# block 1

Figure 1. Layout detail (block 1).
Window x 42 to 82, y 42 to 82 µm. Cells in grey, sequential cells in the stronger grey; small squares are vias.
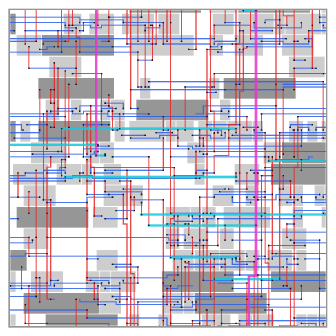

## src/rtl/dev_uart_tx_pkg.sv

```systemverilog
// Shared definitions for the UART transmitter: register map, FSM encodings and
// STATUS/CTRL bit positions.
package dev_uart_tx_pkg;

    // Register select values (bridge address bits [3:2])
    localparam logic [1:0] ADDR_TXDATA = 2'd0;
    localparam logic [1:0] ADDR_STATUS = 2'd1;
    localparam logic [1:0] ADDR_CTRL   = 2'd2;
    localparam logic [1:0] ADDR_DIV    = 2'd3;

    // Transmit FSM encodings
    localparam logic [1:0] S_IDLE  = 2'd0;
    localparam logic [1:0] S_START = 2'd1;
    localparam logic [1:0] S_DATA  = 2'd2;
    localparam logic [1:0] S_STOP  = 2'd3;

    // STATUS bit positions
    localparam int unsigned STAT_EMPTY   = 0;
    localparam int unsigned STAT_FULL    = 1;
    localparam int unsigned STAT_BUSY    = 2;
    localparam int unsigned STAT_OVF     = 3;
    localparam int unsigned STAT_CNT_LSB = 4;

    // CTRL bit positions
    localparam int unsigned CTRL_TX_EN  = 0;
    localparam int unsigned CTRL_INT_EN = 1;

    // A zero divisor would stall the baud counter, so it is promoted to 1.
    function automatic logic [15:0] fix_div(input logic [15:0] div);
        return (div == 16'd0) ? 16'd1 : div;
    endfunction

endpackage

```

## src/rtl/dev_uart_tx_fifo.sv

```systemverilog
// Byte-wide synchronous FIFO. A push while full is accepted only when a pop
// frees the head slot in the same cycle; otherwise it is silently dropped and
// the caller decides what to do about it.
module dev_uart_tx_fifo #(
    parameter int unsigned DEPTH = 4
) (
    input  logic                     clk,
    input  logic                     reset,
    input  logic                     push,
    input  logic                     pop,
    input  logic [7:0]               wdata,
    output logic [7:0]               rdata,
    output logic                     full,
    output logic                     empty,
    output logic [$clog2(DEPTH):0]   count
);

    localparam int unsigned PtrW = $clog2(DEPTH);
    localparam int unsigned CntW = PtrW + 1;

    logic [PtrW-1:0] wptr_q, wptr_d;
    logic [PtrW-1:0] rptr_q, rptr_d;
    logic [CntW-1:0] count_q, count_d;
    logic [7:0]      mem_q [DEPTH];
    logic            push_ok;
    logic            pop_ok;

    assign full    = (count_q == CntW'(DEPTH));
    assign empty   = (count_q == '0);
    assign count   = count_q;
    assign rdata   = mem_q[rptr_q];
    assign pop_ok  = pop && !empty;
    assign push_ok = push && (!full || pop_ok);

    // Next-state for pointers and occupancy; pointers wrap naturally (DEPTH is 2^n)
    always_comb begin
        wptr_d  = wptr_q;
        rptr_d  = rptr_q;
        count_d = count_q;
        if (push_ok) begin
            wptr_d = wptr_q + 1'b1;
        end
        if (pop_ok) begin
            rptr_d = rptr_q + 1'b1;
        end
        if (push_ok && !pop_ok) begin
            count_d = count_q + 1'b1;
        end else if (pop_ok && !push_ok) begin
            count_d = count_q - 1'b1;
        end
    end

    // Pointer and occupancy state; reset flushes the FIFO
    always_ff @(posedge clk or negedge reset) begin
        if (!reset) begin
            wptr_q  <= '0;
            rptr_q  <= '0;
            count_q <= '0;
        end else begin
            wptr_q  <= wptr_d;
            rptr_q  <= rptr_d;
            count_q <= count_d;
        end
    end

    // Storage needs no reset: empty pointers make its contents unreachable
    always_ff @(posedge clk) begin
        if (push_ok) begin
            mem_q[wptr_q] <= wdata;
        end
    end

endmodule

```

## src/rtl/dev_uart_tx.sv

```systemverilog
// Memory-mapped 8N1 UART transmitter with a small byte FIFO, programmable baud
// divisor and a level "buffer drained" interrupt.
module dev_uart_tx
    import dev_uart_tx_pkg::*;
#(
    parameter int unsigned DEPTH       = 4,
    parameter logic [15:0] DEFAULT_DIV = 16'd434
) (
    input  logic        clk,
    input  logic        reset,
    input  logic [1:0]  add,
    input  logic        write_en,
    input  logic [31:0] data_in,
    output logic [31:0] data_out,
    output logic        int_request,
    output logic        tx
);

    localparam int unsigned CntW = $clog2(DEPTH) + 1;

    logic [1:0]      state_q, state_d;
    logic [15:0]     baud_q, baud_d;
    logic [15:0]     div_lat_q, div_lat_d;
    logic [2:0]      bit_idx_q, bit_idx_d;
    logic [7:0]      shift_q, shift_d;
    logic            tx_q, tx_d;
    logic            int_q, int_d;
    logic            tx_en_q, tx_en_d;
    logic            int_en_q, int_en_d;
    logic [15:0]     div_q, div_d;
    logic            ovf_q, ovf_d;

    logic            fifo_push;
    logic            fifo_pop;
    logic [7:0]      fifo_rdata;
    logic            fifo_full;
    logic            fifo_empty;
    logic [CntW-1:0] fifo_count;
    logic [3:0]      cnt4;
    logic            busy;
    logic            unused_data;

    assign unused_data = ^data_in[31:16];

    assign busy      = (state_q != S_IDLE);
    assign fifo_push = write_en && (add == ADDR_TXDATA);
    assign fifo_pop  = (state_q == S_IDLE) && tx_en_q && !fifo_empty;
    assign cnt4      = 4'(fifo_count);

    dev_uart_tx_fifo #(
        .DEPTH (DEPTH)
    ) u_fifo (
        .clk   (clk),
        .reset (reset),
        .push  (fifo_push),
        .pop   (fifo_pop),
        .wdata (data_in[7:0]),
        .rdata (fifo_rdata),
        .full  (fifo_full),
        .empty (fifo_empty),
        .count (fifo_count)
    );

    // Register writes and sticky overflow
    always_comb begin
        tx_en_d  = tx_en_q;
        int_en_d = int_en_q;
        div_d    = div_q;
        ovf_d    = ovf_q;
        if (write_en) begin
            unique case (add)
                ADDR_STATUS: ovf_d = 1'b0;
                ADDR_CTRL: begin
                    tx_en_d  = data_in[CTRL_TX_EN];
                    int_en_d = data_in[CTRL_INT_EN];
                end
                ADDR_DIV:    div_d = fix_div(data_in[15:0]);
                default:     ;
            endcase
        end
        // A push into a full FIFO with no same-cycle pop is lost
        if (fifo_push && fifo_full && !fifo_pop) begin
            ovf_d = 1'b1;
        end
    end

    // Frame sequencer: each state holds for div_lat_q clocks
    always_comb begin
        state_d   = state_q;
        baud_d    = baud_q;
        div_lat_d = div_lat_q;
        bit_idx_d = bit_idx_q;
        shift_d   = shift_q;
        case (state_q)
            S_IDLE: begin
                if (fifo_pop) begin
                    shift_d   = fifo_rdata;
                    div_lat_d = div_q;
                    baud_d    = div_q - 16'd1;
                    state_d   = S_START;
                end
            end
            S_START: begin
                if (baud_q == 16'd0) begin
                    baud_d    = div_lat_q - 16'd1;
                    bit_idx_d = 3'd0;
                    state_d   = S_DATA;
                end else begin
                    baud_d = baud_q - 16'd1;
                end
            end
            S_DATA: begin
                if (baud_q == 16'd0) begin
                    baud_d  = div_lat_q - 16'd1;
                    shift_d = {1'b0, shift_q[7:1]};
                    if (bit_idx_q == 3'd7) begin
                        state_d = S_STOP;
                    end else begin
                        bit_idx_d = bit_idx_q + 3'd1;
                    end
                end else begin
                    baud_d = baud_q - 16'd1;
                end
            end
            default: begin
                if (baud_q == 16'd0) begin
                    state_d = S_IDLE;
                end else begin
                    baud_d = baud_q - 16'd1;
                end
            end
        endcase
    end

    // Line level and interrupt are registered, so tx lags the state by one clock
    always_comb begin
        case (state_q)
            S_START: tx_d = 1'b0;
            S_DATA:  tx_d = shift_q[0];
            default: tx_d = 1'b1;
        endcase
        int_d = int_en_q && fifo_empty && !busy;
    end

    // All device state; reset forces the line idle immediately
    always_ff @(posedge clk or negedge reset) begin
        if (!reset) begin
            state_q   <= S_IDLE;
            baud_q    <= '0;
            div_lat_q <= DEFAULT_DIV;
            bit_idx_q <= '0;
            shift_q   <= '0;
            tx_q      <= 1'b1;
            int_q     <= 1'b0;
            tx_en_q   <= 1'b0;
            int_en_q  <= 1'b0;
            div_q     <= DEFAULT_DIV;
            ovf_q     <= 1'b0;
        end else begin
            state_q   <= state_d;
            baud_q    <= baud_d;
            div_lat_q <= div_lat_d;
            bit_idx_q <= bit_idx_d;
            shift_q   <= shift_d;
            tx_q      <= tx_d;
            int_q     <= int_d;
            tx_en_q   <= tx_en_d;
            int_en_q  <= int_en_d;
            div_q     <= div_d;
            ovf_q     <= ovf_d;
        end
    end

    // Combinational read mux, free of side effects
    always_comb begin
        data_out = 32'd0;
        unique case (add)
            ADDR_STATUS: begin
                data_out[STAT_EMPTY]                  = fifo_empty;
                data_out[STAT_FULL]                   = fifo_full;
                data_out[STAT_BUSY]                   = busy;
                data_out[STAT_OVF]                    = ovf_q;
                data_out[STAT_CNT_LSB+3:STAT_CNT_LSB] = cnt4;
            end
            ADDR_CTRL: begin
                data_out[CTRL_TX_EN]  = tx_en_q;
                data_out[CTRL_INT_EN] = int_en_q;
            end
            ADDR_DIV:  data_out[15:0] = div_q;
            default:   data_out = 32'd0;
        endcase
    end

    assign tx          = tx_q;
    assign int_request = int_q;

endmodule

```

## config.mk

```make
export PLATFORM = sky130hd
export DESIGN_NAME = dev_uart_tx
export DESIGN_NICKNAME = d
export VERILOG_FILES = /design/src/rtl/dev_uart_tx_pkg.sv /design/src/rtl/dev_uart_tx_fifo.sv /design/src/rtl/dev_uart_tx.sv
export SDC_FILE = /design/constraint.sdc
export NUM_CORES = 1
export LEC_CHECK = 0
export CORE_UTILIZATION = 40
export CTS_BUF_LIST = sky130_fd_sc_hd__clkbuf_2
export CTS_CLUSTER_DIAMETER = 100
export DETAILED_ROUTE_END_ITERATION = 8
export PLACE_DENSITY = 0.57
export SLEW_MARGIN = 20
export SYNTH_ARGS = -nofsm -noshare
export SYNTH_HDL_FRONTEND = slang
export SYNTH_SLANG_ARGS = --single-unit
```

## constraint.sdc

```tcl
create_clock -name clk -period 3.4 [get_ports clk]
set_clock_uncertainty 0.05 [all_clocks]
set_input_delay 0.34 -clock clk [delete_from_list [all_inputs] [get_ports clk]]
set_output_delay 0.34 -clock clk [all_outputs]
set_load 0.05 [all_outputs]
```

# block 2

<file path="config.mk">
export PLATFORM = sky130hd
export DESIGN_NAME = serial_adder
export DESIGN_NICKNAME = d
export VERILOG_FILES = /design/src/rtl/serial_adder_pkg.sv /design/src/rtl/Gate_FA.sv /design/src/rtl/serial_adder.sv
export SDC_FILE = /design/constraint.sdc
export NUM_CORES = 1
export LEC_CHECK = 0
export CAP_MARGIN = 20
export CORE_ASPECT_RATIO = 1.1
export CORE_MARGIN = 2
export CORE_UTILIZATION = 44
export DETAILED_ROUTE_END_ITERATION = 16
export PLACE_DENSITY = 0.69
export SYNTH_ARGS = -nofsm -noshare
export SYNTH_HDL_FRONTEND = slang
export SYNTH_SLANG_ARGS = --single-unit
</file>
<file path="constraint.sdc">
create_clock -name clk -period 4.6 [get_ports clk]
set_input_delay 1.15 -clock clk [delete_from_list [all_inputs] [get_ports clk]]
set_output_delay 1.15 -clock clk [all_outputs]
set_load 0.1 [all_outputs]
</file>
<file path="src/rtl/serial_adder_pkg.sv">
// Shared definitions for the bit-serial adder: FSM state encoding and
// parameter limits used by the top level.
package serial_adder_pkg;

    typedef enum logic [1:0] {
        ST_IDLE = 2'b00,
        ST_RUN  = 2'b01,
        ST_DONE = 2'b10
    } state_e;

    localparam int WIDTH_MIN = 2;
    localparam int WIDTH_MAX = 32;

    // Counter must hold WIDTH itself so it never wraps during RUN.
    function automatic int cnt_width(input int width);
        return $clog2(width + 1);
    endfunction

endpackage

</file>
<file path="src/rtl/Gate_FA.sv">
// Gate-level 1-bit full adder; the only arithmetic element of the serial
// adder datapath.
module Gate_FA (
    input  logic a,
    input  logic b,
    input  logic c_in,
    output logic sum,
    output logic c_out
);

    logic p;
    logic g;
    logic t;

    xor u_x0 (p, a, b);
    xor u_x1 (sum, p, c_in);
    and u_a0 (g, a, b);
    and u_a1 (t, p, c_in);
    or  u_o0 (c_out, g, t);

endmodule

</file>
<file path="src/rtl/serial_adder.sv">
// Bit-serial unsigned adder: adds a + b + c_in one bit per clock, LSB first,
// and publishes {c_out, sum} together with a one-cycle done pulse.
module serial_adder
    import serial_adder_pkg::*;
#(
    parameter int WIDTH = 8
) (
    input  logic             clk,
    input  logic             rst_n,
    input  logic             start,
    input  logic [WIDTH-1:0] a,
    input  logic [WIDTH-1:0] b,
    input  logic             c_in,
    output logic             busy,
    output logic             done,
    output logic [WIDTH-1:0] sum,
    output logic             c_out,
    output logic [1:0]       dbg_state_o
);

    localparam int CW = cnt_width(WIDTH);
    localparam logic [CW-1:0] LAST = CW'(WIDTH - 1);
    localparam logic [CW-1:0] ONE  = CW'(1);

    if (WIDTH < WIDTH_MIN || WIDTH > WIDTH_MAX) begin : g_bad_width
        $error("serial_adder: WIDTH out of range");
    end

    state_e           state_q;
    logic [WIDTH-1:0] a_sh_q;
    logic [WIDTH-1:0] b_sh_q;
    logic [WIDTH-2:0] acc_q;
    logic             carry_q;
    logic [CW-1:0]    cnt_q;
    logic [WIDTH-1:0] sum_q;
    logic             c_out_q;
    logic             busy_q;
    logic             done_q;

    logic [WIDTH-1:0] a_sh_d;
    logic [WIDTH-1:0] b_sh_d;
    logic [WIDTH-2:0] acc_d;
    logic [WIDTH-1:0] acc_full;
    logic             fa_sum;
    logic             fa_cout;

    Gate_FA u_fa (
        .a     (a_sh_q[0]),
        .b     (b_sh_q[0]),
        .c_in  (carry_q),
        .sum   (fa_sum),
        .c_out (fa_cout)
    );

    // The accumulator keeps only the WIDTH-1 bits already produced; the bit
    // coming out of the adder this cycle completes the full-width result.
    always_comb begin
        a_sh_d   = a_sh_q >> 1;
        b_sh_d   = b_sh_q >> 1;
        acc_full = {fa_sum, acc_q};
        acc_d    = acc_full[WIDTH-1:1];
    end

    always_ff @(posedge clk or negedge rst_n) begin
        if (!rst_n) begin
            state_q <= ST_IDLE;
            a_sh_q  <= '0;
            b_sh_q  <= '0;
            acc_q   <= '0;
            carry_q <= 1'b0;
            cnt_q   <= '0;
            sum_q   <= '0;
            c_out_q <= 1'b0;
            busy_q  <= 1'b0;
            done_q  <= 1'b0;
        end else begin
            case (state_q)
                ST_IDLE: begin
                    done_q <= 1'b0;
                    if (start) begin
                        a_sh_q  <= a;
                        b_sh_q  <= b;
                        acc_q   <= '0;
                        carry_q <= c_in;
                        cnt_q   <= '0;
                        busy_q  <= 1'b1;
                        state_q <= ST_RUN;
                    end
                end
                ST_RUN: begin
                    a_sh_q  <= a_sh_d;
                    b_sh_q  <= b_sh_d;
                    acc_q   <= acc_d;
                    carry_q <= fa_cout;
                    cnt_q   <= cnt_q + ONE;
                    if (cnt_q == LAST) begin
                        sum_q   <= acc_full;
                        c_out_q <= fa_cout;
                        busy_q  <= 1'b0;
                        done_q  <= 1'b1;
                        state_q <= ST_DONE;
                    end
                end
                ST_DONE: begin
                    done_q  <= 1'b0;
                    state_q <= ST_IDLE;
                end
                default: begin
                    busy_q  <= 1'b0;
                    done_q  <= 1'b0;
                    state_q <= ST_IDLE;
                end
            endcase
        end
    end

    assign busy        = busy_q;
    assign done        = done_q;
    assign sum         = sum_q;
    assign c_out       = c_out_q;
    assign dbg_state_o = state_q;

endmodule

</file>
# block 3

[src/rtl/key_matrix_scan.sv]
// key_matrix_scan: 8x8 key matrix scanner with per-row settle time and whole-frame debounce.
module key_matrix_scan #(
    parameter int SETTLE_BITS    = 13,
    parameter int DEBOUNCE_SCANS = 3
) (
    input  logic        clk,
    input  logic        rst,
    input  logic [7:0]  colIn,
    output logic [7:0]  rowOut,
    output logic [63:0] keys,
    output logic        keysChanged,
    output logic        anyKey
);
    localparam logic [3:0] max_count = 4'(DEBOUNCE_SCANS);
    logic [7:0]             sync1, sync2;
    logic [SETTLE_BITS:0]   settle;
    logic [2:0]             row_idx;
    logic [63:0]            frame, prev;
    logic [3:0]             stable;
    logic                   done;
    logic                   sample;
    assign sample = settle[SETTLE_BITS];
    always_ff @(posedge clk) begin
        if (rst) begin
            sync1       <= '0;
            sync2       <= '0;
            settle      <= '0;
            row_idx     <= '0;
            rowOut      <= 8'b0000_0001;
            frame       <= '0;
            prev        <= '0;
            stable      <= '0;
            done        <= 1'b0;
            keys        <= '0;
            keysChanged <= 1'b0;
            anyKey      <= 1'b0;
        end else begin
            sync1       <= colIn;
            sync2       <= sync1;
            settle      <= sample ? '0 : settle + {{SETTLE_BITS{1'b0}}, 1'b1};
            done        <= sample && row_idx == 3'd7;
            keysChanged <= 1'b0;
            if (sample) begin
                frame[8*row_idx +: 8] <= sync2;
                row_idx               <= row_idx + 3'd1;
                rowOut                <= {rowOut[6:0], rowOut[7]};
            end
            // frame holds the completed scan one cycle after the row-7 sample
            if (done) begin
                prev <= frame;
                if (frame == prev) begin
                    if (stable != max_count)
                        stable <= stable + 4'd1;
                    if (stable + 4'd1 == max_count && frame != keys) begin
                        keys        <= frame;
                        anyKey      <= |frame;
                        keysChanged <= 1'b1;
                    end
                end else begin
                    stable <= '0;
                end
            end
        end
    end
endmodule

[config.mk]
export PLATFORM = sky130hd
export DESIGN_NAME = key_matrix_scan
export DESIGN_NICKNAME = d
export VERILOG_FILES = /design/src/rtl/key_matrix_scan.sv
export SDC_FILE = /design/constraint.sdc
export NUM_CORES = 1
export LEC_CHECK = 0
export CAP_MARGIN = 20
export CELL_PAD_IN_SITES_DETAIL_PLACEMENT = 1
export CELL_PAD_IN_SITES_GLOBAL_PLACEMENT = 2
export CORE_MARGIN = 2
export CORE_UTILIZATION = 40
export CTS_CLUSTER_SIZE = 8
export DETAILED_ROUTE_END_ITERATION = 10
export PLACE_DENSITY = 0.87
export SLEW_MARGIN = 10
export SYNTH_ARGS = -nofsm -noshare
export SYNTH_HDL_FRONTEND = slang
export SYNTH_SLANG_ARGS = --single-unit
[constraint.sdc]
create_clock -name clk -period 6 [get_ports clk]
set_input_delay 1.2 -clock clk [delete_from_list [all_inputs] [get_ports clk]]
set_output_delay 1.2 -clock clk [all_outputs]
set_load 0.005 [all_outputs]
# block 4

--- src/rtl/fir_seq_mac.sv ---
`default_nettype none
// ============================================================================
// Module   : fir_seq_mac
// Purpose  : Sequential FIR MAC; accumulates one burst of N_TAPS samples
//            against ROM coefficients and emits one filtered sample.
//            Optional macro FIR_SAT_EN selects a saturating output.
// Revision : 1.0 - initial release
// ============================================================================
module fir_seq_mac #(
    parameter int N_TAPS = 1021,
    parameter int DW     = 16,
    parameter int AW     = 42,
    parameter int FRAC   = 15,
    localparam int CW    = $clog2(N_TAPS + 1)
) (
    input  logic                 clk,
    input  logic                 rst_n,
    input  logic                 sequencing,
    input  logic signed [DW-1:0] smpl_in,
    output logic [CW-1:0]        coeff_addr,
    input  logic signed [DW-1:0] coeff,
    output logic [DW-1:0]        filt_out,
    output logic                 filt_vld,
    output logic                 tap_err,
    output logic                 busy
);

    typedef enum logic [1:0] {
        ST_IDLE  = 2'd0,
        ST_MAC   = 2'd1,
        ST_DRAIN = 2'd2
    } state_t;

    localparam logic [CW-1:0] c_taps       = CW'(N_TAPS);
    localparam logic [1:0]    c_drain_last = 2'd2;

    state_t                 state_q, state_d;
    logic [CW-1:0]          tap_cnt_q, tap_cnt_d;
    logic [1:0]             drain_cnt_q, drain_cnt_d;
    logic                   ovr_q, ovr_d;
    logic                   err_q, err_d;
    logic                   w_accept;
    logic                   w_valid;
    logic                   w_fire;

    logic signed [DW-1:0]   smpl_a_q;
    logic                   va_q, fa_q;
    logic signed [2*DW-1:0] prod_q;
    logic                   vb_q, fb_q;
    logic signed [AW-1:0]   acc_q;
    logic signed [AW-1:0]   w_prod_ext;
    logic [DW-1:0]          w_out;
    logic [DW-1:0]          filt_out_q;
    logic                   filt_vld_q;
    logic                   tap_err_q;

    always_comb begin
        state_d     = state_q;
        tap_cnt_d   = tap_cnt_q;
        drain_cnt_d = drain_cnt_q;
        ovr_d       = ovr_q;
        err_d       = err_q;
        w_accept    = 1'b0;
        w_fire      = 1'b0;
        case (state_q)
            ST_IDLE: begin
                if (sequencing) begin
                    w_accept = 1'b1;
                    state_d  = ST_MAC;
                end
            end
            ST_MAC: begin
                if (sequencing) begin
                    w_accept = 1'b1;
                end else begin
                    // Burst closed: latch its error status and rearm the counters.
                    state_d     = ST_DRAIN;
                    drain_cnt_d = 2'd0;
                    tap_cnt_d   = '0;
                    ovr_d       = 1'b0;
                    err_d       = ovr_q || (tap_cnt_q != c_taps);
                end
            end
            ST_DRAIN: begin
                if (drain_cnt_q == c_drain_last) begin
                    state_d = ST_IDLE;
                    w_fire  = 1'b1;
                end else begin
                    drain_cnt_d = drain_cnt_q + 2'd1;
                end
            end
            default: state_d = ST_IDLE;
        endcase
        if (w_accept) begin
            if (tap_cnt_q == c_taps) begin
                ovr_d = 1'b1;
            end else begin
                tap_cnt_d = tap_cnt_q + 1'b1;
            end
        end
    end

    assign w_valid    = w_accept && (tap_cnt_q != c_taps);
    assign w_prod_ext = {{(AW-2*DW){prod_q[2*DW-1]}}, prod_q};

`ifdef FIR_SAT_EN
    // Bits above the output window must all match the sign for an in-range result.
    logic [AW-FRAC-DW:0] w_hi;
    assign w_hi = acc_q[AW-1:FRAC+DW-1];
    always_comb begin
        w_out = acc_q[FRAC+DW-1:FRAC];
        if (!acc_q[AW-1] && (w_hi != '0)) begin
            w_out = {1'b0, {(DW-1){1'b1}}};
        end else if (acc_q[AW-1] && (w_hi != '1)) begin
            w_out = {1'b1, {(DW-1){1'b0}}};
        end
    end
`else
    assign w_out = acc_q[FRAC+DW-1:FRAC];
`endif

    always_ff @(posedge clk) begin
        if (!rst_n) begin
            state_q     <= ST_IDLE;
            tap_cnt_q   <= '0;
            drain_cnt_q <= 2'd0;
            ovr_q       <= 1'b0;
            err_q       <= 1'b0;
            smpl_a_q    <= '0;
            va_q        <= 1'b0;
            fa_q        <= 1'b0;
            prod_q      <= '0;
            vb_q        <= 1'b0;
            fb_q        <= 1'b0;
            acc_q       <= '0;
            filt_out_q  <= '0;
            filt_vld_q  <= 1'b0;
            tap_err_q   <= 1'b0;
        end else begin
            state_q     <= state_d;
            tap_cnt_q   <= tap_cnt_d;
            drain_cnt_q <= drain_cnt_d;
            ovr_q       <= ovr_d;
            err_q       <= err_d;
            smpl_a_q    <= smpl_in;
            va_q        <= w_valid;
            fa_q        <= (tap_cnt_q == '0);
            prod_q      <= smpl_a_q * coeff;
            vb_q        <= va_q;
            fb_q        <= fa_q;
            if (vb_q) begin
                acc_q <= fb_q ? w_prod_ext : acc_q + w_prod_ext;
            end
            filt_vld_q <= w_fire;
            tap_err_q  <= w_fire && err_q;
            if (w_fire) begin
                filt_out_q <= w_out;
            end
        end
    end

    assign coeff_addr = tap_cnt_q;
    assign filt_out   = filt_out_q;
    assign filt_vld   = filt_vld_q;
    assign tap_err    = tap_err_q;
    assign busy       = (state_q != ST_IDLE);

endmodule
`default_nettype wire

--- config.mk ---
export PLATFORM = sky130hd
export DESIGN_NAME = fir_seq_mac
export DESIGN_NICKNAME = d
export VERILOG_FILES = /design/src/rtl/fir_seq_mac.sv
export SDC_FILE = /design/constraint.sdc
export NUM_CORES = 1
export LEC_CHECK = 0
export ABC_AREA = 1
export CAP_MARGIN = 30
export CORE_ASPECT_RATIO = 0.7
export CORE_UTILIZATION = 64
export DETAILED_ROUTE_END_ITERATION = 7
export HOLD_SLACK_MARGIN = 0.05
export PLACE_DENSITY = 0.82
export SETUP_SLACK_MARGIN = 0.5
export SLEW_MARGIN = 5
export SYNTH_ARGS = -nofsm -noshare
export SYNTH_HDL_FRONTEND = slang
export SYNTH_SLANG_ARGS = --single-unit
--- constraint.sdc ---
create_clock -name clk -period 9.4 [get_ports clk]
set_input_delay 1.88 -clock clk [delete_from_list [all_inputs] [get_ports clk]]
set_output_delay 1.88 -clock clk [all_outputs]
set_load 0.01 [all_outputs]

==> screenshots <==
Signal wires on met3.
Cells faint in the background.
shot_01.png
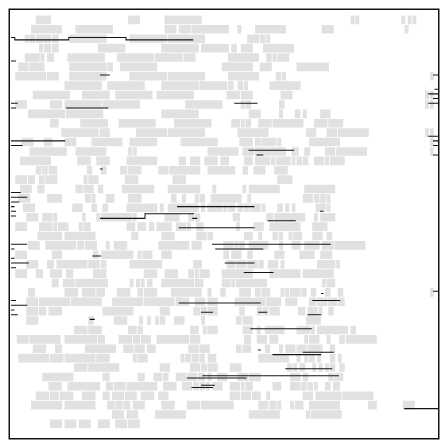
shot_02.png
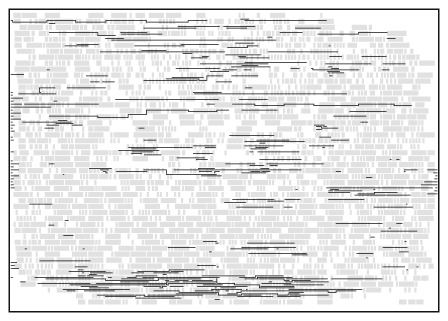
shot_03.png
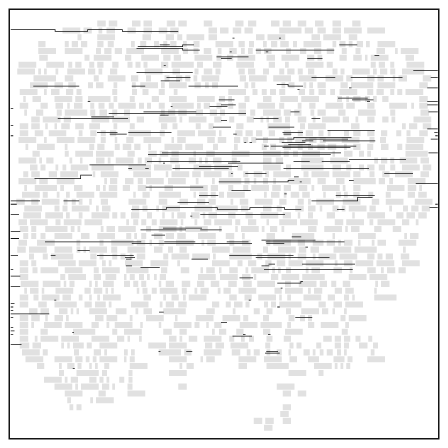
shot_04.png
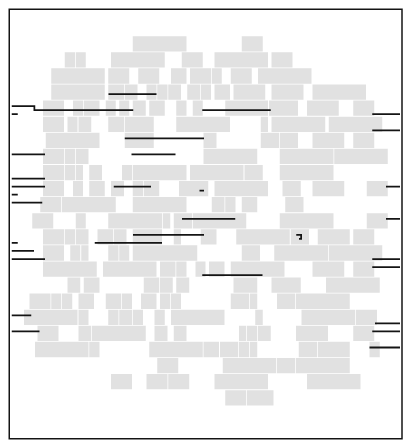
shot_01.png -> block 1
shot_03.png -> block 3
shot_02.png -> block 4
shot_04.png -> block 2

Key to shot_04.png:
nets with wire on the layer: 26
longest straight run: 16.6 µm
share of all routed wire: 5.0%
main direction: horizontal
wire length on this layer: 183 µm

Figure 2. Clock routing (block 4).
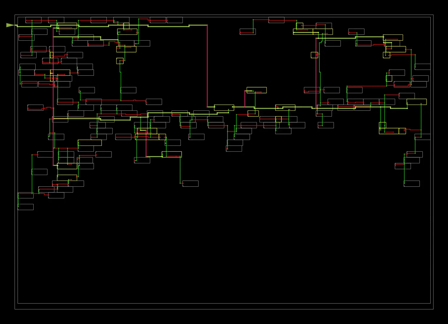
Power Clock: 0.655 mW
# clk buffers: 20
CTS buffer count: 17

==> run_results.csv, block 4 <==
group,metric,value,unit
logic_synthesis,mappedNetlistArea,16700,µm²
logic_synthesis,ys_chip_area,16700,µm²
final_layout,clkCellAreaFrac,0.0327,
floorplanning,die_height,137,µm
run,cap_viol_max_count,0,
final_layout,comb_area_share,0.654,
pwr,combPwrFrac,0.725,
logic_synthesis,synth.most_common_cell,"nand2_1",
cts,clkSinkCount,116,
outcome,run_status,"complete, no violations",
pwr,power.sequential.fraction,0.136,
logic_synthesis,edf_count,0,
cts,ctsHoldBuffers,0,
final_layout,syn2layout_area_growth,8.29,%
logic_synthesis,ys_types,44,
final_timing,max_slew_margin,0.414,
final_timing,timing.final.hold_violations,0,
route,ant_nets,0,
cts,cts_buffer_depth,2,
final_layout,layout_top_cell,"nand2_1",
run,warning_count,28,
final_layout,comb_cells,1532,
final_layout,lay_top_cells,"nand2_1, inv_1, fa_1",
final_timing,fin_skew,8.77,ps
final_timing,drv_slew,0,
placed_design,place_congestion,1.01,
floorplanning,coreArea,25600,µm²
final_layout,seqCellArea,2320,µm²
logic_synthesis,ys_sh_aoi,0.0741,
route,viasPerCell,5.32,
pwr,p_comb,3.42,mW
final_timing,post-route-period-util,0.849,
logic_synthesis,synth_stat.cells,2322,
final_timing,rsz0062_at_grt,"false",
final_timing,fmax,0.125,GHz
block 4: worst paths after layout:
| check | start | to | slack (ps) |
|---|---|---|---|
| setup / recovery | coeff[4] | prod_q[29] | 1420 |
| hold / removal | va_q | vb_q | 420 |
| setup reg to reg | smpl_a_q[15] | prod_q[29] | 2970 |
| hold reg to reg | va_q | vb_q | 420 |
block 4: flip-flops by register name, summed over array words and instances (netlist names), 2 cells and up:
name,flops
drain_cnt_q,2
prod_q,31
filt_out,16
state_q,2
acc_q,31
smpl_a_q,16
coeff_addr,10
block 4: worst min-delay path: stages, from the launching register on:
cell	delay, ps
dfxtp_1	300
nand2_1	50
inv_1	40
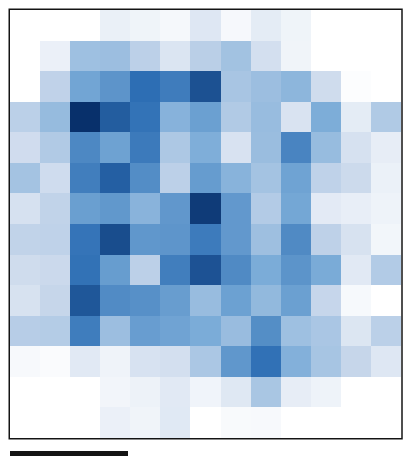
Figure 3: block 2, wiring heat map.
The bar under the picture is 20 µm long. 13 x 14 tiles, from white (low) to dark blue (high), scaled to the fullest tile. Values are wire area over tile area, all layers added.
densest ninth of the die: centre
nearly empty tiles: 15%
fullest tile: 0.38
routed wire length: 3650 µm
Tot GR Track Use: 0.165
via count: 1340
routed wire length per instance: 15.1 µm

==> run_results.csv, block 2 <==
group,metric,value,unit
run,warning_count,26,
pwr,swShare,0.439,
logic_synthesis,mappedNetlistArea,1870,µm²
logic_synthesis,synth.most_common_cell,"dfrtp_1",
final_layout,filler_cell_count,362,
min_path,min_from,"acc_q[0]",
route,dr_wl_met2,1720,µm
logic_synthesis,synth_stat.cells,160,
final_timing,post-route-period-util,0.772,
outcome,run_status,"complete, no violations",
final_timing,fin_skew,5.66,ps
cts,numCtsBuffers,5,
final_timing,finalWorstSetupSlack,1050,ps
route,route.detailed.drc,0,
global_route,top_usage_layer,"met2",
setup_path,start_kind,"register",
[block 2: layout make-up]
class,instances,area share
multi-input combinational,105,0.328
tap,52,0.0283
clock inverter,1,0.0131
clock buffer,7,0.0376
inverter,2,0.00327
sequential,41,0.446
timing repair buffer,34,0.144
[block 2: cell families after synthesis]
kind of cell	Yosys count	synth area share
AOI/OAI and AO/OA	65	0.220
DFF	41	0.549
and+or+nand+nor	28	0.0877
buffers and inverters	14	0.0482
muxes	10	0.0783
adders and majority gates	2	0.0174
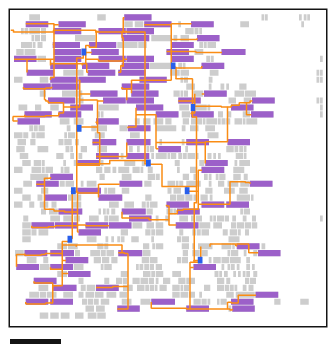
Figure 4: block 1, clock wires, drivers and flops.
The bar under the picture is 20 µm long.
legend:
  clock wires:
    colour: orange
    length: 1330 µm
  flip-flops:
    colour: purple
    count: 105
  cells driving clock nets:
    colour: blue
    count: 9
flops lie: spread over the die
routed clock nets: 10
Clock Latency Late Sink: 660 ps
Power Clock: 0.648 mW
clock share of power: 0.123

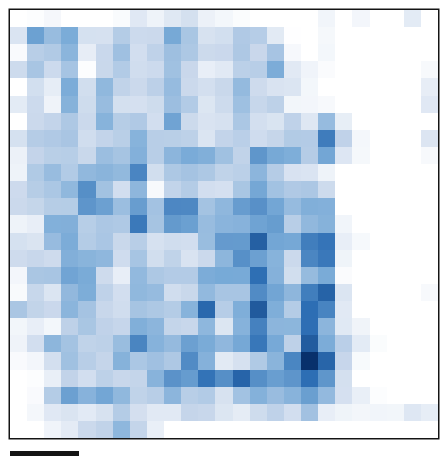
Figure 5: block 1, wiring heat map.
The bar under the picture is 20 µm long. 25 x 25 tiles, from white (low) to dark blue (high), scaled to the fullest tile. Values are wire area over tile area, all layers added.
densest ninth of the die: centre
nearly empty tiles: 23%
tiles over half the peak: 11%
via count: 4089
routed wire length per instance: 17.3 µm
routed wire length: 13200 µm

About Figure 1:
legend:
  met1:
    colour: blue
  met4:
    colour: magenta
  met3:
    colour: cyan
  met2:
    colour: red
netlist names of flops here include: div_lat_q (6), baud_q (5)
sequential cells in the window: 13
most frequent: nand2_1 (12), dfrtp_1 (11)
cells with their middle in the window: 97

==> run_results.csv, block 1 <==
group,metric,value,unit
outcome,run_status,"complete, no violations",
setup_path,rr_worst_depth,9,
setup_path,critical-path-top-delay-family,"buffers and inverters",
setup_path,cp_slowest_cell,"clkdlybuf4s50_1",
final_layout,diodes,0,
floorplanning,io_pins,71,
cts,cts_buffer_depth,2,
cts,numCtsBuffers,9,
logic_synthesis,synth_stat.cells,539,
setup_path,cp.depth,6,
setup_path,r2r-start,"baud_q[0]",
cts,cts_tree,"done",
logic_synthesis,adder_share,0.0349,
placed_design,dpl-instance-area,6420,µm²
global_route,antenna_found_initial,0,
## block 1: kinds of logic after synthesis
family,after synthesis
multiplexers,57
AND/OR/NAND/NOR,170
XOR/XNOR,39
other,1
buffers and inverters,55
AND-OR/OR-AND,96
adder cells (fa/ha/maj),16
flip-flops,105
## block 1: routing by layer
metal,vias up,global-route usage,wire (µm)
li1,1995,-,-
met1,1992,0.273,6610
met2,89,0.278,5860
met3,13,0.0252,477
met4,0,0.0685,203
met5,-,0,0
## block 1: power breakdown
group	total (mW)	switching [mW]	internal (mW)
logic	2.43	1.35	1.08
clock network	0.648	0.508	0.140
registers	2.19	0.472	1.71
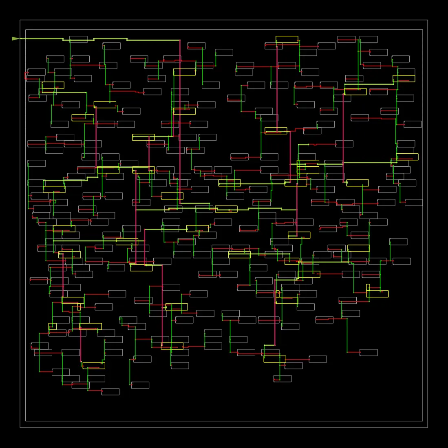
Figure 6: block 3, clock routing.
# clk buffers: 41
Sink Count: 240
Clock Latency Late Sink: 520 ps

==> run_results.csv, block 3 <==
group,metric,value,unit
outcome,run_status,"complete, no violations",
placed_design,hpwl,24100,µm
pwr,power.sequential.fraction,0.465,
setup_path,critPathMaxStageDelay,1000,ps
route,drtIter0Drc,728,
route,wl_met1,16200,µm
route,viasPerCell,5.87,
final_layout,diodes,0,
global_route,grt_pass1_vias,9169,
setup_path,critPathMaxFanout,29,
floorplanning,rows,60,
setup_path,worstSetupStartpoint,"frame[25]",
setup_path,cp.depth,8,
logic_synthesis,ys_chip_area,11000,µm²
cts,postCtsSetupBuffers,0,
global_route,antenna_found_initial,0,
cts,htreeDepth,2,
global_route,top_usage_layer,"met2",
final_timing,max_slew_margin,0.261,
final_timing,setup-violations-final,0,
route,firstDrtPassIters,5,
pwr,swShare,0.210,
final_layout,comb_area,5500,µm²
final_timing,post-route-period-util,0.678,
final_layout,syn2layout_area_growth,15.4,%
logic_synthesis,yosysTopAreaCell,"dfxtp_1",
logic_synthesis,ff_type,"dfxtp_1",
final_timing,fmax,0.246,GHz
route,route.detailed.drc,0,
final_timing,timing.final.hold_violations,0,
final_layout,drive_gt1_frac,0.0596,
route,ant_nets,0,
logic_synthesis,ys.flops,240,
final_layout,clkCellAreaFrac,0.0777,
pwr,power_leader,"clock",
pwr,p_comb,0.0411,mW
final_layout,seq-cell-share,0.378,
cts,ctsHoldBuffers,0,
route,dr_wl_met3,1860,µm
final_layout,fin_area,12700,µm²
final_layout,seqCellArea,4810,µm²
final_layout,largestClassByArea,"multi-input combinational cells",
## block 3: through the flow
| stage | power (mW) | setup WS, ps | instances |
|---|---|---|---|
| 2_1_floorplan | 1.67 | 3690 | 1197 |
| 3_3_place_gp | 1.68 | 2200 | 1489 |
| 3_5_place_dp | 1.68 | 2130 | 1489 |
| 4_1_cts | 3.49 | 2100 | 1532 |
| 5_1_grt | 3.57 | 1870 | 1533 |
| 6_report | 3.46 | 1930 | 1533 |

# block 5

Figure 7. Clock wires, drivers and flops (block 5).
The bar under the picture is 50 µm long.
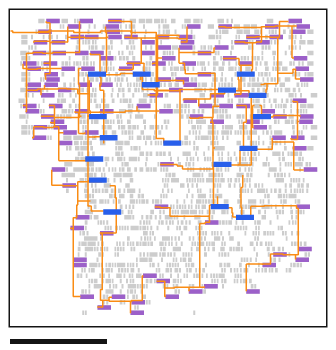

### config.mk
export PLATFORM = sky130hd
export DESIGN_NAME = freq_word_calc_flat
export DESIGN_NICKNAME = d
export VERILOG_FILES = /design/src/rtl/freq_word_calc_if.sv /design/src/rtl/freq_word_calc.sv /design/src/flat_wrapper.sv
export SDC_FILE = /design/constraint.sdc
export NUM_CORES = 1
export LEC_CHECK = 0
export ABC_AREA = 1
export CORE_MARGIN = 4
export CORE_UTILIZATION = 38
export DETAILED_ROUTE_END_ITERATION = 10
export PLACE_DENSITY = 0.61
export SLEW_MARGIN = 20
export SYNTH_ARGS = -nofsm -noshare
export SYNTH_HDL_FRONTEND = slang
export SYNTH_SLANG_ARGS = --single-unit
### constraint.sdc
create_clock -name CLK_fc -period 3.4 [get_ports CLK_fc]
set_input_delay 0.51 -clock CLK_fc [delete_from_list [all_inputs] [get_ports CLK_fc]]
set_output_delay 0.51 -clock CLK_fc [all_outputs]
set_load 0.02 [all_outputs]
### src/rtl/freq_word_calc_if.sv
// Frequency request in, tuning word and status out.
// The master drives f; the slave returns M and its flags.
interface freq_word_calc_if #(
  parameter int F_W = 18,
  parameter int N   = 30
);
  logic [F_W-1:0] f;
  logic [N-1:0]   M;
  logic           M_valid;
  logic           M_upd;
  logic           busy;

  modport master (
    output f,
    input  M, M_valid, M_upd, busy
  );

  modport slave (
    input  f,
    output M, M_valid, M_upd, busy
  );
endinterface

### src/rtl/freq_word_calc.sv
// Hz request -> DDS tuning word via an 18-cycle shift-add multiply.
// Optional input debounce: define FREQ_DEBOUNCE_EN.
module freq_word_calc #(
  parameter int N    = 30,
  parameter int F_W  = 18,
  parameter int K    = 1407375,
  parameter int K_W  = 21,
  parameter int FRAC = 16
`ifdef FREQ_DEBOUNCE_EN
  ,
  parameter int STABLE_CYC = 50000
`endif
) (
  input  logic             CLK_fc,
  input  logic             RST,
  freq_word_calc_if.slave  bus
);

  localparam int ACC_W = F_W + K_W;
  localparam int CNT_W = $clog2(F_W);

  typedef logic [ACC_W-1:0] acc_t;
  typedef logic [ACC_W:0]   rnd_t;
  typedef logic [CNT_W-1:0] cnt_t;

  localparam rnd_t HALF = rnd_t'(1) << (FRAC - 1);
  localparam acc_t KX   = acc_t'(K);
  localparam cnt_t LAST = cnt_t'(F_W - 1);

`ifdef FREQ_DEBOUNCE_EN
  localparam int W_W = $clog2(STABLE_CYC + 1);
  typedef logic [W_W-1:0] wcnt_t;
  localparam wcnt_t W_END = wcnt_t'(STABLE_CYC - 1);
  typedef enum logic [1:0] {IDLE, CALC, DONE, WAIT} state_t;
`else
  typedef enum logic [1:0] {IDLE, CALC, DONE} state_t;
`endif

  state_t         state;
  logic [F_W-1:0] f_s1;
  logic [F_W-1:0] f_s2;
  logic [F_W-1:0] f_cap;
  acc_t           acc;
  cnt_t           cnt;
  logic           pend;
  logic [N-1:0]   m_q;
  logic           valid_q;
  logic           upd_q;
  acc_t           kterm;
  rnd_t           rnd;

`ifdef FREQ_DEBOUNCE_EN
  logic [F_W-1:0] f_prev;
  wcnt_t          wcnt;
`endif

  assign kterm = KX << cnt;
  assign rnd   = rnd_t'(acc) + HALF;

  assign bus.M       = m_q;
  assign bus.M_valid = valid_q;
  assign bus.M_upd   = upd_q;
  assign bus.busy    = (state != IDLE);

  always_ff @(posedge CLK_fc) begin
    if (RST) begin
      state   <= IDLE;
      f_s1    <= '0;
      f_s2    <= '0;
      f_cap   <= '0;
      acc     <= '0;
      cnt     <= '0;
      pend    <= 1'b1;
      m_q     <= '0;
      valid_q <= 1'b0;
      upd_q   <= 1'b0;
`ifdef FREQ_DEBOUNCE_EN
      f_prev  <= '0;
      wcnt    <= '0;
`endif
    end else begin
      f_s1  <= bus.f;
      f_s2  <= f_s1;
      upd_q <= 1'b0;
      unique case (state)
        IDLE: begin
          if (pend) begin
            f_cap <= f_s2;
            acc   <= '0;
            cnt   <= '0;
            pend  <= 1'b0;
            state <= CALC;
          end else if (f_s2 != f_cap) begin
`ifdef FREQ_DEBOUNCE_EN
            f_prev <= f_s2;
            wcnt   <= '0;
            state  <= WAIT;
`else
            f_cap <= f_s2;
            acc   <= '0;
            cnt   <= '0;
            state <= CALC;
`endif
          end
        end
`ifdef FREQ_DEBOUNCE_EN
        WAIT: begin
          f_prev <= f_s2;
          if (f_s2 != f_prev) begin
            wcnt <= '0;
          end else if (wcnt == W_END) begin
            // settled back on the old value: nothing to recompute
            if (f_s2 != f_cap) begin
              f_cap <= f_s2;
              acc   <= '0;
              cnt   <= '0;
              state <= CALC;
            end else begin
              state <= IDLE;
            end
          end else begin
            wcnt <= wcnt + wcnt_t'(1);
          end
        end
`endif
        CALC: begin
          if (f_cap[cnt]) acc <= acc + kterm;
          cnt <= cnt + cnt_t'(1);
          if (cnt == LAST) state <= DONE;
        end
        DONE: begin
          m_q     <= N'(rnd >> FRAC);
          upd_q   <= 1'b1;
          valid_q <= 1'b1;
          state   <= IDLE;
        end
        default: state <= IDLE;
      endcase
    end
  end

endmodule

### src/flat_wrapper.sv
// flat-port wrapper written by rule: the top's interface ports become plain ports
module freq_word_calc_flat 
#(
  parameter int N    = 30,
  parameter int F_W  = 18,
  parameter int K    = 1407375,
  parameter int K_W  = 21,
  parameter int FRAC = 16

)
  (CLK_fc, RST, bus_f, bus_M, bus_M_valid, bus_M_upd, bus_busy);
  freq_word_calc_if #(.F_W(F_W), .N(N)) bus_i ();
  input  logic CLK_fc;
  input  logic RST;
  input wire logic [$bits(bus_i.f)-1:0] bus_f;
  output wire logic [$bits(bus_i.M)-1:0] bus_M;
  output wire logic [$bits(bus_i.M_valid)-1:0] bus_M_valid;
  output wire logic [$bits(bus_i.M_upd)-1:0] bus_M_upd;
  output wire logic [$bits(bus_i.busy)-1:0] bus_busy;
  assign bus_i.f = bus_f;
  assign bus_M = bus_i.M;
  assign bus_M_valid = bus_i.M_valid;
  assign bus_M_upd = bus_i.M_upd;
  assign bus_busy = bus_i.busy;
  freq_word_calc #(.N(N), .F_W(F_W), .K(K), .K_W(K_W), .FRAC(FRAC)) u_core (.CLK_fc(CLK_fc), .RST(RST), .bus(bus_i));
endmodule
# block 6

--- config.mk ---
export PLATFORM = sky130hd
export DESIGN_NAME = mux_n_pipe_flat
export DESIGN_NICKNAME = d
export VERILOG_FILES = /design/src/rtl/mux_n_pipe_if.sv /design/src/rtl/mux_n_pipe.sv /design/src/flat_wrapper.sv
export SDC_FILE = /design/constraint.sdc
export NUM_CORES = 1
export LEC_CHECK = 0
export ABC_AREA = 1
export CORE_MARGIN = 2
export CORE_UTILIZATION = 30
export DETAILED_ROUTE_END_ITERATION = 16
export GPL_TIMING_DRIVEN = 0
export PLACE_DENSITY = 0.57
export SYNTH_ARGS = -nofsm -noshare
export SYNTH_HDL_FRONTEND = slang
export SYNTH_SLANG_ARGS = --single-unit
--- constraint.sdc ---
create_clock -name clk -period 1.85 [get_ports clk]
set_input_delay 0.2775 -clock clk [delete_from_list [all_inputs] [get_ports clk]]
set_output_delay 0.2775 -clock clk [all_outputs]
set_load 0.1 [all_outputs]
--- src/rtl/mux_n_pipe_if.sv ---
// Handshake/data bundle for mux_n_pipe: upstream select side and downstream output side.
// The slave modport is the mux itself; the master modport is whatever drives and consumes it.
interface mux_n_pipe_if #(
    parameter int WIDTH = 8,
    parameter int N     = 3
);
    localparam int SELW = $clog2(N);

    logic [N*WIDTH-1:0] d;
    logic [SELW-1:0]    s;
    logic               in_valid;
    logic               in_ready;
    logic [WIDTH-1:0]   y;
    logic               out_valid;
    logic               out_ready;
    logic               out_err;
    logic               sel_err;
    logic               err_clr;

    modport slave (
        input  d, s, in_valid, out_ready, err_clr,
        output in_ready, y, out_valid, out_err, sel_err
    );

    modport master (
        output d, s, in_valid, out_ready, err_clr,
        input  in_ready, y, out_valid, out_err, sel_err
    );
endinterface

--- src/rtl/mux_n_pipe.sv ---
// N-input WIDTH-bit selector feeding a 2-entry valid/ready output buffer.
// Illegal selects push a zero entry tagged with an error bit and set a sticky flag.
module mux_n_pipe #(
    parameter int WIDTH = 8,
    parameter int N     = 3
) (
    input  logic           clk,
    input  logic           reset,
    mux_n_pipe_if.slave    bus
);
    localparam int SELW = $clog2(N);

    // Handshake: a transfer happens on a rising edge where valid & ready are both 1;
    // in_ready depends only on the fill level, never on out_ready.
    logic [WIDTH-1:0] r_data [2];
    logic             r_err  [2];
    logic [1:0]       r_count;
    logic             r_wr_ptr;
    logic             r_rd_ptr;
    logic             r_sel_err;

    logic [WIDTH-1:0] w_data;
    logic             w_sel_ok;
    logic             w_in_ready;
    logic             w_out_valid;
    logic             w_push;
    logic             w_pop;

    always_comb begin
        w_data = '0;
        for (int i = 0; i < N; i++) begin
            if (bus.s == SELW'(i)) begin
                w_data = bus.d[i*WIDTH +: WIDTH];
            end
        end
    end

    assign w_sel_ok    = (32'(bus.s) < 32'(N));
    assign w_in_ready  = (r_count != 2'd2);
    assign w_out_valid = (r_count != 2'd0);
    assign w_push      = bus.in_valid & w_in_ready;
    assign w_pop       = w_out_valid & bus.out_ready;

    always_ff @(posedge clk or negedge reset) begin
        if (!reset) begin
            r_data[0] <= '0;
            r_data[1] <= '0;
            r_err[0]  <= 1'b0;
            r_err[1]  <= 1'b0;
            r_count   <= 2'd0;
            r_wr_ptr  <= 1'b0;
            r_rd_ptr  <= 1'b0;
            r_sel_err <= 1'b0;
        end else begin
            if (w_push) begin
                r_data[r_wr_ptr] <= w_sel_ok ? w_data : '0;
                r_err[r_wr_ptr]  <= ~w_sel_ok;
                r_wr_ptr         <= ~r_wr_ptr;
            end
            if (w_pop) begin
                r_rd_ptr <= ~r_rd_ptr;
            end
            case ({w_push, w_pop})
                2'b10:   r_count <= r_count + 2'd1;
                2'b01:   r_count <= r_count - 2'd1;
                default: r_count <= r_count;
            endcase
            // A new illegal push in the same cycle as a clear keeps the flag set.
            if (w_push && !w_sel_ok) begin
                r_sel_err <= 1'b1;
            end else if (bus.err_clr) begin
                r_sel_err <= 1'b0;
            end
        end
    end

    assign bus.in_ready  = w_in_ready;
    assign bus.out_valid = w_out_valid;
    assign bus.y         = w_out_valid ? r_data[r_rd_ptr] : '0;
    assign bus.out_err   = w_out_valid ? r_err[r_rd_ptr]  : 1'b0;
    assign bus.sel_err   = r_sel_err;
endmodule

--- src/flat_wrapper.sv ---
// flat-port wrapper written by rule: the top's interface ports become plain ports
module mux_n_pipe_flat 
#(
    parameter int WIDTH = 8,
    parameter int N     = 3
)
  (clk, reset, bus_d, bus_s, bus_in_valid, bus_out_ready, bus_err_clr, bus_in_ready, bus_y, bus_out_valid, bus_out_err, bus_sel_err);
  mux_n_pipe_if #(.WIDTH(WIDTH), .N(N)) bus_i ();
  input  logic clk;
  input  logic reset;
  input wire logic [$bits(bus_i.d)-1:0] bus_d;
  input wire logic [$bits(bus_i.s)-1:0] bus_s;
  input wire logic [$bits(bus_i.in_valid)-1:0] bus_in_valid;
  input wire logic [$bits(bus_i.out_ready)-1:0] bus_out_ready;
  input wire logic [$bits(bus_i.err_clr)-1:0] bus_err_clr;
  output wire logic [$bits(bus_i.in_ready)-1:0] bus_in_ready;
  output wire logic [$bits(bus_i.y)-1:0] bus_y;
  output wire logic [$bits(bus_i.out_valid)-1:0] bus_out_valid;
  output wire logic [$bits(bus_i.out_err)-1:0] bus_out_err;
  output wire logic [$bits(bus_i.sel_err)-1:0] bus_sel_err;
  assign bus_i.d = bus_d;
  assign bus_i.s = bus_s;
  assign bus_i.in_valid = bus_in_valid;
  assign bus_i.out_ready = bus_out_ready;
  assign bus_i.err_clr = bus_err_clr;
  assign bus_in_ready = bus_i.in_ready;
  assign bus_y = bus_i.y;
  assign bus_out_valid = bus_i.out_valid;
  assign bus_out_err = bus_i.out_err;
  assign bus_sel_err = bus_i.sel_err;
  mux_n_pipe #(.WIDTH(WIDTH), .N(N)) u_core (.clk(clk), .reset(reset), .bus(bus_i));
endmodule
# block 7

[config.mk]
export PLATFORM = sky130hd
export DESIGN_NAME = uart_tx_ctrl_flat
export DESIGN_NICKNAME = d
export VERILOG_FILES = /design/src/rtl/uart_tx_ctrl_if.sv /design/src/rtl/uart_tx_ctrl.sv /design/src/flat_wrapper.sv
export SDC_FILE = /design/constraint.sdc
export NUM_CORES = 1
export LEC_CHECK = 0
export CAP_MARGIN = 20
export CORE_ASPECT_RATIO = 1.4
export CORE_UTILIZATION = 35
export CTS_CLUSTER_DIAMETER = 200
export DETAILED_ROUTE_END_ITERATION = 10
export SLEW_MARGIN = 30
export SYNTH_ARGS = -nofsm -noshare
export SYNTH_HDL_FRONTEND = slang
export SYNTH_SLANG_ARGS = --single-unit
[constraint.sdc]
create_clock -name clk -period 2.5 [get_ports clk]
set_input_delay 0.375 -clock clk [delete_from_list [all_inputs] [get_ports clk]]
set_output_delay 0.375 -clock clk [all_outputs]
set_load 0.02 [all_outputs]
[src/rtl/uart_tx_ctrl_if.sv]
// uart_tx_ctrl_if: valid/ready byte handshake into the UART TX controller.
// master drives tx_valid/tx_data (+parity_odd with UART_TX_PARITY_EN); slave drives tx_ready.
interface uart_tx_ctrl_if #(
  parameter int DATA_W = 8
);
  logic              tx_valid;
  logic              tx_ready;
  logic [DATA_W-1:0] tx_data;
`ifdef UART_TX_PARITY_EN
  logic              parity_odd;

  modport master (
    output tx_valid, tx_data, parity_odd,
    input  tx_ready
  );
  modport slave (
    input  tx_valid, tx_data, parity_odd,
    output tx_ready
  );
`else
  modport master (
    output tx_valid, tx_data,
    input  tx_ready
  );
  modport slave (
    input  tx_valid, tx_data,
    output tx_ready
  );
`endif
endinterface

[src/rtl/uart_tx_ctrl.sv]
// uart_tx_ctrl: UART transmit FSM, start/data/[parity]/stop at baud_div_i+1 clocks per bit.
// Ports: clk, hard_rst (async), soft_rst_i, baud_div_i, tx_if (slave), tx_out_o, busy_o,
// frame_done_o. Macro UART_TX_PARITY_EN adds tx_if.parity_odd and a parity bit.
module uart_tx_ctrl #(
  parameter int DATA_W = 8,
  parameter int DIV_W  = 16
) (
  input  logic             clk,
  input  logic             hard_rst,
  input  logic             soft_rst_i,
  input  logic [DIV_W-1:0] baud_div_i,
  uart_tx_ctrl_if.slave    tx_if,
  output logic             tx_out_o,
  output logic             busy_o,
  output logic             frame_done_o
);

  localparam int BW = $clog2(DATA_W);
  localparam logic [BW-1:0] LAST = BW'(DATA_W - 1);

  typedef enum logic [2:0] {
    S_IDLE,
    S_START,
    S_DATA,
`ifdef UART_TX_PARITY_EN
    S_PAR,
`endif
    S_STOP
  } state_t;

  state_t            state_q;
  logic [DIV_W-1:0]  baud_q;
  logic [DIV_W-1:0]  div_q;
  logic [BW-1:0]     bit_q;
  logic [DATA_W-1:0] shift_q;
  logic              tx_q;
  logic              ready_q;
  logic              busy_q;
  logic              done_q;
`ifdef UART_TX_PARITY_EN
  logic              par_q;
`endif
  logic              tick;

  // Last clock of the current bit period.
  assign tick = (baud_q == div_q);

  assign tx_out_o       = tx_q;
  assign busy_o         = busy_q;
  assign frame_done_o   = done_q;
  assign tx_if.tx_ready = ready_q;

  always_ff @(posedge clk or posedge hard_rst) begin
    if (hard_rst) begin
      state_q <= S_IDLE;
      baud_q  <= '0;
      div_q   <= '0;
      bit_q   <= '0;
      shift_q <= '0;
      tx_q    <= 1'b1;
      ready_q <= 1'b1;
      busy_q  <= 1'b0;
      done_q  <= 1'b0;
`ifdef UART_TX_PARITY_EN
      par_q   <= 1'b0;
`endif
    end else if (soft_rst_i) begin
      state_q <= S_IDLE;
      baud_q  <= '0;
      div_q   <= '0;
      bit_q   <= '0;
      shift_q <= '0;
      tx_q    <= 1'b1;
      ready_q <= 1'b1;
      busy_q  <= 1'b0;
      done_q  <= 1'b0;
`ifdef UART_TX_PARITY_EN
      par_q   <= 1'b0;
`endif
    end else begin
      done_q <= 1'b0;
      if (state_q != S_IDLE) begin
        baud_q <= tick ? '0 : baud_q + 1'b1;
      end
      unique case (state_q)
        S_IDLE: begin
          // ready_q is high exactly while idle
          if (tx_if.tx_valid) begin
            shift_q <= tx_if.tx_data;
            div_q   <= baud_div_i;
`ifdef UART_TX_PARITY_EN
            par_q   <= (^tx_if.tx_data) ^ tx_if.parity_odd;
`endif
            state_q <= S_START;
            tx_q    <= 1'b0;
            ready_q <= 1'b0;
            busy_q  <= 1'b1;
          end
        end
        S_START: begin
          if (tick) begin
            state_q <= S_DATA;
            tx_q    <= shift_q[0];
            shift_q <= shift_q >> 1;
          end
        end
        S_DATA: begin
          if (tick) begin
            if (bit_q == LAST) begin
              bit_q   <= '0;
`ifdef UART_TX_PARITY_EN
              state_q <= S_PAR;
              tx_q    <= par_q;
`else
              state_q <= S_STOP;
              tx_q    <= 1'b1;
`endif
            end else begin
              bit_q   <= bit_q + 1'b1;
              tx_q    <= shift_q[0];
              shift_q <= shift_q >> 1;
            end
          end
        end
`ifdef UART_TX_PARITY_EN
        S_PAR: begin
          if (tick) begin
            state_q <= S_STOP;
            tx_q    <= 1'b1;
          end
        end
`endif
        S_STOP: begin
          if (tick) begin
            state_q <= S_IDLE;
            ready_q <= 1'b1;
            busy_q  <= 1'b0;
            done_q  <= 1'b1;
          end
        end
        default: begin
          state_q <= S_IDLE;
          tx_q    <= 1'b1;
          ready_q <= 1'b1;
          busy_q  <= 1'b0;
        end
      endcase
    end
  end

endmodule

[src/flat_wrapper.sv]
// flat-port wrapper written by rule: the top's interface ports become plain ports
module uart_tx_ctrl_flat 
#(
  parameter int DATA_W = 8,
  parameter int DIV_W  = 16
)
  (clk, hard_rst, soft_rst_i, baud_div_i, tx_out_o, busy_o, frame_done_o, tx_if_tx_valid, tx_if_tx_data, tx_if_tx_ready);
  uart_tx_ctrl_if #(.DATA_W(DATA_W)) tx_if_i ();
  input  logic clk;
  input  logic hard_rst;
  input  logic soft_rst_i;
  input  logic [DIV_W-1:0] baud_div_i;
  output logic tx_out_o;
  output logic busy_o;
  output logic frame_done_o;
  input wire logic [$bits(tx_if_i.tx_valid)-1:0] tx_if_tx_valid;
  input wire logic [$bits(tx_if_i.tx_data)-1:0] tx_if_tx_data;
  output wire logic [$bits(tx_if_i.tx_ready)-1:0] tx_if_tx_ready;
  assign tx_if_i.tx_valid = tx_if_tx_valid;
  assign tx_if_i.tx_data = tx_if_tx_data;
  assign tx_if_tx_ready = tx_if_i.tx_ready;
  uart_tx_ctrl #(.DATA_W(DATA_W), .DIV_W(DIV_W)) u_core (.clk(clk), .hard_rst(hard_rst), .soft_rst_i(soft_rst_i), .baud_div_i(baud_div_i), .tx_if(tx_if_i), .tx_out_o(tx_out_o), .busy_o(busy_o), .frame_done_o(frame_done_o));
endmodule
# block 8

**src/rtl/seq_divider_pkg.sv**
```systemverilog
// div_pkg: shared state type and counter sizing for seq_divider.
package div_pkg;
    typedef enum logic [1:0] {IDLE, RUN, DONE} state_t;
    localparam int DEF_WIDTH = 4;
    localparam int CNT_W = $clog2(DEF_WIDTH + 1);
    function automatic int cnt_width(input int w);
        return $clog2(w + 1);
    endfunction
endpackage

```
**src/rtl/seq_divider_sub_stage.sv**
```systemverilog
// div_sub_stage: W-bit ripple subtractor a - b as a + ~b + 1; o_cout=1 means no borrow.
module div_sub_stage #(
    parameter int W = 5
) (
    input  logic [W-1:0] i_a,
    input  logic [W-1:0] i_b,
    output logic [W-1:0] o_diff,
    output logic         o_cout
);
    logic [W:0] w_c;
    assign w_c[0] = 1'b1;
    for (genvar g = 0; g < W; g++) begin : g_bit
        assign o_diff[g]  = i_a[g] ^ ~i_b[g] ^ w_c[g];
        assign w_c[g + 1] = (i_a[g] & ~i_b[g]) | (w_c[g] & (i_a[g] ^ ~i_b[g]));
    end
    assign o_cout = w_c[W];
endmodule

```
**src/rtl/seq_divider.sv**
```systemverilog
// seq_divider: restoring divider, one quotient bit per clock, start/done handshake.
// Define DIV_SIGNED_EN for two's-complement operands with sign fix-up and overflow flag.
module seq_divider
    import div_pkg::*;
#(
    parameter int WIDTH = DEF_WIDTH
) (
    input  logic             i_clk,
    input  logic             i_rst_n,
    input  logic             i_start,
    input  logic [WIDTH-1:0] i_dividend,
    input  logic [WIDTH-1:0] i_divisor,
    output logic             o_busy,
    output logic             o_done,
    output logic [WIDTH-1:0] o_quotient,
    output logic [WIDTH-1:0] o_remainder,
    output logic             o_div_by_zero,
    output logic             o_v
);
    localparam int CW = cnt_width(WIDTH);
    state_t r_state, w_next;
    logic [WIDTH:0]   r_r, r_d, w_sh, w_diff, w_rn;
    logic [WIDTH-1:0] r_q, w_qn, r_quot, r_rem, w_a, w_b, w_qf, w_rf;
    logic [CW-1:0]    r_cnt;
    logic             r_dbz, w_cout, w_acc, w_zero, w_last;
    assign w_acc  = i_start && r_state != RUN;
    assign w_zero = i_divisor == '0;
    assign w_last = r_state == RUN && r_cnt == CW'(WIDTH - 1);
    // {R,Q} shifted left, then trial subtract of D
    assign w_sh = {r_r[WIDTH-1:0], r_q[WIDTH-1]};
    div_sub_stage #(.W(WIDTH + 1)) u_sub (
        .i_a    (w_sh),
        .i_b    (r_d),
        .o_diff (w_diff),
        .o_cout (w_cout)
    );
    assign w_rn = w_cout ? w_diff : w_sh;
    assign w_qn = {r_q[WIDTH-2:0], w_cout};
    always_comb begin
        w_next = r_state;
        if (r_state == RUN)
            w_next = w_last ? DONE : RUN;
        else
            w_next = i_start ? (w_zero ? DONE : RUN) : IDLE;
    end
`ifdef DIV_SIGNED_EN
    logic r_qneg, r_rneg, r_ov, r_v;
    assign w_a  = i_dividend[WIDTH-1] ? -i_dividend : i_dividend;
    assign w_b  = i_divisor[WIDTH-1] ? -i_divisor : i_divisor;
    assign w_qf = r_qneg ? -w_qn : w_qn;
    assign w_rf = r_rneg ? -w_rn[WIDTH-1:0] : w_rn[WIDTH-1:0];
    assign o_v  = r_v;
    always_ff @(posedge i_clk) begin
        if (!i_rst_n) begin
            r_qneg <= 1'b0;
            r_rneg <= 1'b0;
            r_ov   <= 1'b0;
            r_v    <= 1'b0;
        end else if (w_acc) begin
            r_qneg <= i_dividend[WIDTH-1] ^ i_divisor[WIDTH-1];
            r_rneg <= i_dividend[WIDTH-1];
            r_ov   <= i_dividend == {1'b1, {(WIDTH-1){1'b0}}} && i_divisor == '1;
            if (w_zero)
                r_v <= 1'b0;
        end else if (w_last) begin
            r_v <= r_ov;
        end
    end
`else
    assign w_a  = i_dividend;
    assign w_b  = i_divisor;
    assign w_qf = w_qn;
    assign w_rf = w_rn[WIDTH-1:0];
    assign o_v  = 1'b0;
`endif
    always_ff @(posedge i_clk) begin
        if (!i_rst_n) begin
            r_state <= IDLE;
            r_r     <= '0;
            r_q     <= '0;
            r_d     <= '0;
            r_cnt   <= '0;
            r_quot  <= '0;
            r_rem   <= '0;
            r_dbz   <= 1'b0;
        end else begin
            r_state <= w_next;
            if (w_acc) begin
                r_r   <= '0;
                r_q   <= w_a;
                r_d   <= {1'b0, w_b};
                r_cnt <= '0;
                if (w_zero) begin
                    r_quot <= '1;
                    r_rem  <= i_dividend;
                    r_dbz  <= 1'b1;
                end
            end else if (r_state == RUN) begin
                r_r   <= w_rn;
                r_q   <= w_qn;
                r_cnt <= r_cnt + CW'(1);
                if (w_last) begin
                    r_quot <= w_qf;
                    r_rem  <= w_rf;
                    r_dbz  <= 1'b0;
                end
            end
        end
    end
    assign o_busy        = r_state == RUN;
    assign o_done        = r_state == DONE;
    assign o_quotient    = r_quot;
    assign o_remainder   = r_rem;
    assign o_div_by_zero = r_dbz;
endmodule
```
**config.mk**
```make
export PLATFORM = sky130hd
export DESIGN_NAME = seq_divider
export DESIGN_NICKNAME = d
export VERILOG_FILES = /design/src/rtl/seq_divider_pkg.sv /design/src/rtl/seq_divider_sub_stage.sv /design/src/rtl/seq_divider.sv
export SDC_FILE = /design/constraint.sdc
export NUM_CORES = 1
export LEC_CHECK = 0
export ABC_AREA = 1
export CAP_MARGIN = 20
export CORE_MARGIN = 4
export CORE_UTILIZATION = 58
export CTS_BUF_LIST = sky130_fd_sc_hd__clkbuf_4 sky130_fd_sc_hd__clkbuf_8
export DETAILED_ROUTE_END_ITERATION = 10
export GPL_TIMING_DRIVEN = 1
export MAX_ROUTING_LAYER = met4
export PLACE_DENSITY = 0.87
export REMOVE_ABC_BUFFERS = 1
export SLEW_MARGIN = 20
export SYNTH_ARGS = -nofsm -noshare
export SYNTH_HDL_FRONTEND = slang
export SYNTH_SLANG_ARGS = --single-unit
```
**constraint.sdc**
```tcl
create_clock -name i_clk -period 4.1 [get_ports i_clk]
set_input_delay 0.615 -clock i_clk [delete_from_list [all_inputs] [get_ports i_clk]]
set_output_delay 0.615 -clock i_clk [all_outputs]
set_load 0.03 [all_outputs]
```
# block 9

<file path="config.mk">
export PLATFORM = sky130hd
export DESIGN_NAME = pc_fetch_unit
export DESIGN_NICKNAME = d
export VERILOG_FILES = /design/src/rtl/pc_fetch_unit.sv
export SDC_FILE = /design/constraint.sdc
export NUM_CORES = 1
export LEC_CHECK = 0
export CAP_MARGIN = 20
export CORE_MARGIN = 2
export CORE_UTILIZATION = 30
export DETAILED_ROUTE_END_ITERATION = 7
export PLACE_DENSITY = 0.56
export SLEW_MARGIN = 10
export SYNTH_ARGS = -nofsm -noshare
export SYNTH_HDL_FRONTEND = slang
export SYNTH_SLANG_ARGS = --single-unit
</file>
<file path="constraint.sdc">
create_clock -name clk -period 2.76 [get_ports clk]
set_clock_uncertainty 0.05 [all_clocks]
set_input_delay 0.276 -clock clk [delete_from_list [all_inputs] [get_ports clk]]
set_output_delay 0.276 -clock clk [all_outputs]
set_load 0.005 [all_outputs]
</file>
<file path="src/rtl/pc_fetch_unit.sv">
// Instruction-fetch front end: owns the PC, keeps one instruction-memory request
// in flight at a time, and registers the fetched word into the IF/ID boundary.
module pc_fetch_unit #(
    parameter logic [31:0] RESET_PC = 32'h0000_0000
) (
    input  logic        clk,
    input  logic        reset,
    input  logic        stall,
    input  logic        redirect,
    input  logic [31:0] redirect_pc,
    output logic        imem_req,
    output logic [31:0] imem_addr,
    input  logic        imem_ready,
    input  logic        imem_rvalid,
    input  logic [31:0] imem_rdata,
    output logic        if_valid,
    output logic [31:0] if_instr,
    output logic [31:0] if_pc,
    output logic [31:0] if_pcinc
);

    // state | meaning
    // IDLE  | first cycle out of reset, memory responses ignored
    // ISSUE | request for pc presented to memory
    // WAIT  | request accepted, waiting for the response
    // HOLD  | response captured during a stall, waiting for the stall to drop
    // DRAIN | request accepted on a stale path, response will be thrown away
    typedef enum logic [2:0] {IDLE, ISSUE, WAIT, HOLD, DRAIN} state_t;

    state_t      state, state_n;
    logic [31:0] pc, pc_n;
    logic [31:0] hold_instr, hold_n;
    logic        deliver;
    logic [31:0] deliver_word;
    logic [31:0] redirect_tgt;

    assign redirect_tgt = redirect_pc & ~32'h3;
    assign imem_req     = (state == ISSUE);
    assign imem_addr    = pc;

    always_comb begin
        state_n      = state;
        pc_n         = pc;
        hold_n       = hold_instr;
        deliver      = 1'b0;
        deliver_word = hold_instr;
        case (state)
            IDLE:  state_n = ISSUE;
            ISSUE: if (imem_ready) state_n = redirect ? DRAIN : WAIT;
            WAIT: begin
                if (imem_rvalid) begin
                    if (redirect) begin
                        state_n = ISSUE;
                    end else if (stall) begin
                        hold_n  = imem_rdata;
                        state_n = HOLD;
                    end else begin
                        deliver      = 1'b1;
                        deliver_word = imem_rdata;
                        state_n      = ISSUE;
                    end
                end else if (redirect) begin
                    state_n = DRAIN;
                end
            end
            HOLD: begin
                if (redirect) begin
                    state_n = ISSUE;
                end else if (!stall) begin
                    deliver = 1'b1;
                    state_n = ISSUE;
                end
            end
            DRAIN: if (imem_rvalid) state_n = ISSUE;
            default: state_n = IDLE;
        endcase
        // A redirect always overrides the sequential increment.
        if (redirect)     pc_n = redirect_tgt;
        else if (deliver) pc_n = pc + 32'd4;
    end

    always_ff @(negedge clk) begin
        if (reset) begin
            state      <= IDLE;
            pc         <= RESET_PC;
            hold_instr <= 32'h0;
            if_valid   <= 1'b0;
            if_instr   <= 32'h0;
            if_pc      <= 32'h0;
            if_pcinc   <= 32'h0;
        end else begin
            state      <= state_n;
            pc         <= pc_n;
            hold_instr <= hold_n;
            if (redirect) begin
                if_valid <= 1'b0;
            end else if (stall) begin
                if_valid <= if_valid;
            end else if (deliver) begin
                if_valid <= 1'b1;
                if_instr <= deliver_word;
                if_pc    <= pc;
                if_pcinc <= pc + 32'd4;
            end else begin
                if_valid <= 1'b0;
            end
        end
    end

endmodule

</file>
Figure 8. Wiring heat map (block 9).
The bar under the picture is 50 µm long. 31 x 31 tiles, from white (low) to dark blue (high), scaled to the fullest tile. Values are wire area over tile area, all layers added.
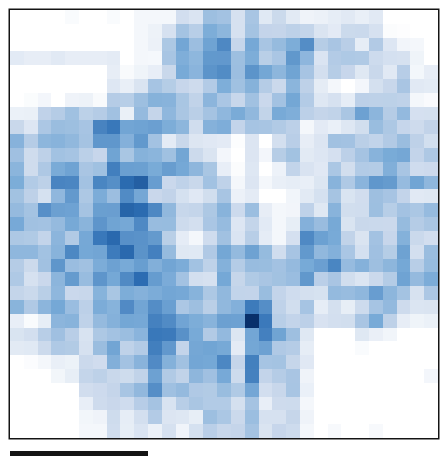
mean over tiles: 0.15
tiles over half the peak: 15%
emptiest ninth of the die: lower right
fullest tile: 0.55
via count: 7197
routed wire length per instance: 15.3 µm
Tot GR Track Use: 0.189
routed wire length: 23200 µm

==> run_results.csv, block 9 <==
group,metric,value,unit
final_timing,finalWorstSetupSlack,-148,ps
logic_synthesis,mux_area_frac,0.0564,
final_layout,lay_top_cells,"inv_1, nand2_1, dfxtp_1",
setup_path,cp_slowest_cell,"or3b_1",
route,ant_nets,0,
logic_synthesis,yosysWarnings,0,
setup_path,r2r_slack,360,ps
outcome,run_status,"finished, violations left",
pwr,power_frac_clock,0.516,
pwr,power,6.39,mW
pwr,pg_seq,2.40,mW
final_timing,timing.final.hold_violations,0,
global_route,antenna_found_initial,0,
placed_design,place_congestion,0.808,
setup_path,worstPathArrival,1780,ps
final_timing,worst_pin_slew,517,ps
logic_synthesis,mappedNetlistArea,6810,µm²
final_timing,setup-violations-final,36,
outcome,violations,"negative setup slack",
floorplanning,initCoreUtil,0.303,
final_layout,num-nets-final,1287,
final_layout,inverters,4,
[block 9: what timing repair did]
action | CTS | global route
gates cloned | 4 | 4
gates resized | 216 | 135
endpoints found under the setup margin | 282 | 196
setup buffers | 7 | 9
pin swaps | 34 | 30
[block 9: metal layers]
layer,vias to the layer above,track usage,share of wire
met5,-,0,0
met3,13,0.0706,0.050
li1,3612,-,-
met1,3372,0.234,0.46
met4,0,0.0829,0.011
met2,200,0.294,0.47
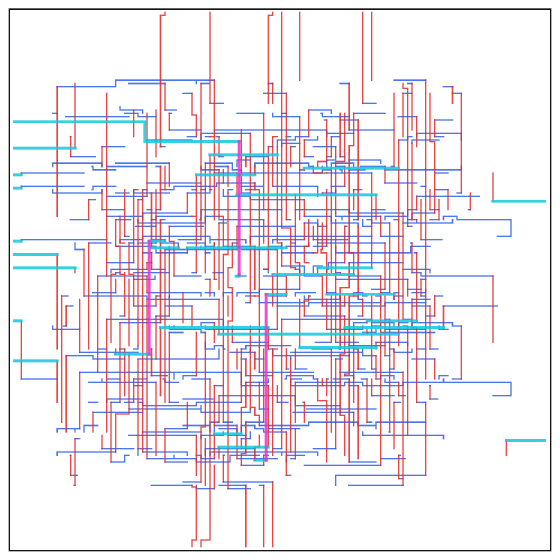
Figure 9: block 8, routed metal, one colour a layer.
legend:
  met4:
    colour: magenta
    wire_length: 42.2 µm
  met1:
    colour: blue
    wire_length: 1250 µm
  met2:
    colour: red
    wire_length: 1570 µm
  met3:
    colour: cyan
    wire_length: 198 µm
routed wire length: 3060 µm
Tot GR Track Use: 0.212
routed wire length per instance: 13.3 µm
via count: 1215

==> run_results.csv, block 8 <==
group,metric,value,unit
logic_synthesis,synth_stat.cells,185,
floorplanning,die-area,3060,µm²
final_layout,diodes,0,
global_route,grt_first_pass_wirelength,5140,µm
global_route,grt_pass1_vias,1145,
logic_synthesis,ys_types,21,
logic_synthesis,ys_top_cells_by_count,"nand2_1, inv_1, dfxtp_1, nor2_1, nand3_1",
pwr,swShare,0.289,
final_timing,timing.final.hold_violations,0,
global_route,antenna_found_initial,0,
final_timing,drv_slew,0,
global_route,grt_max_degree,18,
logic_synthesis,top_cells_by_area,"dfxtp_1, nand2_1, inv_1, nand3_1, nor2_1",
floorplanning,tapCellCount,27,
route,drtIter0Drc,40,
pwr,combPwrFrac,0.211,
floorplanning,die_w,55.3,µm
route,ant_nets,0,
outcome,run_status,"complete, no violations",
logic_synthesis,synth.avg_cell_area,7.01,µm²
placed_design,dpl-instance-area,1510,µm²
final_layout,comb_cells,121,
final_timing,fin_crit,2470,ps
final_timing,worst_pin_slew,602,ps
logic_synthesis,mappedNetlistArea,1300,µm²
setup_path,end_kind,"output pin",
placed_design,port_buffers,21,
logic_synthesis,ys.flops,26,
pwr,power,0.573,mW
final_layout,seqCellArea,520,µm²
final_layout,layout.nonclk_buf_frac,0.135,
final_layout,flop-count,26,
placed_design,place_congestion,0.881,
final_layout,filler_cell_count,169,
setup_path,crit_chain,"inv_2 -> nor2_4 -> clkdlybuf4s50_1",
logic_synthesis,netlist_instances,185,
pwr,p_int,0.408,mW
min_path,hold-path-endpoint,"r_cnt[2]",
logic_synthesis,yosysTopAreaCell,"dfxtp_1",
==> block 8: stage by stage <==
step / hold slack, ps / cells
final: 483 / 231
after global routing: 508 / 231
after CTS: 488 / 231
after detailed placement: 451 / 227
after global placement: 447 / 227
after floorplan: 445 / 179
==> block 8: cell families (layout without fill, tap and decap cells) <==
family / after synthesis / in the layout / synth area share
simple gates: 92 / 92 / 0.307
buf+inv: 38 / 57 / 0.121
flops: 26 / 26 / 0.401
compound gates: 21 / 21 / 0.0868
fa+ha+maj: 6 / 6 / 0.0752
other cells: 1 / 1 / 0.00289
xor+xnor: 1 / 1 / 0.00675
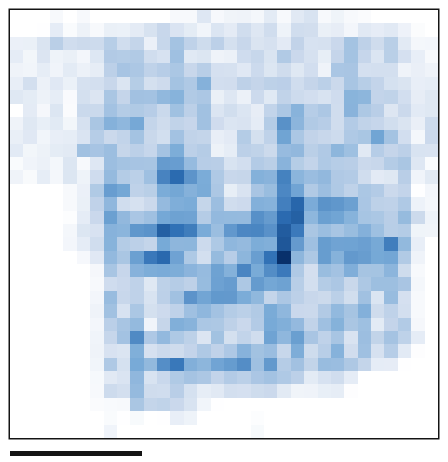
Figure 10: block 5, wiring heat map.
The bar under the picture is 50 µm long. 32 x 32 tiles, from white (low) to dark blue (high), scaled to the fullest tile. Values are wire area over tile area, all layers added.
densest ninth of the die: centre
emptiest ninth of the die: lower left
tiles over half the peak: 8.3%
via count: 9353
routed wire length per instance: 14.9 µm
Tot GR Track Use: 0.219

About Figure 7:
legend:
  flip-flops:
    colour: purple
    count: 127
  cells driving clock nets:
    colour: blue
    count: 17
  clock wires:
    colour: orange
    length: 2250 µm
routed clock nets: 18
skew final: 10.9 ps
Power Clock: 1.86 mW
Clock Latency Late Sink: 430 ps
clock share of power: 0.429

==> run_results.csv, block 5 <==
group,metric,value,unit
final_layout,largestClassByArea,"multi-input combinational cells",
cts,cts_resized,0,
final_timing,setup-violations-final,0,
final_layout,filler_cell_count,2579,
setup_path,start_kind,"register",
final_layout,layout_top_cell,"nand2_1",
final_timing,worst_pin_slew,992,ps
final_timing,finalWorstSetupSlack,208,ps
placed_design,port_buffers,46,
logic_synthesis,async_flop_share,0,
final_layout,seqCellArea,2540,µm²
min_path,hold-path-endpoint,"u_core.f_s2[11]",
final_layout,diodes,0,
pwr,p_int,2.85,mW
route,firstDrtPassIters,5,
final_timing,hold_slack,401,ps
final_layout,drive_gt1_frac,0.0783,
pwr,pg_seq,1.61,mW
global_route,grt_first_pass_wirelength,45600,µm
logic_synthesis,yosysTopAreaCellShare,0.282,
min_path,hold_class,"reg -> reg",
route,routed_wl,28700,µm
pwr,power.sequential.fraction,0.370,
outcome,run_status,"complete, no violations",
logic_synthesis,synth.avg_cell_area,5.91,µm²
setup_path,r2r-start,"u_core.cnt[1]",
setup_path,end_kind,"register",
logic_synthesis,yosysWarnings,0,
min_path,min_from,"u_core.f_s1[11]",
## block 5: cells by family after synthesis
logic type | Yosys count | share of synthesized area
simple gates | 811 | 0.364
buf+inv | 299 | 0.130
compound gates | 208 | 0.122
flops | 127 | 0.282
fa+ha+maj | 53 | 0.0743
xor+xnor | 28 | 0.0272
other cells | 1 | 0.000416
## block 5: worst max-delay path, delay by kind of cell, from the launching register on
kind	cells	cell delay (ps)
simple gates	11	1190
fa+ha+maj	2	650
compound gates	3	590
buf+inv	3	370
flops	1	340
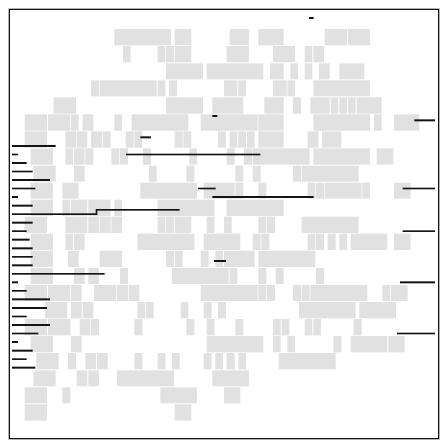
Figure 11: block 6, signal wires on met3.
Cells faint in the background.
nets with wire on the layer: 36
longest straight run: 21.2 µm
wire length on this layer: 185 µm
main direction: horizontal
share of all routed wire: 5.9%
GR met3 Demand/Resource: 0.0296
via count: 1222

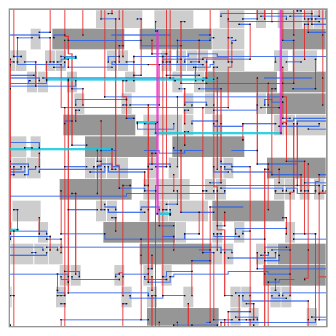
Figure 12: block 6, layout detail.
Window x 14 to 54, y 14 to 54 µm. Cells in grey, sequential cells in the stronger grey; small squares are vias.
legend:
  met4:
    colour: magenta
  met2:
    colour: red
  met3:
    colour: cyan
  met1:
    colour: blue
cells with their middle in the window: 107
most frequent: nand2_1 (65), dfrtp_1 (17), nand3_1 (4)
netlist names of flops here include: u_core.r_data (12), u_core.r_err (2)
sequential cells in the window: 17

==> run_results.csv, block 6 <==
group,metric,value,unit
logic_synthesis,ys_types,15,
cts,cts_resized,62,
final_timing,timing.final.hold_violations,0,
floorplanning,initCoreUtil,0.310,
final_timing,fin_tns_setup,0,ps
route,ant_nets,0,
final_timing,hold_slack,477,ps
global_route,grt_util_met2,0.243,
final_timing,finalWorstSetupSlack,87.2,ps
logic_synthesis,ff_type,"dfrtp_1",
floorplanning,io_pins,43,
global_route,grt_max_degree,24,
cts,clk_pin_slew,80,ps
route,drtIter0Drc,61,
setup_path,r2r-start,"u_core.r_count[1]",
global_route,overflow,0,
route,dr_wl_met3,184,µm
route,dr_wl_met2,1440,µm
logic_synthesis,synth.most_common_cell,"nand2_1",
final_layout,finalNonFillerCells,268,
setup_path,setup.worst_path.class,"reg -> out",
setup_path,cp_slowest_cell,"dfrtp_1",
final_layout,reg_top3,"u_core.r_data (16), u_core.r_count (2), u_core.r_err (2)",
outcome,run_status,"complete, no violations",
pwr,combPwrFrac,0.659,
pwr,ir_drop,0.412,mV
logic_synthesis,top_logic_kind,"simple AND/OR/NAND/NOR gates",
final_timing,worst_pin_slew,1040,ps
final_timing,post-route-period-util,0.953,
setup_path,cp.depth,5,
logic_synthesis,netlist_instances,172,
logic_synthesis,synth_stat.cells,172,
setup_path,cp.required,1570,ps
global_route,top_usage_layer,"met2",
logic_synthesis,ys_sh_aoi,0.0525,
cts,cts_buffer_depth,2,
placed_design,hpwl,2340,µm
floorplanning,rows,23,
cts,htreeDepth,1,
setup_path,critical-path-top-delay-family,"buffers and inverters",
cts,cts_tree,"done",
pwr,power.sequential.fraction,0.252,
cts,clkSinkCount,23,
logic_synthesis,async_flop_share,1.00,
setup_path,worstSetupStartpoint,"u_core.r_rd_ptr",
block 6: worst min-delay path: cells and delay by family, from the launching register on:
family	cells	cell delay, ps
and+or+nand+nor	2	100
DFF	1	350
block 6: area by class of cell:
| type | count | area (µm²) | share of cell area |
|---|---|---|---|
| plain buffers | 4 | 33.8 | 0.0182 |
| repair buffers | 42 | 399 | 0.216 |
| multi-input cells | 136 | 701 | 0.378 |
| well taps | 50 | 62.6 | 0.0338 |
| flip-flops and latches | 23 | 576 | 0.311 |
| clock buffers | 4 | 45.0 | 0.0243 |
| inverters | 9 | 35.0 | 0.0189 |
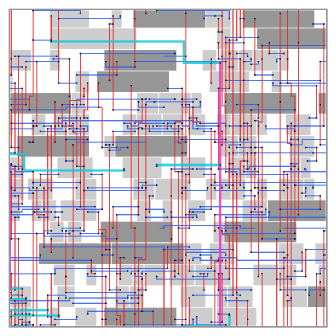
Figure 13: block 7, layout detail.
Window x 18 to 58, y 33 to 73 µm. Cells in grey, sequential cells in the stronger grey; small squares are vias.
legend:
  met4:
    colour: magenta
  met2:
    colour: red
  met3:
    colour: cyan
  met1:
    colour: blue
sequential cells in the window: 15
most frequent: dfrtp_1 (15), xor2_1 (11), nor2_1 (10)
netlist names of flops here include: u_core.baud_q (10), u_core.bit_q (3)
cells with their middle in the window: 105

==> run_results.csv, block 7 <==
group,metric,value,unit
final_layout,syn2layout_area_growth,20.3,%
global_route,grt_first_pass_wirelength,9600,µm
run,cap_viol_max_count,0,
logic_synthesis,ys_sh_simple,0.196,
final_layout,lay_top_cells,"dfrtp_1, nand2_1, clkdlybuf4s50_1",
setup_path,rr_worst_depth,5,
floorplanning,die_height,105,µm
route,routedWlPerCell,14.0,µm
route,route.detailed.drc,0,
final_timing,fin_tns_setup,0,ps
placed_design,place_congestion,0.819,
pwr,power,2.80,mW
global_route,antenna_found_initial,0,
cts,numCtsBuffers,5,
logic_synthesis,synth.avg_cell_area,9.32,µm²
logic_synthesis,ys_types,43,
final_timing,timing.final.hold_violations,0,
global_route,overflow,0,
cts,clk_pin_slew,90,ps
logic_synthesis,synth_nets,323,
final_timing,max_slew_margin,0.560,
final_layout,layout_top_cell,"dfrtp_1",
setup_path,cp_slowest_cell,"a2111oi_0",
outcome,run_status,"complete, no violations",
final_layout,fin_area,3220,µm²
cts,clock_latency,310,ps
pwr,power_leader,"combinational logic",
pwr,power.sequential.fraction,0.373,
floorplanning,coreArea,7360,µm²
logic_synthesis,ys_seq_share,0.459,
==> block 7: area by class of cell <==
| class | instances | share of cell area |
|---|---|---|
| multi-input cells | 209 | 0.413 |
| flip-flops and latches | 49 | 0.382 |
| repair buffers | 39 | 0.119 |
| well taps | 97 | 0.0377 |
| clock buffers | 6 | 0.0226 |
| inverters | 13 | 0.0152 |
| clock inverters | 2 | 0.0109 |
==> block 7: metal layers <==
layer,part of all wire,GRT usage,vias to the layer above
li1,-,-,1057
met1,0.44,0.189,970
met2,0.52,0.276,33
met3,0.028,0.0335,7
met4,0.014,0.0489,0
met5,0,0,-

==> screenshots <==
Clock routing.
image #1
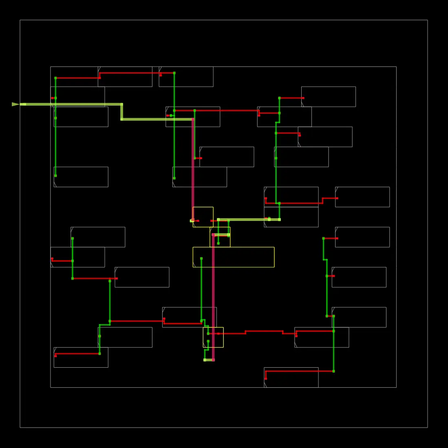
image #2
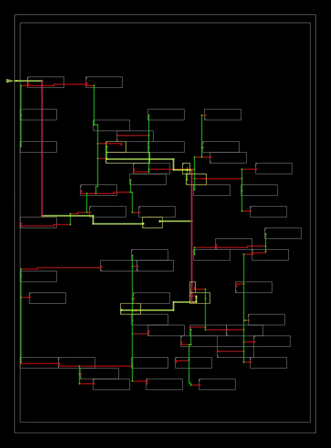
image #3
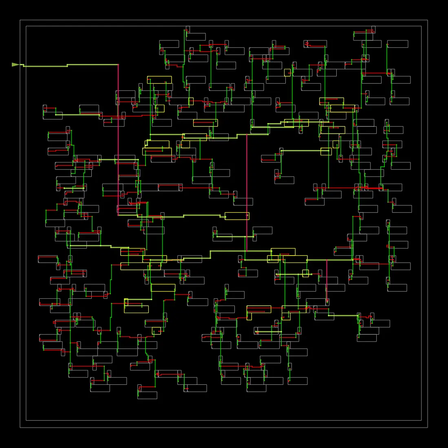
image #4
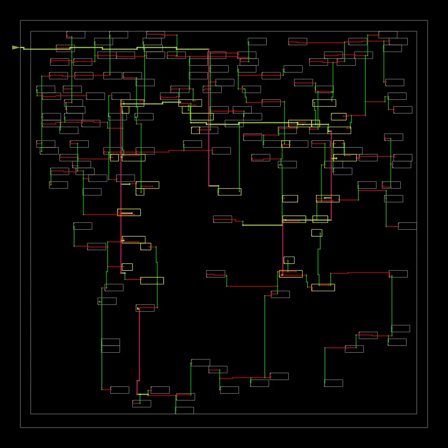
image #5
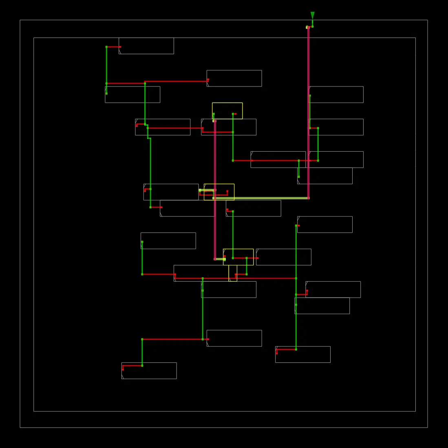
The one with the most sequential cells is image #3.
Image #2 comes from block 7.
Image #3 comes from block 9.
Image #5 comes from block 6.
Image #4 comes from block 5.
Image #1 comes from block 8.


# block 10

Figure 14. Clock routing (block 10).
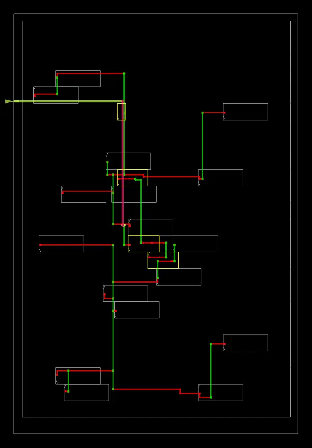

[src/rtl/ldst_fsm_if.sv]
// Handshake and bus-control bundle between the load/store sequencer and the datapath.
// master drives requests and memory ready; slave (the sequencer) drives the strobes.
interface ldst_fsm_if #(
  parameter int NUM_REGS = 5,
  parameter int SEL_W    = 6
);
  logic                fetch_done;
  logic                start;
  logic                is_store;
  logic [SEL_W-1:0]    src_sel;
  logic [SEL_W-1:0]    dst_sel;
  logic                mem_ready;
  logic [NUM_REGS-1:0] reg_out;
  logic [NUM_REGS-1:0] reg_in;
  logic                MARin;
  logic                MDR_tobusin;
  logic                MDR_frombusin;
  logic                MDROutEn;
  logic                EN;
  logic                RW;
  logic                busy;
  logic                done;
  logic                err;

  modport master (
    output fetch_done, start, is_store, src_sel, dst_sel, mem_ready,
    input  reg_out, reg_in, MARin, MDR_tobusin, MDR_frombusin, MDROutEn,
           EN, RW, busy, done, err
  );

  modport slave (
    input  fetch_done, start, is_store, src_sel, dst_sel, mem_ready,
    output reg_out, reg_in, MARin, MDR_tobusin, MDR_frombusin, MDROutEn,
           EN, RW, busy, done, err
  );
endinterface

[src/rtl/ldst_fsm.sv]
// Single LOAD/STORE sequencer for the shared-bus datapath with variable-latency memory.
// Optional memory-wait timeout is enabled by defining LDST_TIMEOUT_EN.
module ldst_fsm #(
  parameter int NUM_REGS = 5,
  parameter int SEL_W    = 6,
  parameter int WAIT_W   = 4
) (
  input logic       clk,
  input logic       rst,
  ldst_fsm_if.slave bus
);

  // S_CAPT holds the freshly registered operands so the selector check runs off flops.
  typedef enum logic [2:0] {
    S_IDLE, S_CAPT, S_ADDR, S_MEM_RD, S_WB, S_DATA, S_MEM_WR, S_DONE
  } state_t;

  localparam logic [SEL_W:0] LP_NUM_REGS = (SEL_W+1)'(NUM_REGS);

  state_t              r_state;
  state_t              w_next;
  logic                r_isStore;
  logic [SEL_W-1:0]    r_src;
  logic [SEL_W-1:0]    r_dst;
  logic                r_err;
  logic                w_selBad;
  logic                w_inMem;
  logic                w_timeout;
  logic [NUM_REGS-1:0] w_srcHot;
  logic [NUM_REGS-1:0] w_dstHot;

  assign w_selBad = ({1'b0, r_src} >= LP_NUM_REGS) || ({1'b0, r_dst} >= LP_NUM_REGS);
  assign w_inMem  = (r_state == S_MEM_RD) || (r_state == S_MEM_WR);
  assign w_srcHot = NUM_REGS'(1) << r_src;
  assign w_dstHot = NUM_REGS'(1) << r_dst;

`ifdef LDST_TIMEOUT_EN
  // Abort on the wait cycle that brings the counter to its all-ones limit.
  localparam logic [WAIT_W-1:0] LP_WAIT_LAST = {{(WAIT_W-1){1'b1}}, 1'b0};
  logic [WAIT_W-1:0] r_waitCnt;

  always_ff @(posedge clk) begin
    if (rst || !w_inMem) begin
      r_waitCnt <= '0;
    end else if (!bus.mem_ready) begin
      r_waitCnt <= r_waitCnt + 1'b1;
    end
  end

  assign w_timeout = w_inMem && !bus.mem_ready && (r_waitCnt == LP_WAIT_LAST);
`else
  assign w_timeout = 1'b0;
`endif

  always_ff @(posedge clk) begin
    if (rst) begin
      r_isStore <= 1'b0;
      r_src     <= '0;
      r_dst     <= '0;
    end else if (r_state == S_IDLE && bus.start && bus.fetch_done) begin
      r_isStore <= bus.is_store;
      r_src     <= bus.src_sel;
      r_dst     <= bus.dst_sel;
    end
  end

  always_ff @(posedge clk) begin
    if (rst) begin
      r_err <= 1'b0;
    end else if (r_state == S_CAPT) begin
      r_err <= w_selBad;
    end else if (w_timeout) begin
      r_err <= 1'b1;
    end
  end

  always_ff @(posedge clk) begin
    if (rst) begin
      r_state <= S_IDLE;
    end else begin
      r_state <= w_next;
    end
  end

  always_comb begin
    w_next = r_state;
    case (r_state)
      S_IDLE:   if (bus.start && bus.fetch_done) w_next = S_CAPT;
      S_CAPT:   w_next = w_selBad ? S_DONE : S_ADDR;
      S_ADDR:   w_next = r_isStore ? S_DATA : S_MEM_RD;
      S_MEM_RD: begin
        if (bus.mem_ready)  w_next = S_WB;
        else if (w_timeout) w_next = S_DONE;
      end
      S_WB:     w_next = S_DONE;
      S_DATA:   w_next = S_MEM_WR;
      S_MEM_WR: if (bus.mem_ready || w_timeout) w_next = S_DONE;
      S_DONE:   w_next = S_IDLE;
      default:  w_next = S_IDLE;
    endcase
  end

  always_comb begin
    bus.reg_out       = '0;
    bus.reg_in        = '0;
    bus.MARin         = 1'b0;
    bus.MDR_tobusin   = 1'b0;
    bus.MDR_frombusin = 1'b0;
    bus.MDROutEn      = 1'b0;
    bus.EN            = 1'b0;
    bus.RW            = 1'b0;
    bus.done          = 1'b0;
    bus.err           = 1'b0;
    bus.busy          = (r_state != S_IDLE);
    case (r_state)
      S_ADDR: begin
        bus.reg_out = w_srcHot;
        bus.MARin   = 1'b1;
      end
      S_MEM_RD: begin
        bus.EN          = 1'b1;
        bus.RW          = 1'b1;
        bus.MDR_tobusin = bus.mem_ready;
      end
      S_WB: begin
        bus.MDROutEn = 1'b1;
        bus.reg_in   = w_dstHot;
      end
      S_DATA: begin
        bus.reg_out       = w_dstHot;
        bus.MDR_frombusin = 1'b1;
      end
      S_MEM_WR: bus.EN = 1'b1;
      S_DONE: begin
        bus.done = 1'b1;
        bus.err  = r_err;
      end
      default: ;
    endcase
  end

endmodule

[src/flat_wrapper.sv]
// flat-port wrapper written by rule: the top's interface ports become plain ports
module ldst_fsm_flat 
#(
  parameter int NUM_REGS = 5,
  parameter int SEL_W    = 6,
  parameter int WAIT_W   = 4
)
  (clk, rst, bus_fetch_done, bus_start, bus_is_store, bus_src_sel, bus_dst_sel, bus_mem_ready, bus_reg_out, bus_reg_in, bus_MARin, bus_MDR_tobusin, bus_MDR_frombusin, bus_MDROutEn, bus_EN, bus_RW, bus_busy, bus_done, bus_err);
  ldst_fsm_if #(.NUM_REGS(NUM_REGS), .SEL_W(SEL_W)) bus_i ();
  input logic clk;
  input logic rst;
  input wire logic [$bits(bus_i.fetch_done)-1:0] bus_fetch_done;
  input wire logic [$bits(bus_i.start)-1:0] bus_start;
  input wire logic [$bits(bus_i.is_store)-1:0] bus_is_store;
  input wire logic [$bits(bus_i.src_sel)-1:0] bus_src_sel;
  input wire logic [$bits(bus_i.dst_sel)-1:0] bus_dst_sel;
  input wire logic [$bits(bus_i.mem_ready)-1:0] bus_mem_ready;
  output wire logic [$bits(bus_i.reg_out)-1:0] bus_reg_out;
  output wire logic [$bits(bus_i.reg_in)-1:0] bus_reg_in;
  output wire logic [$bits(bus_i.MARin)-1:0] bus_MARin;
  output wire logic [$bits(bus_i.MDR_tobusin)-1:0] bus_MDR_tobusin;
  output wire logic [$bits(bus_i.MDR_frombusin)-1:0] bus_MDR_frombusin;
  output wire logic [$bits(bus_i.MDROutEn)-1:0] bus_MDROutEn;
  output wire logic [$bits(bus_i.EN)-1:0] bus_EN;
  output wire logic [$bits(bus_i.RW)-1:0] bus_RW;
  output wire logic [$bits(bus_i.busy)-1:0] bus_busy;
  output wire logic [$bits(bus_i.done)-1:0] bus_done;
  output wire logic [$bits(bus_i.err)-1:0] bus_err;
  assign bus_i.fetch_done = bus_fetch_done;
  assign bus_i.start = bus_start;
  assign bus_i.is_store = bus_is_store;
  assign bus_i.src_sel = bus_src_sel;
  assign bus_i.dst_sel = bus_dst_sel;
  assign bus_i.mem_ready = bus_mem_ready;
  assign bus_reg_out = bus_i.reg_out;
  assign bus_reg_in = bus_i.reg_in;
  assign bus_MARin = bus_i.MARin;
  assign bus_MDR_tobusin = bus_i.MDR_tobusin;
  assign bus_MDR_frombusin = bus_i.MDR_frombusin;
  assign bus_MDROutEn = bus_i.MDROutEn;
  assign bus_EN = bus_i.EN;
  assign bus_RW = bus_i.RW;
  assign bus_busy = bus_i.busy;
  assign bus_done = bus_i.done;
  assign bus_err = bus_i.err;
  ldst_fsm #(.NUM_REGS(NUM_REGS), .SEL_W(SEL_W), .WAIT_W(WAIT_W)) u_core (.clk(clk), .rst(rst), .bus(bus_i));
endmodule
[config.mk]
export PLATFORM = sky130hd
export DESIGN_NAME = ldst_fsm_flat
export DESIGN_NICKNAME = d
export VERILOG_FILES = /design/src/rtl/ldst_fsm_if.sv /design/src/rtl/ldst_fsm.sv /design/src/flat_wrapper.sv
export SDC_FILE = /design/constraint.sdc
export NUM_CORES = 1
export LEC_CHECK = 0
export CAP_MARGIN = 10
export CELL_PAD_IN_SITES_DETAIL_PLACEMENT = 1
export CELL_PAD_IN_SITES_GLOBAL_PLACEMENT = 1
export CORE_ASPECT_RATIO = 1.5
export CORE_UTILIZATION = 32
export DETAILED_ROUTE_END_ITERATION = 7
export GPL_TIMING_DRIVEN = 0
export PLACE_DENSITY_LB_ADDON = 0.1
export SKIP_LAST_GASP = 1
export SLEW_MARGIN = 20
export SYNTH_ARGS = -nofsm -noshare
export SYNTH_HDL_FRONTEND = slang
export SYNTH_SLANG_ARGS = --single-unit
[constraint.sdc]
create_clock -name clk -period 3.2 [get_ports clk]
set_input_delay 0.64 -clock clk [delete_from_list [all_inputs] [get_ports clk]]
set_output_delay 0.64 -clock clk [all_outputs]
set_load 0.1 [all_outputs]
# block 11

--- config.mk ---
export PLATFORM = sky130hd
export DESIGN_NAME = sysid_probe_master
export DESIGN_NICKNAME = d
export VERILOG_FILES = /design/src/rtl/sysid_probe_master.sv
export SDC_FILE = /design/constraint.sdc
export NUM_CORES = 1
export LEC_CHECK = 0
export CAP_MARGIN = 5
export CORE_ASPECT_RATIO = 1.5
export CORE_MARGIN = 5
export CORE_UTILIZATION = 46
export DETAILED_ROUTE_END_ITERATION = 10
export HOLD_SLACK_MARGIN = 0.08
export PLACE_DENSITY = 0.82
export SKIP_CTS_REPAIR_TIMING = 1
export SLEW_MARGIN = 20
export SYNTH_ARGS = -nofsm -noshare
export SYNTH_HDL_FRONTEND = slang
export SYNTH_SLANG_ARGS = --single-unit
--- constraint.sdc ---
create_clock -name clock -period 2.3 [get_ports clock]
set_input_delay 0.46 -clock clock [delete_from_list [all_inputs] [get_ports clock]]
set_output_delay 0.46 -clock clock [all_outputs]
set_load 0.1 [all_outputs]
--- src/rtl/sysid_probe_master.sv ---
// sysid_probe_master: Avalon-MM read master that fetches the system ID and
// build timestamp words, checks them against expected values and reports a
// held pass/timeout result. Every read is bounded, so a missing slave shows up
// as timeout_err instead of a hung bus.
module sysid_probe_master #(
  parameter logic [31:0] BASE_ADDR      = 32'h0000_0000,
  parameter logic [31:0] EXPECTED_ID    = 32'd0,
  parameter logic [31:0] EXPECTED_TS    = 32'd1617249225,
  parameter int unsigned TIMEOUT_CYCLES = 255,
  parameter bit          AUTO_START     = 1'b1
) (
  input  logic        clock,
  input  logic        reset_n,
  input  logic        start,
  output logic [31:0] avm_address,
  output logic        avm_read,
  input  logic        avm_waitrequest,
  input  logic [31:0] avm_readdata,
  input  logic        avm_readdatavalid,
  output logic        busy,
  output logic        done,
  output logic        pass,
  output logic        timeout_err,
  output logic [31:0] id_value,
  output logic [31:0] ts_value
);

  typedef enum logic [2:0] {IDLE, RD_ID, WT_ID, RD_TS, WT_TS, DONE} state_t;

  // Last counter value still inside the allowed window for one read.
  localparam logic [15:0] TMO_LAST = 16'(TIMEOUT_CYCLES - 1);

  state_t      state, state_nxt;
  logic        launch;     // probe accepted, RD_ID follows next cycle
  logic        auto_pend;  // implicit start request right after reset release
  logic        go;
  logic [15:0] cnt;
  logic        tmo_hit;
  logic        tmo_exit;

  // A launch is taken only from an idle master with no launch in flight.
  assign go      = (state == IDLE) && !launch && (start || auto_pend);
  assign tmo_hit = (cnt >= TMO_LAST);
  // Leaving for DONE without the timestamp capture means the read was abandoned.
  assign tmo_exit = (state_nxt == DONE) && !(state == WT_TS && avm_readdatavalid);

  // State register; reset drops the bus request asynchronously via the decode.
  always_ff @(posedge clock or negedge reset_n) begin
    if (!reset_n) state <= IDLE;
    else          state <= state_nxt;
  end

  // Next-state: handshake/data take priority, otherwise the timeout abandons.
  always_comb begin
    state_nxt = state;
    unique case (state)
      IDLE:  if (launch) state_nxt = RD_ID;
      RD_ID: if (!avm_waitrequest)       state_nxt = WT_ID;
             else if (tmo_hit)           state_nxt = DONE;
      WT_ID: if (avm_readdatavalid)      state_nxt = RD_TS;
             else if (tmo_hit)           state_nxt = DONE;
      RD_TS: if (!avm_waitrequest)       state_nxt = WT_TS;
             else if (tmo_hit)           state_nxt = DONE;
      WT_TS: if (avm_readdatavalid || tmo_hit) state_nxt = DONE;
      DONE:  state_nxt = IDLE;
      default: state_nxt = IDLE;
    endcase
  end

  // Output decode: bus request, status strobes.
  always_comb begin
    avm_read    = 1'b0;
    avm_address = 32'd0;
    done        = 1'b0;
    busy        = launch;
    unique case (state)
      RD_ID: begin avm_read = 1'b1; avm_address = BASE_ADDR;         busy = 1'b1; end
      WT_ID: busy = 1'b1;
      RD_TS: begin avm_read = 1'b1; avm_address = BASE_ADDR + 32'd4; busy = 1'b1; end
      WT_TS: busy = 1'b1;
      DONE:  done = 1'b1;
      default: ;
    endcase
  end

  // Launch pipeline stage and the one-shot auto start after reset.
  always_ff @(posedge clock or negedge reset_n) begin
    if (!reset_n) begin
      launch    <= 1'b0;
      auto_pend <= AUTO_START;
    end else begin
      launch    <= go;
      auto_pend <= 1'b0;
    end
  end

  // Per-read timeout counter: restarts when a new read phase is entered.
  always_ff @(posedge clock or negedge reset_n) begin
    if (!reset_n)
      cnt <= 16'd0;
    else if (state_nxt != state && (state_nxt == RD_ID || state_nxt == RD_TS))
      cnt <= 16'd0;
    else if (state == RD_ID || state == WT_ID || state == RD_TS || state == WT_TS)
      cnt <= cnt + 16'd1;
  end

  // Captured words and verdict; cleared at launch, held until the next one.
  always_ff @(posedge clock or negedge reset_n) begin
    if (!reset_n) begin
      pass        <= 1'b0;
      timeout_err <= 1'b0;
      id_value    <= 32'd0;
      ts_value    <= 32'd0;
    end else if (go) begin
      pass        <= 1'b0;
      timeout_err <= 1'b0;
      id_value    <= 32'd0;
      ts_value    <= 32'd0;
    end else begin
      if (state == WT_ID && avm_readdatavalid)
        id_value <= avm_readdata;
      if (state == WT_TS && avm_readdatavalid) begin
        ts_value <= avm_readdata;
        pass     <= (id_value == EXPECTED_ID) && (avm_readdata == EXPECTED_TS) && !timeout_err;
      end
      if (tmo_exit) begin
        timeout_err <= 1'b1;
        pass        <= 1'b0;
      end
    end
  end

endmodule


==> gallery <==
Signal wires on met3.
Cells faint in the background.
Plate I
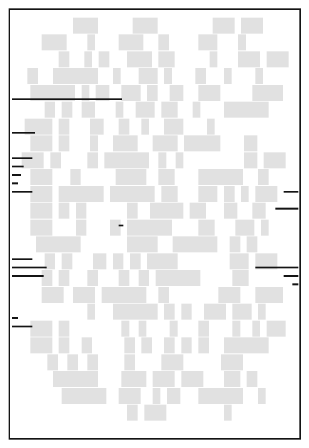
Plate II
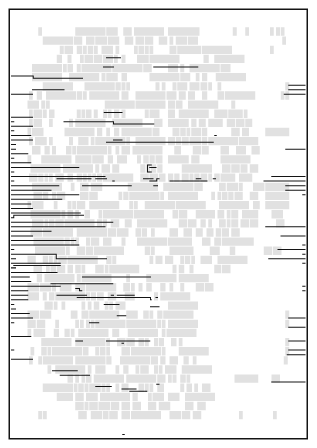
block 10 -> Plate I
block 11 -> Plate II

Figure 15. Routed metal, one colour a layer (block 10).
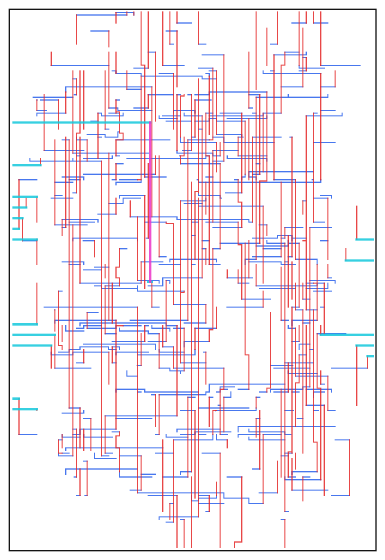
legend:
  met4:
    colour: magenta
    wire_length: 20.4 µm
  met1:
    colour: blue
    wire_length: 1100 µm
  met2:
    colour: red
    wire_length: 1720 µm
  met3:
    colour: cyan
    wire_length: 62.3 µm
via count: 1080
Tot GR Track Use: 0.202
routed wire length per instance: 14.2 µm

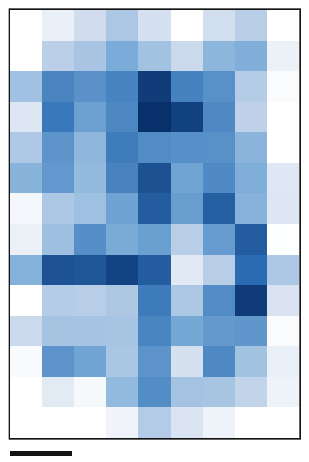
Figure 16: block 10, wiring heat map.
The bar under the picture is 10 µm long. 9 x 14 tiles, from white (low) to dark blue (high), scaled to the fullest tile. Values are wire area over tile area, all layers added.
tiles over half the peak: 37%
fullest tile: 0.34
nearly empty tiles: 11%
mean over tiles: 0.14
routed wire length: 2890 µm

Notes on Figure 14 above:
skew final: 1.60 ps
registers: 17
Clock Latency Late Sink: 250 ps

==> run_results.csv, block 10 <==
group,metric,value,unit
cts,numCtsBuffers,3,
min_path,hold_depth,2,
final_layout,layout_top_cell,"clkdlybuf4s50_1",
final_layout,diodes,0,
outcome,run_status,"complete, no violations",
setup_path,crit_buf_inv,1,
logic_synthesis,ys_chip_area,962,µm²
final_timing,worst_pin_slew,969,ps
final_layout,comb_area_share,0.404,
setup_path,r2r_end,"u_core.r_src[2]",
cts,ctsHoldBuffers,0,
setup_path,cp_slowest_cell,"dlygate4sd2_1",
setup_path,start_kind,"register",
logic_synthesis,adder_share,0,
setup_path,worstSetupStartpoint,"u_core.r_dst[5]",
[block 10: metrics by stage]
step	setup TNS [ps]	instance area [µm²]	utilization	hold WS, ps
after floorplan	-3420	977	-	448
after global placement	-173	1380	0.477	465
after detailed placement	-542	1380	0.477	469
after CTS	-78.8	1420	0.494	474
after global routing	0	1420	0.491	500
final	0	1420	0.491	474
[block 10: worst reg2reg max path, stage by stage (launching register included)]
cell     delay, ps
dfxtp_1        320
buf_2          180
nor3_2         310
inv_1          160
buf_2          210
o21ai_0        210
a21oi_1         90
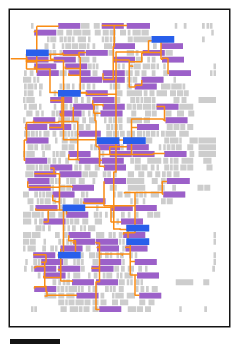
Figure 17: block 11, clock wires, drivers and flops.
The bar under the picture is 20 µm long.
legend:
  cells driving clock nets:
    colour: blue
    count: 9
  flip-flops:
    colour: purple
    count: 87
  clock wires:
    colour: orange
    length: 1030 µm
routed clock nets: 10
Clock Latency Late Sink: 340 ps
skew final: 3.26 ps

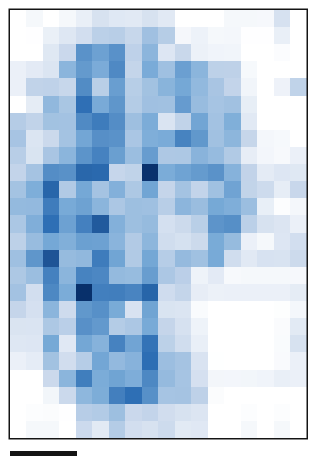
Figure 18: block 11, wiring heat map.
The bar under the picture is 20 µm long. 18 x 25 tiles, from white (low) to dark blue (high), scaled to the fullest tile. Values are wire area over tile area, all layers added.
mean over tiles: 0.17
emptiest ninth of the die: lower right
densest ninth of the die: middle left
routed wire length: 11700 µm
Tot GR Track Use: 0.211
routed wire length per instance: 16.7 µm
via count: 3726

==> run_results.csv, block 11 <==
group,metric,value,unit
outcome,run_status,"complete, no violations",
placed_design,hpwl,8350,µm
placed_design,place_congestion,0.884,
route,dr_wl_met3,907,µm
floorplanning,rows,43,
logic_synthesis,async_flop_share,1.00,
global_route,grt_pass1_vias,3728,
route,ant_nets,0,
route,drtIter0Drc,250,
setup_path,rr_worst_depth,4,
route,viasPerCell,5.35,
final_layout,fin_area,5540,µm²
run,cap_viol_max_count,0,
route,top_layer,"met4",
floorplanning,die_w,88.3,µm
logic_synthesis,ys_sh_aoi,0.125,
setup_path,setup.worst_path.class,"reg -> out",
placed_design,port_buffers,106,
min_path,hold_class,"in -> async",
final_layout,lay_top_cells,"nand2_1, dfrtp_1, buf_4",
setup_path,worstPathArrival,1760,ps
-- block 11: cells by family after synthesis --
family	Yosys count
compound gates	96
xor+xnor	6
fa+ha+maj	2
buf+inv	59
flops	87
mux	1
other cells	1
simple gates	220
-- block 11: worst max-delay path: stages, from the launching register on --
cell and delay, ps:
dfrtp_2 430, or3_1 380, and2_4 190, or2_1 240, buf_12 180
-- block 11: final cells by class --
cell class,instances,area [µm²]
Sequential cell,87,2180
Fill cell,792,3610
Multi-Input combinational cell,357,1820
Inverter,2,7.51
Tap cell,112,140
Clock inverter,3,17.5
Timing Repair Buffer,123,1110
Clock buffer,13,260

# block 12

Figure 19. Clock wires, drivers and flops (block 12).
The bar under the picture is 20 µm long.
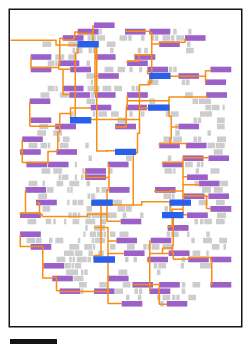
Figure 20. Wiring heat map (block 12).
The bar under the picture is 20 µm long. 20 x 27 tiles, from white (low) to dark blue (high), scaled to the fullest tile. Values are wire area over tile area, all layers added.
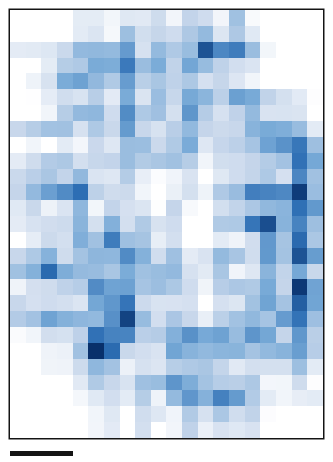
Figure 21. Layout detail (block 12).
Window x 30 to 70, y 48 to 88 µm. Cells in grey, sequential cells in the stronger grey; small squares are vias.
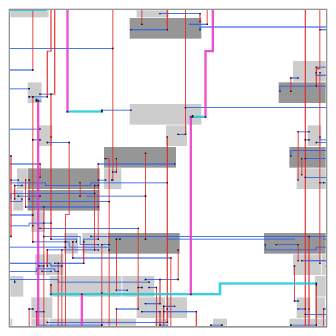
--- src/rtl/mem_stage_sequencer_pkg.sv ---
// LC-3b shared types: opcodes, data word, byte enables and memory-op classification helpers.
package lc3b_types;

  typedef logic [15:0] lc3b_word;
  typedef logic [1:0]  lc3b_byte_en;

  typedef enum logic [3:0] {
    OP_BR   = 4'h0,
    OP_ADD  = 4'h1,
    OP_LDB  = 4'h2,
    OP_STB  = 4'h3,
    OP_JSR  = 4'h4,
    OP_AND  = 4'h5,
    OP_LDR  = 4'h6,
    OP_STR  = 4'h7,
    OP_RTI  = 4'h8,
    OP_NOT  = 4'h9,
    OP_LDI  = 4'hA,
    OP_STI  = 4'hB,
    OP_JMP  = 4'hC,
    OP_SHF  = 4'hD,
    OP_LEA  = 4'hE,
    OP_TRAP = 4'hF
  } lc3b_opcode;

  function automatic logic is_mem_op(input logic [3:0] op);
    return (op == OP_LDR) || (op == OP_LDB) || (op == OP_LDI) ||
           (op == OP_STR) || (op == OP_STB) || (op == OP_STI);
  endfunction

  function automatic logic is_indirect(input logic [3:0] op);
    return (op == OP_LDI) || (op == OP_STI);
  endfunction

  function automatic logic is_byte_op(input logic [3:0] op);
    return (op == OP_LDB) || (op == OP_STB);
  endfunction

  // Only STR/STB write on their first access; STI reads its pointer first.
  function automatic logic is_direct_store(input logic [3:0] op);
    return (op == OP_STR) || (op == OP_STB);
  endfunction

endpackage

--- src/rtl/mem_stage_sequencer_load_align.sv ---
// Load alignment: picks the addressed byte for LDB and extends it, passes words through.
module lc3b_load_align
  import lc3b_types::*;
(
  input  logic [15:0] rdata,
  input  logic        addr0,
  input  logic        is_byte,
  input  logic        sext,
  output logic [15:0] load_data
);

  logic [7:0] w_byte;

  always_comb begin
    w_byte = addr0 ? rdata[15:8] : rdata[7:0];
    if (!is_byte)
      load_data = rdata;
    else if (sext)
      load_data = {{8{w_byte[7]}}, w_byte};
    else
      load_data = {8'h00, w_byte};
  end

endmodule

--- src/rtl/mem_stage_sequencer.sv ---
// LC-3b MEM-stage data-memory sequencer (direct and indirect loads/stores).
// Optional MISALIGN_TRAP_EN: misaligned word accesses trap with misalign_fault instead of forcing even.
module mem_stage_sequencer
  import lc3b_types::*;
#(
  parameter int unsigned ADDR_W   = 16,
  parameter bit          LDB_SEXT = 1'b1
) (
  input  logic              clk,
  input  logic              reset_n,
  input  logic              valid,
  input  logic [3:0]        opcode,
  input  logic [ADDR_W-1:0] addr,
  input  logic [15:0]       store_data,
  input  logic              dmem_resp,
  input  logic [15:0]       dmem_rdata,
  output logic              dmem_read,
  output logic              dmem_write,
  output logic [ADDR_W-1:0] dmem_address,
  output logic [1:0]        dmem_byte_en,
  output logic [15:0]       dmem_wdata,
  output logic [15:0]       load_data,
  output logic              done,
`ifdef MISALIGN_TRAP_EN
  output logic              misalign_fault,
`endif
  output logic              stall
);

  typedef enum logic [1:0] {S_IDLE, S_FIRST, S_SECOND, S_DONE} state_t;

  state_t            r_state;
  logic [3:0]        r_opcode;
  logic              r_addr0;
  lc3b_word          r_store_data;
  logic              r_dmem_read;
  logic              r_dmem_write;
  logic [ADDR_W-1:0] r_dmem_address;
  lc3b_byte_en       r_dmem_byte_en;
  lc3b_word          r_dmem_wdata;
  lc3b_word          r_load_data;
  logic              r_done;
  logic              r_stall;

  logic              w_accept;
  logic              w_byte_in;
  logic [ADDR_W-1:0] w_req_addr;
  lc3b_byte_en       w_req_be;
  lc3b_word          w_req_wdata;
  logic [ADDR_W-1:0] w_ptr_addr;
  lc3b_word          w_aligned;
  logic              w_trap_word;
  logic              w_trap_ptr;

  assign w_accept    = (r_state == S_IDLE) && valid && is_mem_op(opcode);
  assign w_byte_in   = is_byte_op(opcode);
  assign w_req_addr  = w_byte_in ? addr : {addr[ADDR_W-1:1], 1'b0};
  assign w_req_be    = w_byte_in ? (addr[0] ? 2'b10 : 2'b01) : 2'b11;
  assign w_req_wdata = w_byte_in ? {store_data[7:0], store_data[7:0]} : store_data;
  assign w_ptr_addr  = ADDR_W'({dmem_rdata[15:1], 1'b0});

`ifdef MISALIGN_TRAP_EN
  assign w_trap_word = !w_byte_in && addr[0];
  assign w_trap_ptr  = dmem_rdata[0];
`else
  assign w_trap_word = 1'b0;
  assign w_trap_ptr  = 1'b0;
`endif

  lc3b_load_align u_align (
    .rdata     (dmem_rdata),
    .addr0     (r_addr0),
    .is_byte   (is_byte_op(r_opcode)),
    .sext      (LDB_SEXT),
    .load_data (w_aligned)
  );

  always_ff @(posedge clk or negedge reset_n) begin
    if (!reset_n) begin
      r_state        <= S_IDLE;
      r_opcode       <= '0;
      r_addr0        <= 1'b0;
      r_store_data   <= '0;
      r_dmem_read    <= 1'b0;
      r_dmem_write   <= 1'b0;
      r_dmem_address <= '0;
      r_dmem_byte_en <= '0;
      r_dmem_wdata   <= '0;
      r_load_data    <= '0;
      r_done         <= 1'b0;
      r_stall        <= 1'b0;
    end else begin
      r_done <= 1'b0;
      unique case (r_state)
        S_IDLE: begin
          if (w_accept) begin
            r_opcode     <= opcode;
            r_addr0      <= addr[0];
            r_store_data <= store_data;
            if (w_trap_word) begin
              r_state <= S_DONE;
              r_done  <= 1'b1;
            end else begin
              r_state        <= S_FIRST;
              r_stall        <= 1'b1;
              r_dmem_read    <= !is_direct_store(opcode);
              r_dmem_write   <= is_direct_store(opcode);
              r_dmem_address <= w_req_addr;
              r_dmem_byte_en <= w_req_be;
              r_dmem_wdata   <= w_req_wdata;
            end
          end
        end
        S_FIRST: begin
          if (dmem_resp) begin
            if (is_indirect(r_opcode) && !w_trap_ptr) begin
              // Pointer arrives here; the second access is issued back-to-back.
              r_state        <= S_SECOND;
              r_dmem_address <= w_ptr_addr;
              r_dmem_byte_en <= 2'b11;
              r_dmem_read    <= (r_opcode == OP_LDI);
              r_dmem_write   <= (r_opcode == OP_STI);
              r_dmem_wdata   <= r_store_data;
            end else begin
              r_state      <= S_DONE;
              r_done       <= 1'b1;
              r_stall      <= 1'b0;
              r_dmem_read  <= 1'b0;
              r_dmem_write <= 1'b0;
              if (!is_direct_store(r_opcode) && !is_indirect(r_opcode))
                r_load_data <= w_aligned;
            end
          end
        end
        S_SECOND: begin
          if (dmem_resp) begin
            r_state      <= S_DONE;
            r_done       <= 1'b1;
            r_stall      <= 1'b0;
            r_dmem_read  <= 1'b0;
            r_dmem_write <= 1'b0;
            if (r_opcode == OP_LDI)
              r_load_data <= w_aligned;
          end
        end
        S_DONE: begin
          r_state <= S_IDLE;
        end
        default: r_state <= S_IDLE;
      endcase
    end
  end

`ifdef MISALIGN_TRAP_EN
  logic r_fault;

  always_ff @(posedge clk or negedge reset_n) begin
    if (!reset_n)
      r_fault <= 1'b0;
    else
      r_fault <= (w_accept && w_trap_word) ||
                 ((r_state == S_FIRST) && dmem_resp && is_indirect(r_opcode) && w_trap_ptr);
  end

  assign misalign_fault = r_fault;
`endif

  assign dmem_read    = r_dmem_read;
  assign dmem_write   = r_dmem_write;
  assign dmem_address = r_dmem_address;
  assign dmem_byte_en = r_dmem_byte_en;
  assign dmem_wdata   = r_dmem_wdata;
  assign load_data    = r_load_data;
  assign stall        = r_stall;
  // Non-memory ops complete combinationally from IDLE without touching the FSM.
  assign done = r_done || (reset_n && (r_state == S_IDLE) && valid && !is_mem_op(opcode));

endmodule

--- config.mk ---
export PLATFORM = sky130hd
export DESIGN_NAME = mem_stage_sequencer
export DESIGN_NICKNAME = d
export VERILOG_FILES = /design/src/rtl/mem_stage_sequencer_pkg.sv /design/src/rtl/mem_stage_sequencer_load_align.sv /design/src/rtl/mem_stage_sequencer.sv
export SDC_FILE = /design/constraint.sdc
export NUM_CORES = 1
export LEC_CHECK = 0
export CORE_ASPECT_RATIO = 1.4
export CORE_MARGIN = 4
export CORE_UTILIZATION = 32
export DETAILED_ROUTE_END_ITERATION = 12
export DONT_BUFFER_PORTS = 1
export GPL_ROUTABILITY_DRIVEN = 0
export PLACE_DENSITY_LB_ADDON = 0.12
export SLEW_MARGIN = 20
export SYNTH_ARGS = -nofsm -noshare
export SYNTH_HDL_FRONTEND = slang
export SYNTH_SLANG_ARGS = --single-unit
--- constraint.sdc ---
create_clock -name clk -period 3.1 [get_ports clk]
set_input_delay 0.775 -clock clk [delete_from_list [all_inputs] [get_ports clk]]
set_output_delay 0.775 -clock clk [all_outputs]
set_load 0.1 [all_outputs]
==> run_results.csv <==
group,metric,value,unit
outcome,run_status,"complete, no violations",
logic_synthesis,adder_share,0.0168,
route,firstDrtPassIters,4,
floorplanning,coreArea,11400,µm²
run,cap_viol_max_count,0,
final_layout,fin_area,4190,µm²
global_route,grt_pass1_vias,2672,
global_route,grt_max_degree,79,
final_timing,fin_tns_setup,0,ps
final_layout,comb_area_share,0.393,
logic_synthesis,mappedNetlistArea,3730,µm²
logic_synthesis,async_flop_share,1.00,
logic_synthesis,yosysTopAreaCellShare,0.516,
final_layout,clkCellAreaFrac,0.0747,
final_layout,finish.utilization,0.367,
cts,htreeDepth,3,
cts,ctsHoldBuffers,0,
final_timing,worst_pin_slew,945,ps
setup_path,rr_worst_depth,5,
setup_path,worstPathArrival,2630,ps
global_route,grt_first_pass_wirelength,15800,µm
Notes on Figure 19 above:
legend:
  cells driving clock nets:
    colour: blue
    count: 9
  flip-flops:
    colour: purple
    count: 77
  clock wires:
    colour: orange
    length: 1120 µm
flops lie: spread over the die
skew final: 3.49 ps

Notes on Figure 20 above:
fullest tile: 0.45
tiles over half the peak: 14%
nearly empty tiles: 15%
densest ninth of the die: middle right
mean over tiles: 0.12
routed wire length: 10200 µm
Tot GR Track Use: 0.155
routed wire length per instance: 21.7 µm
via count: 2474

Notes on Figure 21 above:
legend:
  met4:
    colour: magenta
  met2:
    colour: red
  met1:
    colour: blue
  met3:
    colour: cyan
netlist names of flops here include: load_data (3), r_opcode (3)
most frequent: dfrtp_1 (8), a21oi_1 (6), buf_4 (4)
cells with their middle in the window: 32
sequential cells in the window: 8

==> sequential cells by signal (all words and copies together) (netlist names) <==
| signal | flops |
|---|---|
| dmem_address | 16 |
| dmem_byte_en | 2 |
| dmem_read | 1 |
| dmem_wdata | 16 |
| dmem_write | 1 |
| load_data | 16 |
| r_addr0 | 1 |
| r_done | 1 |
| r_opcode | 4 |
| r_state | 2 |
| r_store_data | 16 |
| stall | 1 |


==> gallery <==
Signal wires on met3.
Cells faint in the background.
(a)
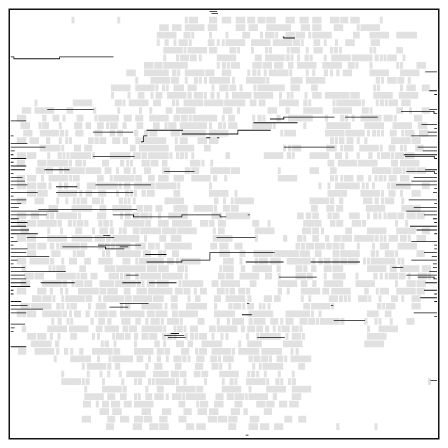
(b)
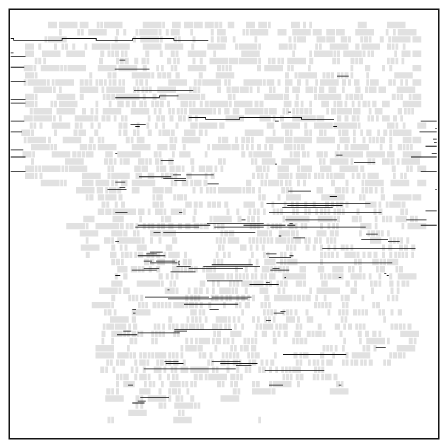
(c)
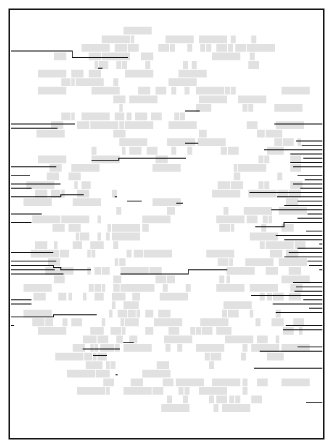
(d)
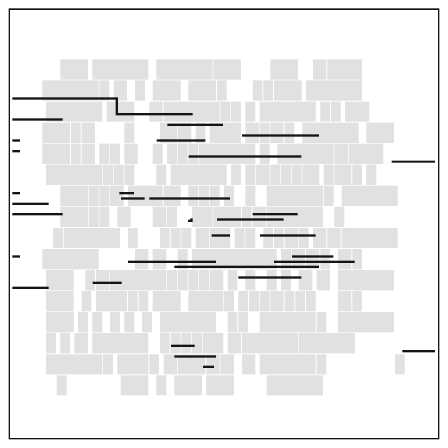
(e)
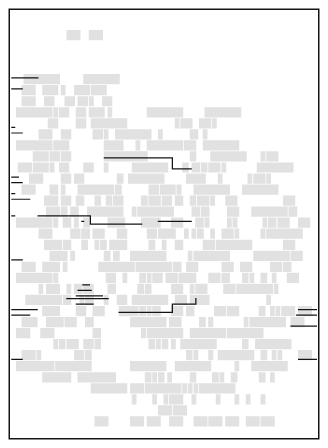
For block 7, see (e).
For block 5, see (b).
For block 12, see (c).
For block 8, see (d).
For block 9, see (a).

Key to (b):
share of all routed wire: 4.5%
nets with wire on the layer: 103
wire length on this layer: 1300 µm


==> screenshots <==
Clock routing.
panel A
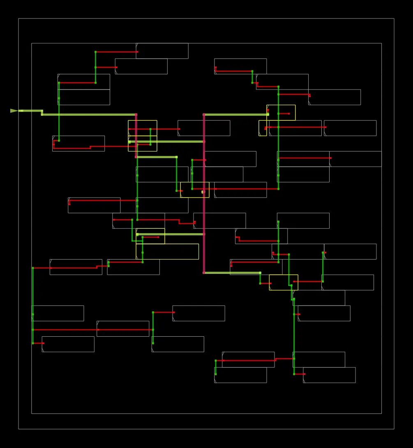
panel B
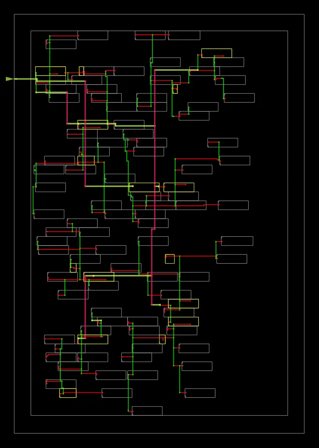
panel C
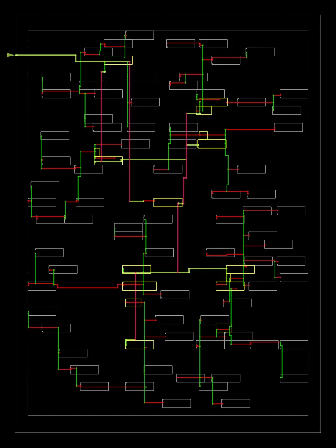
panel D
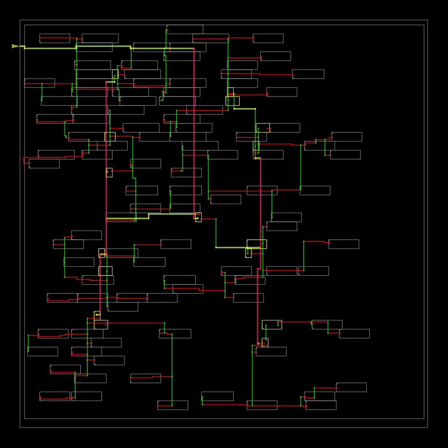
block 1 -> panel D
block 2 -> panel A
block 11 -> panel B
block 12 -> panel C

Power figures rest on the tool's default switching activity, not on a simulated workload.
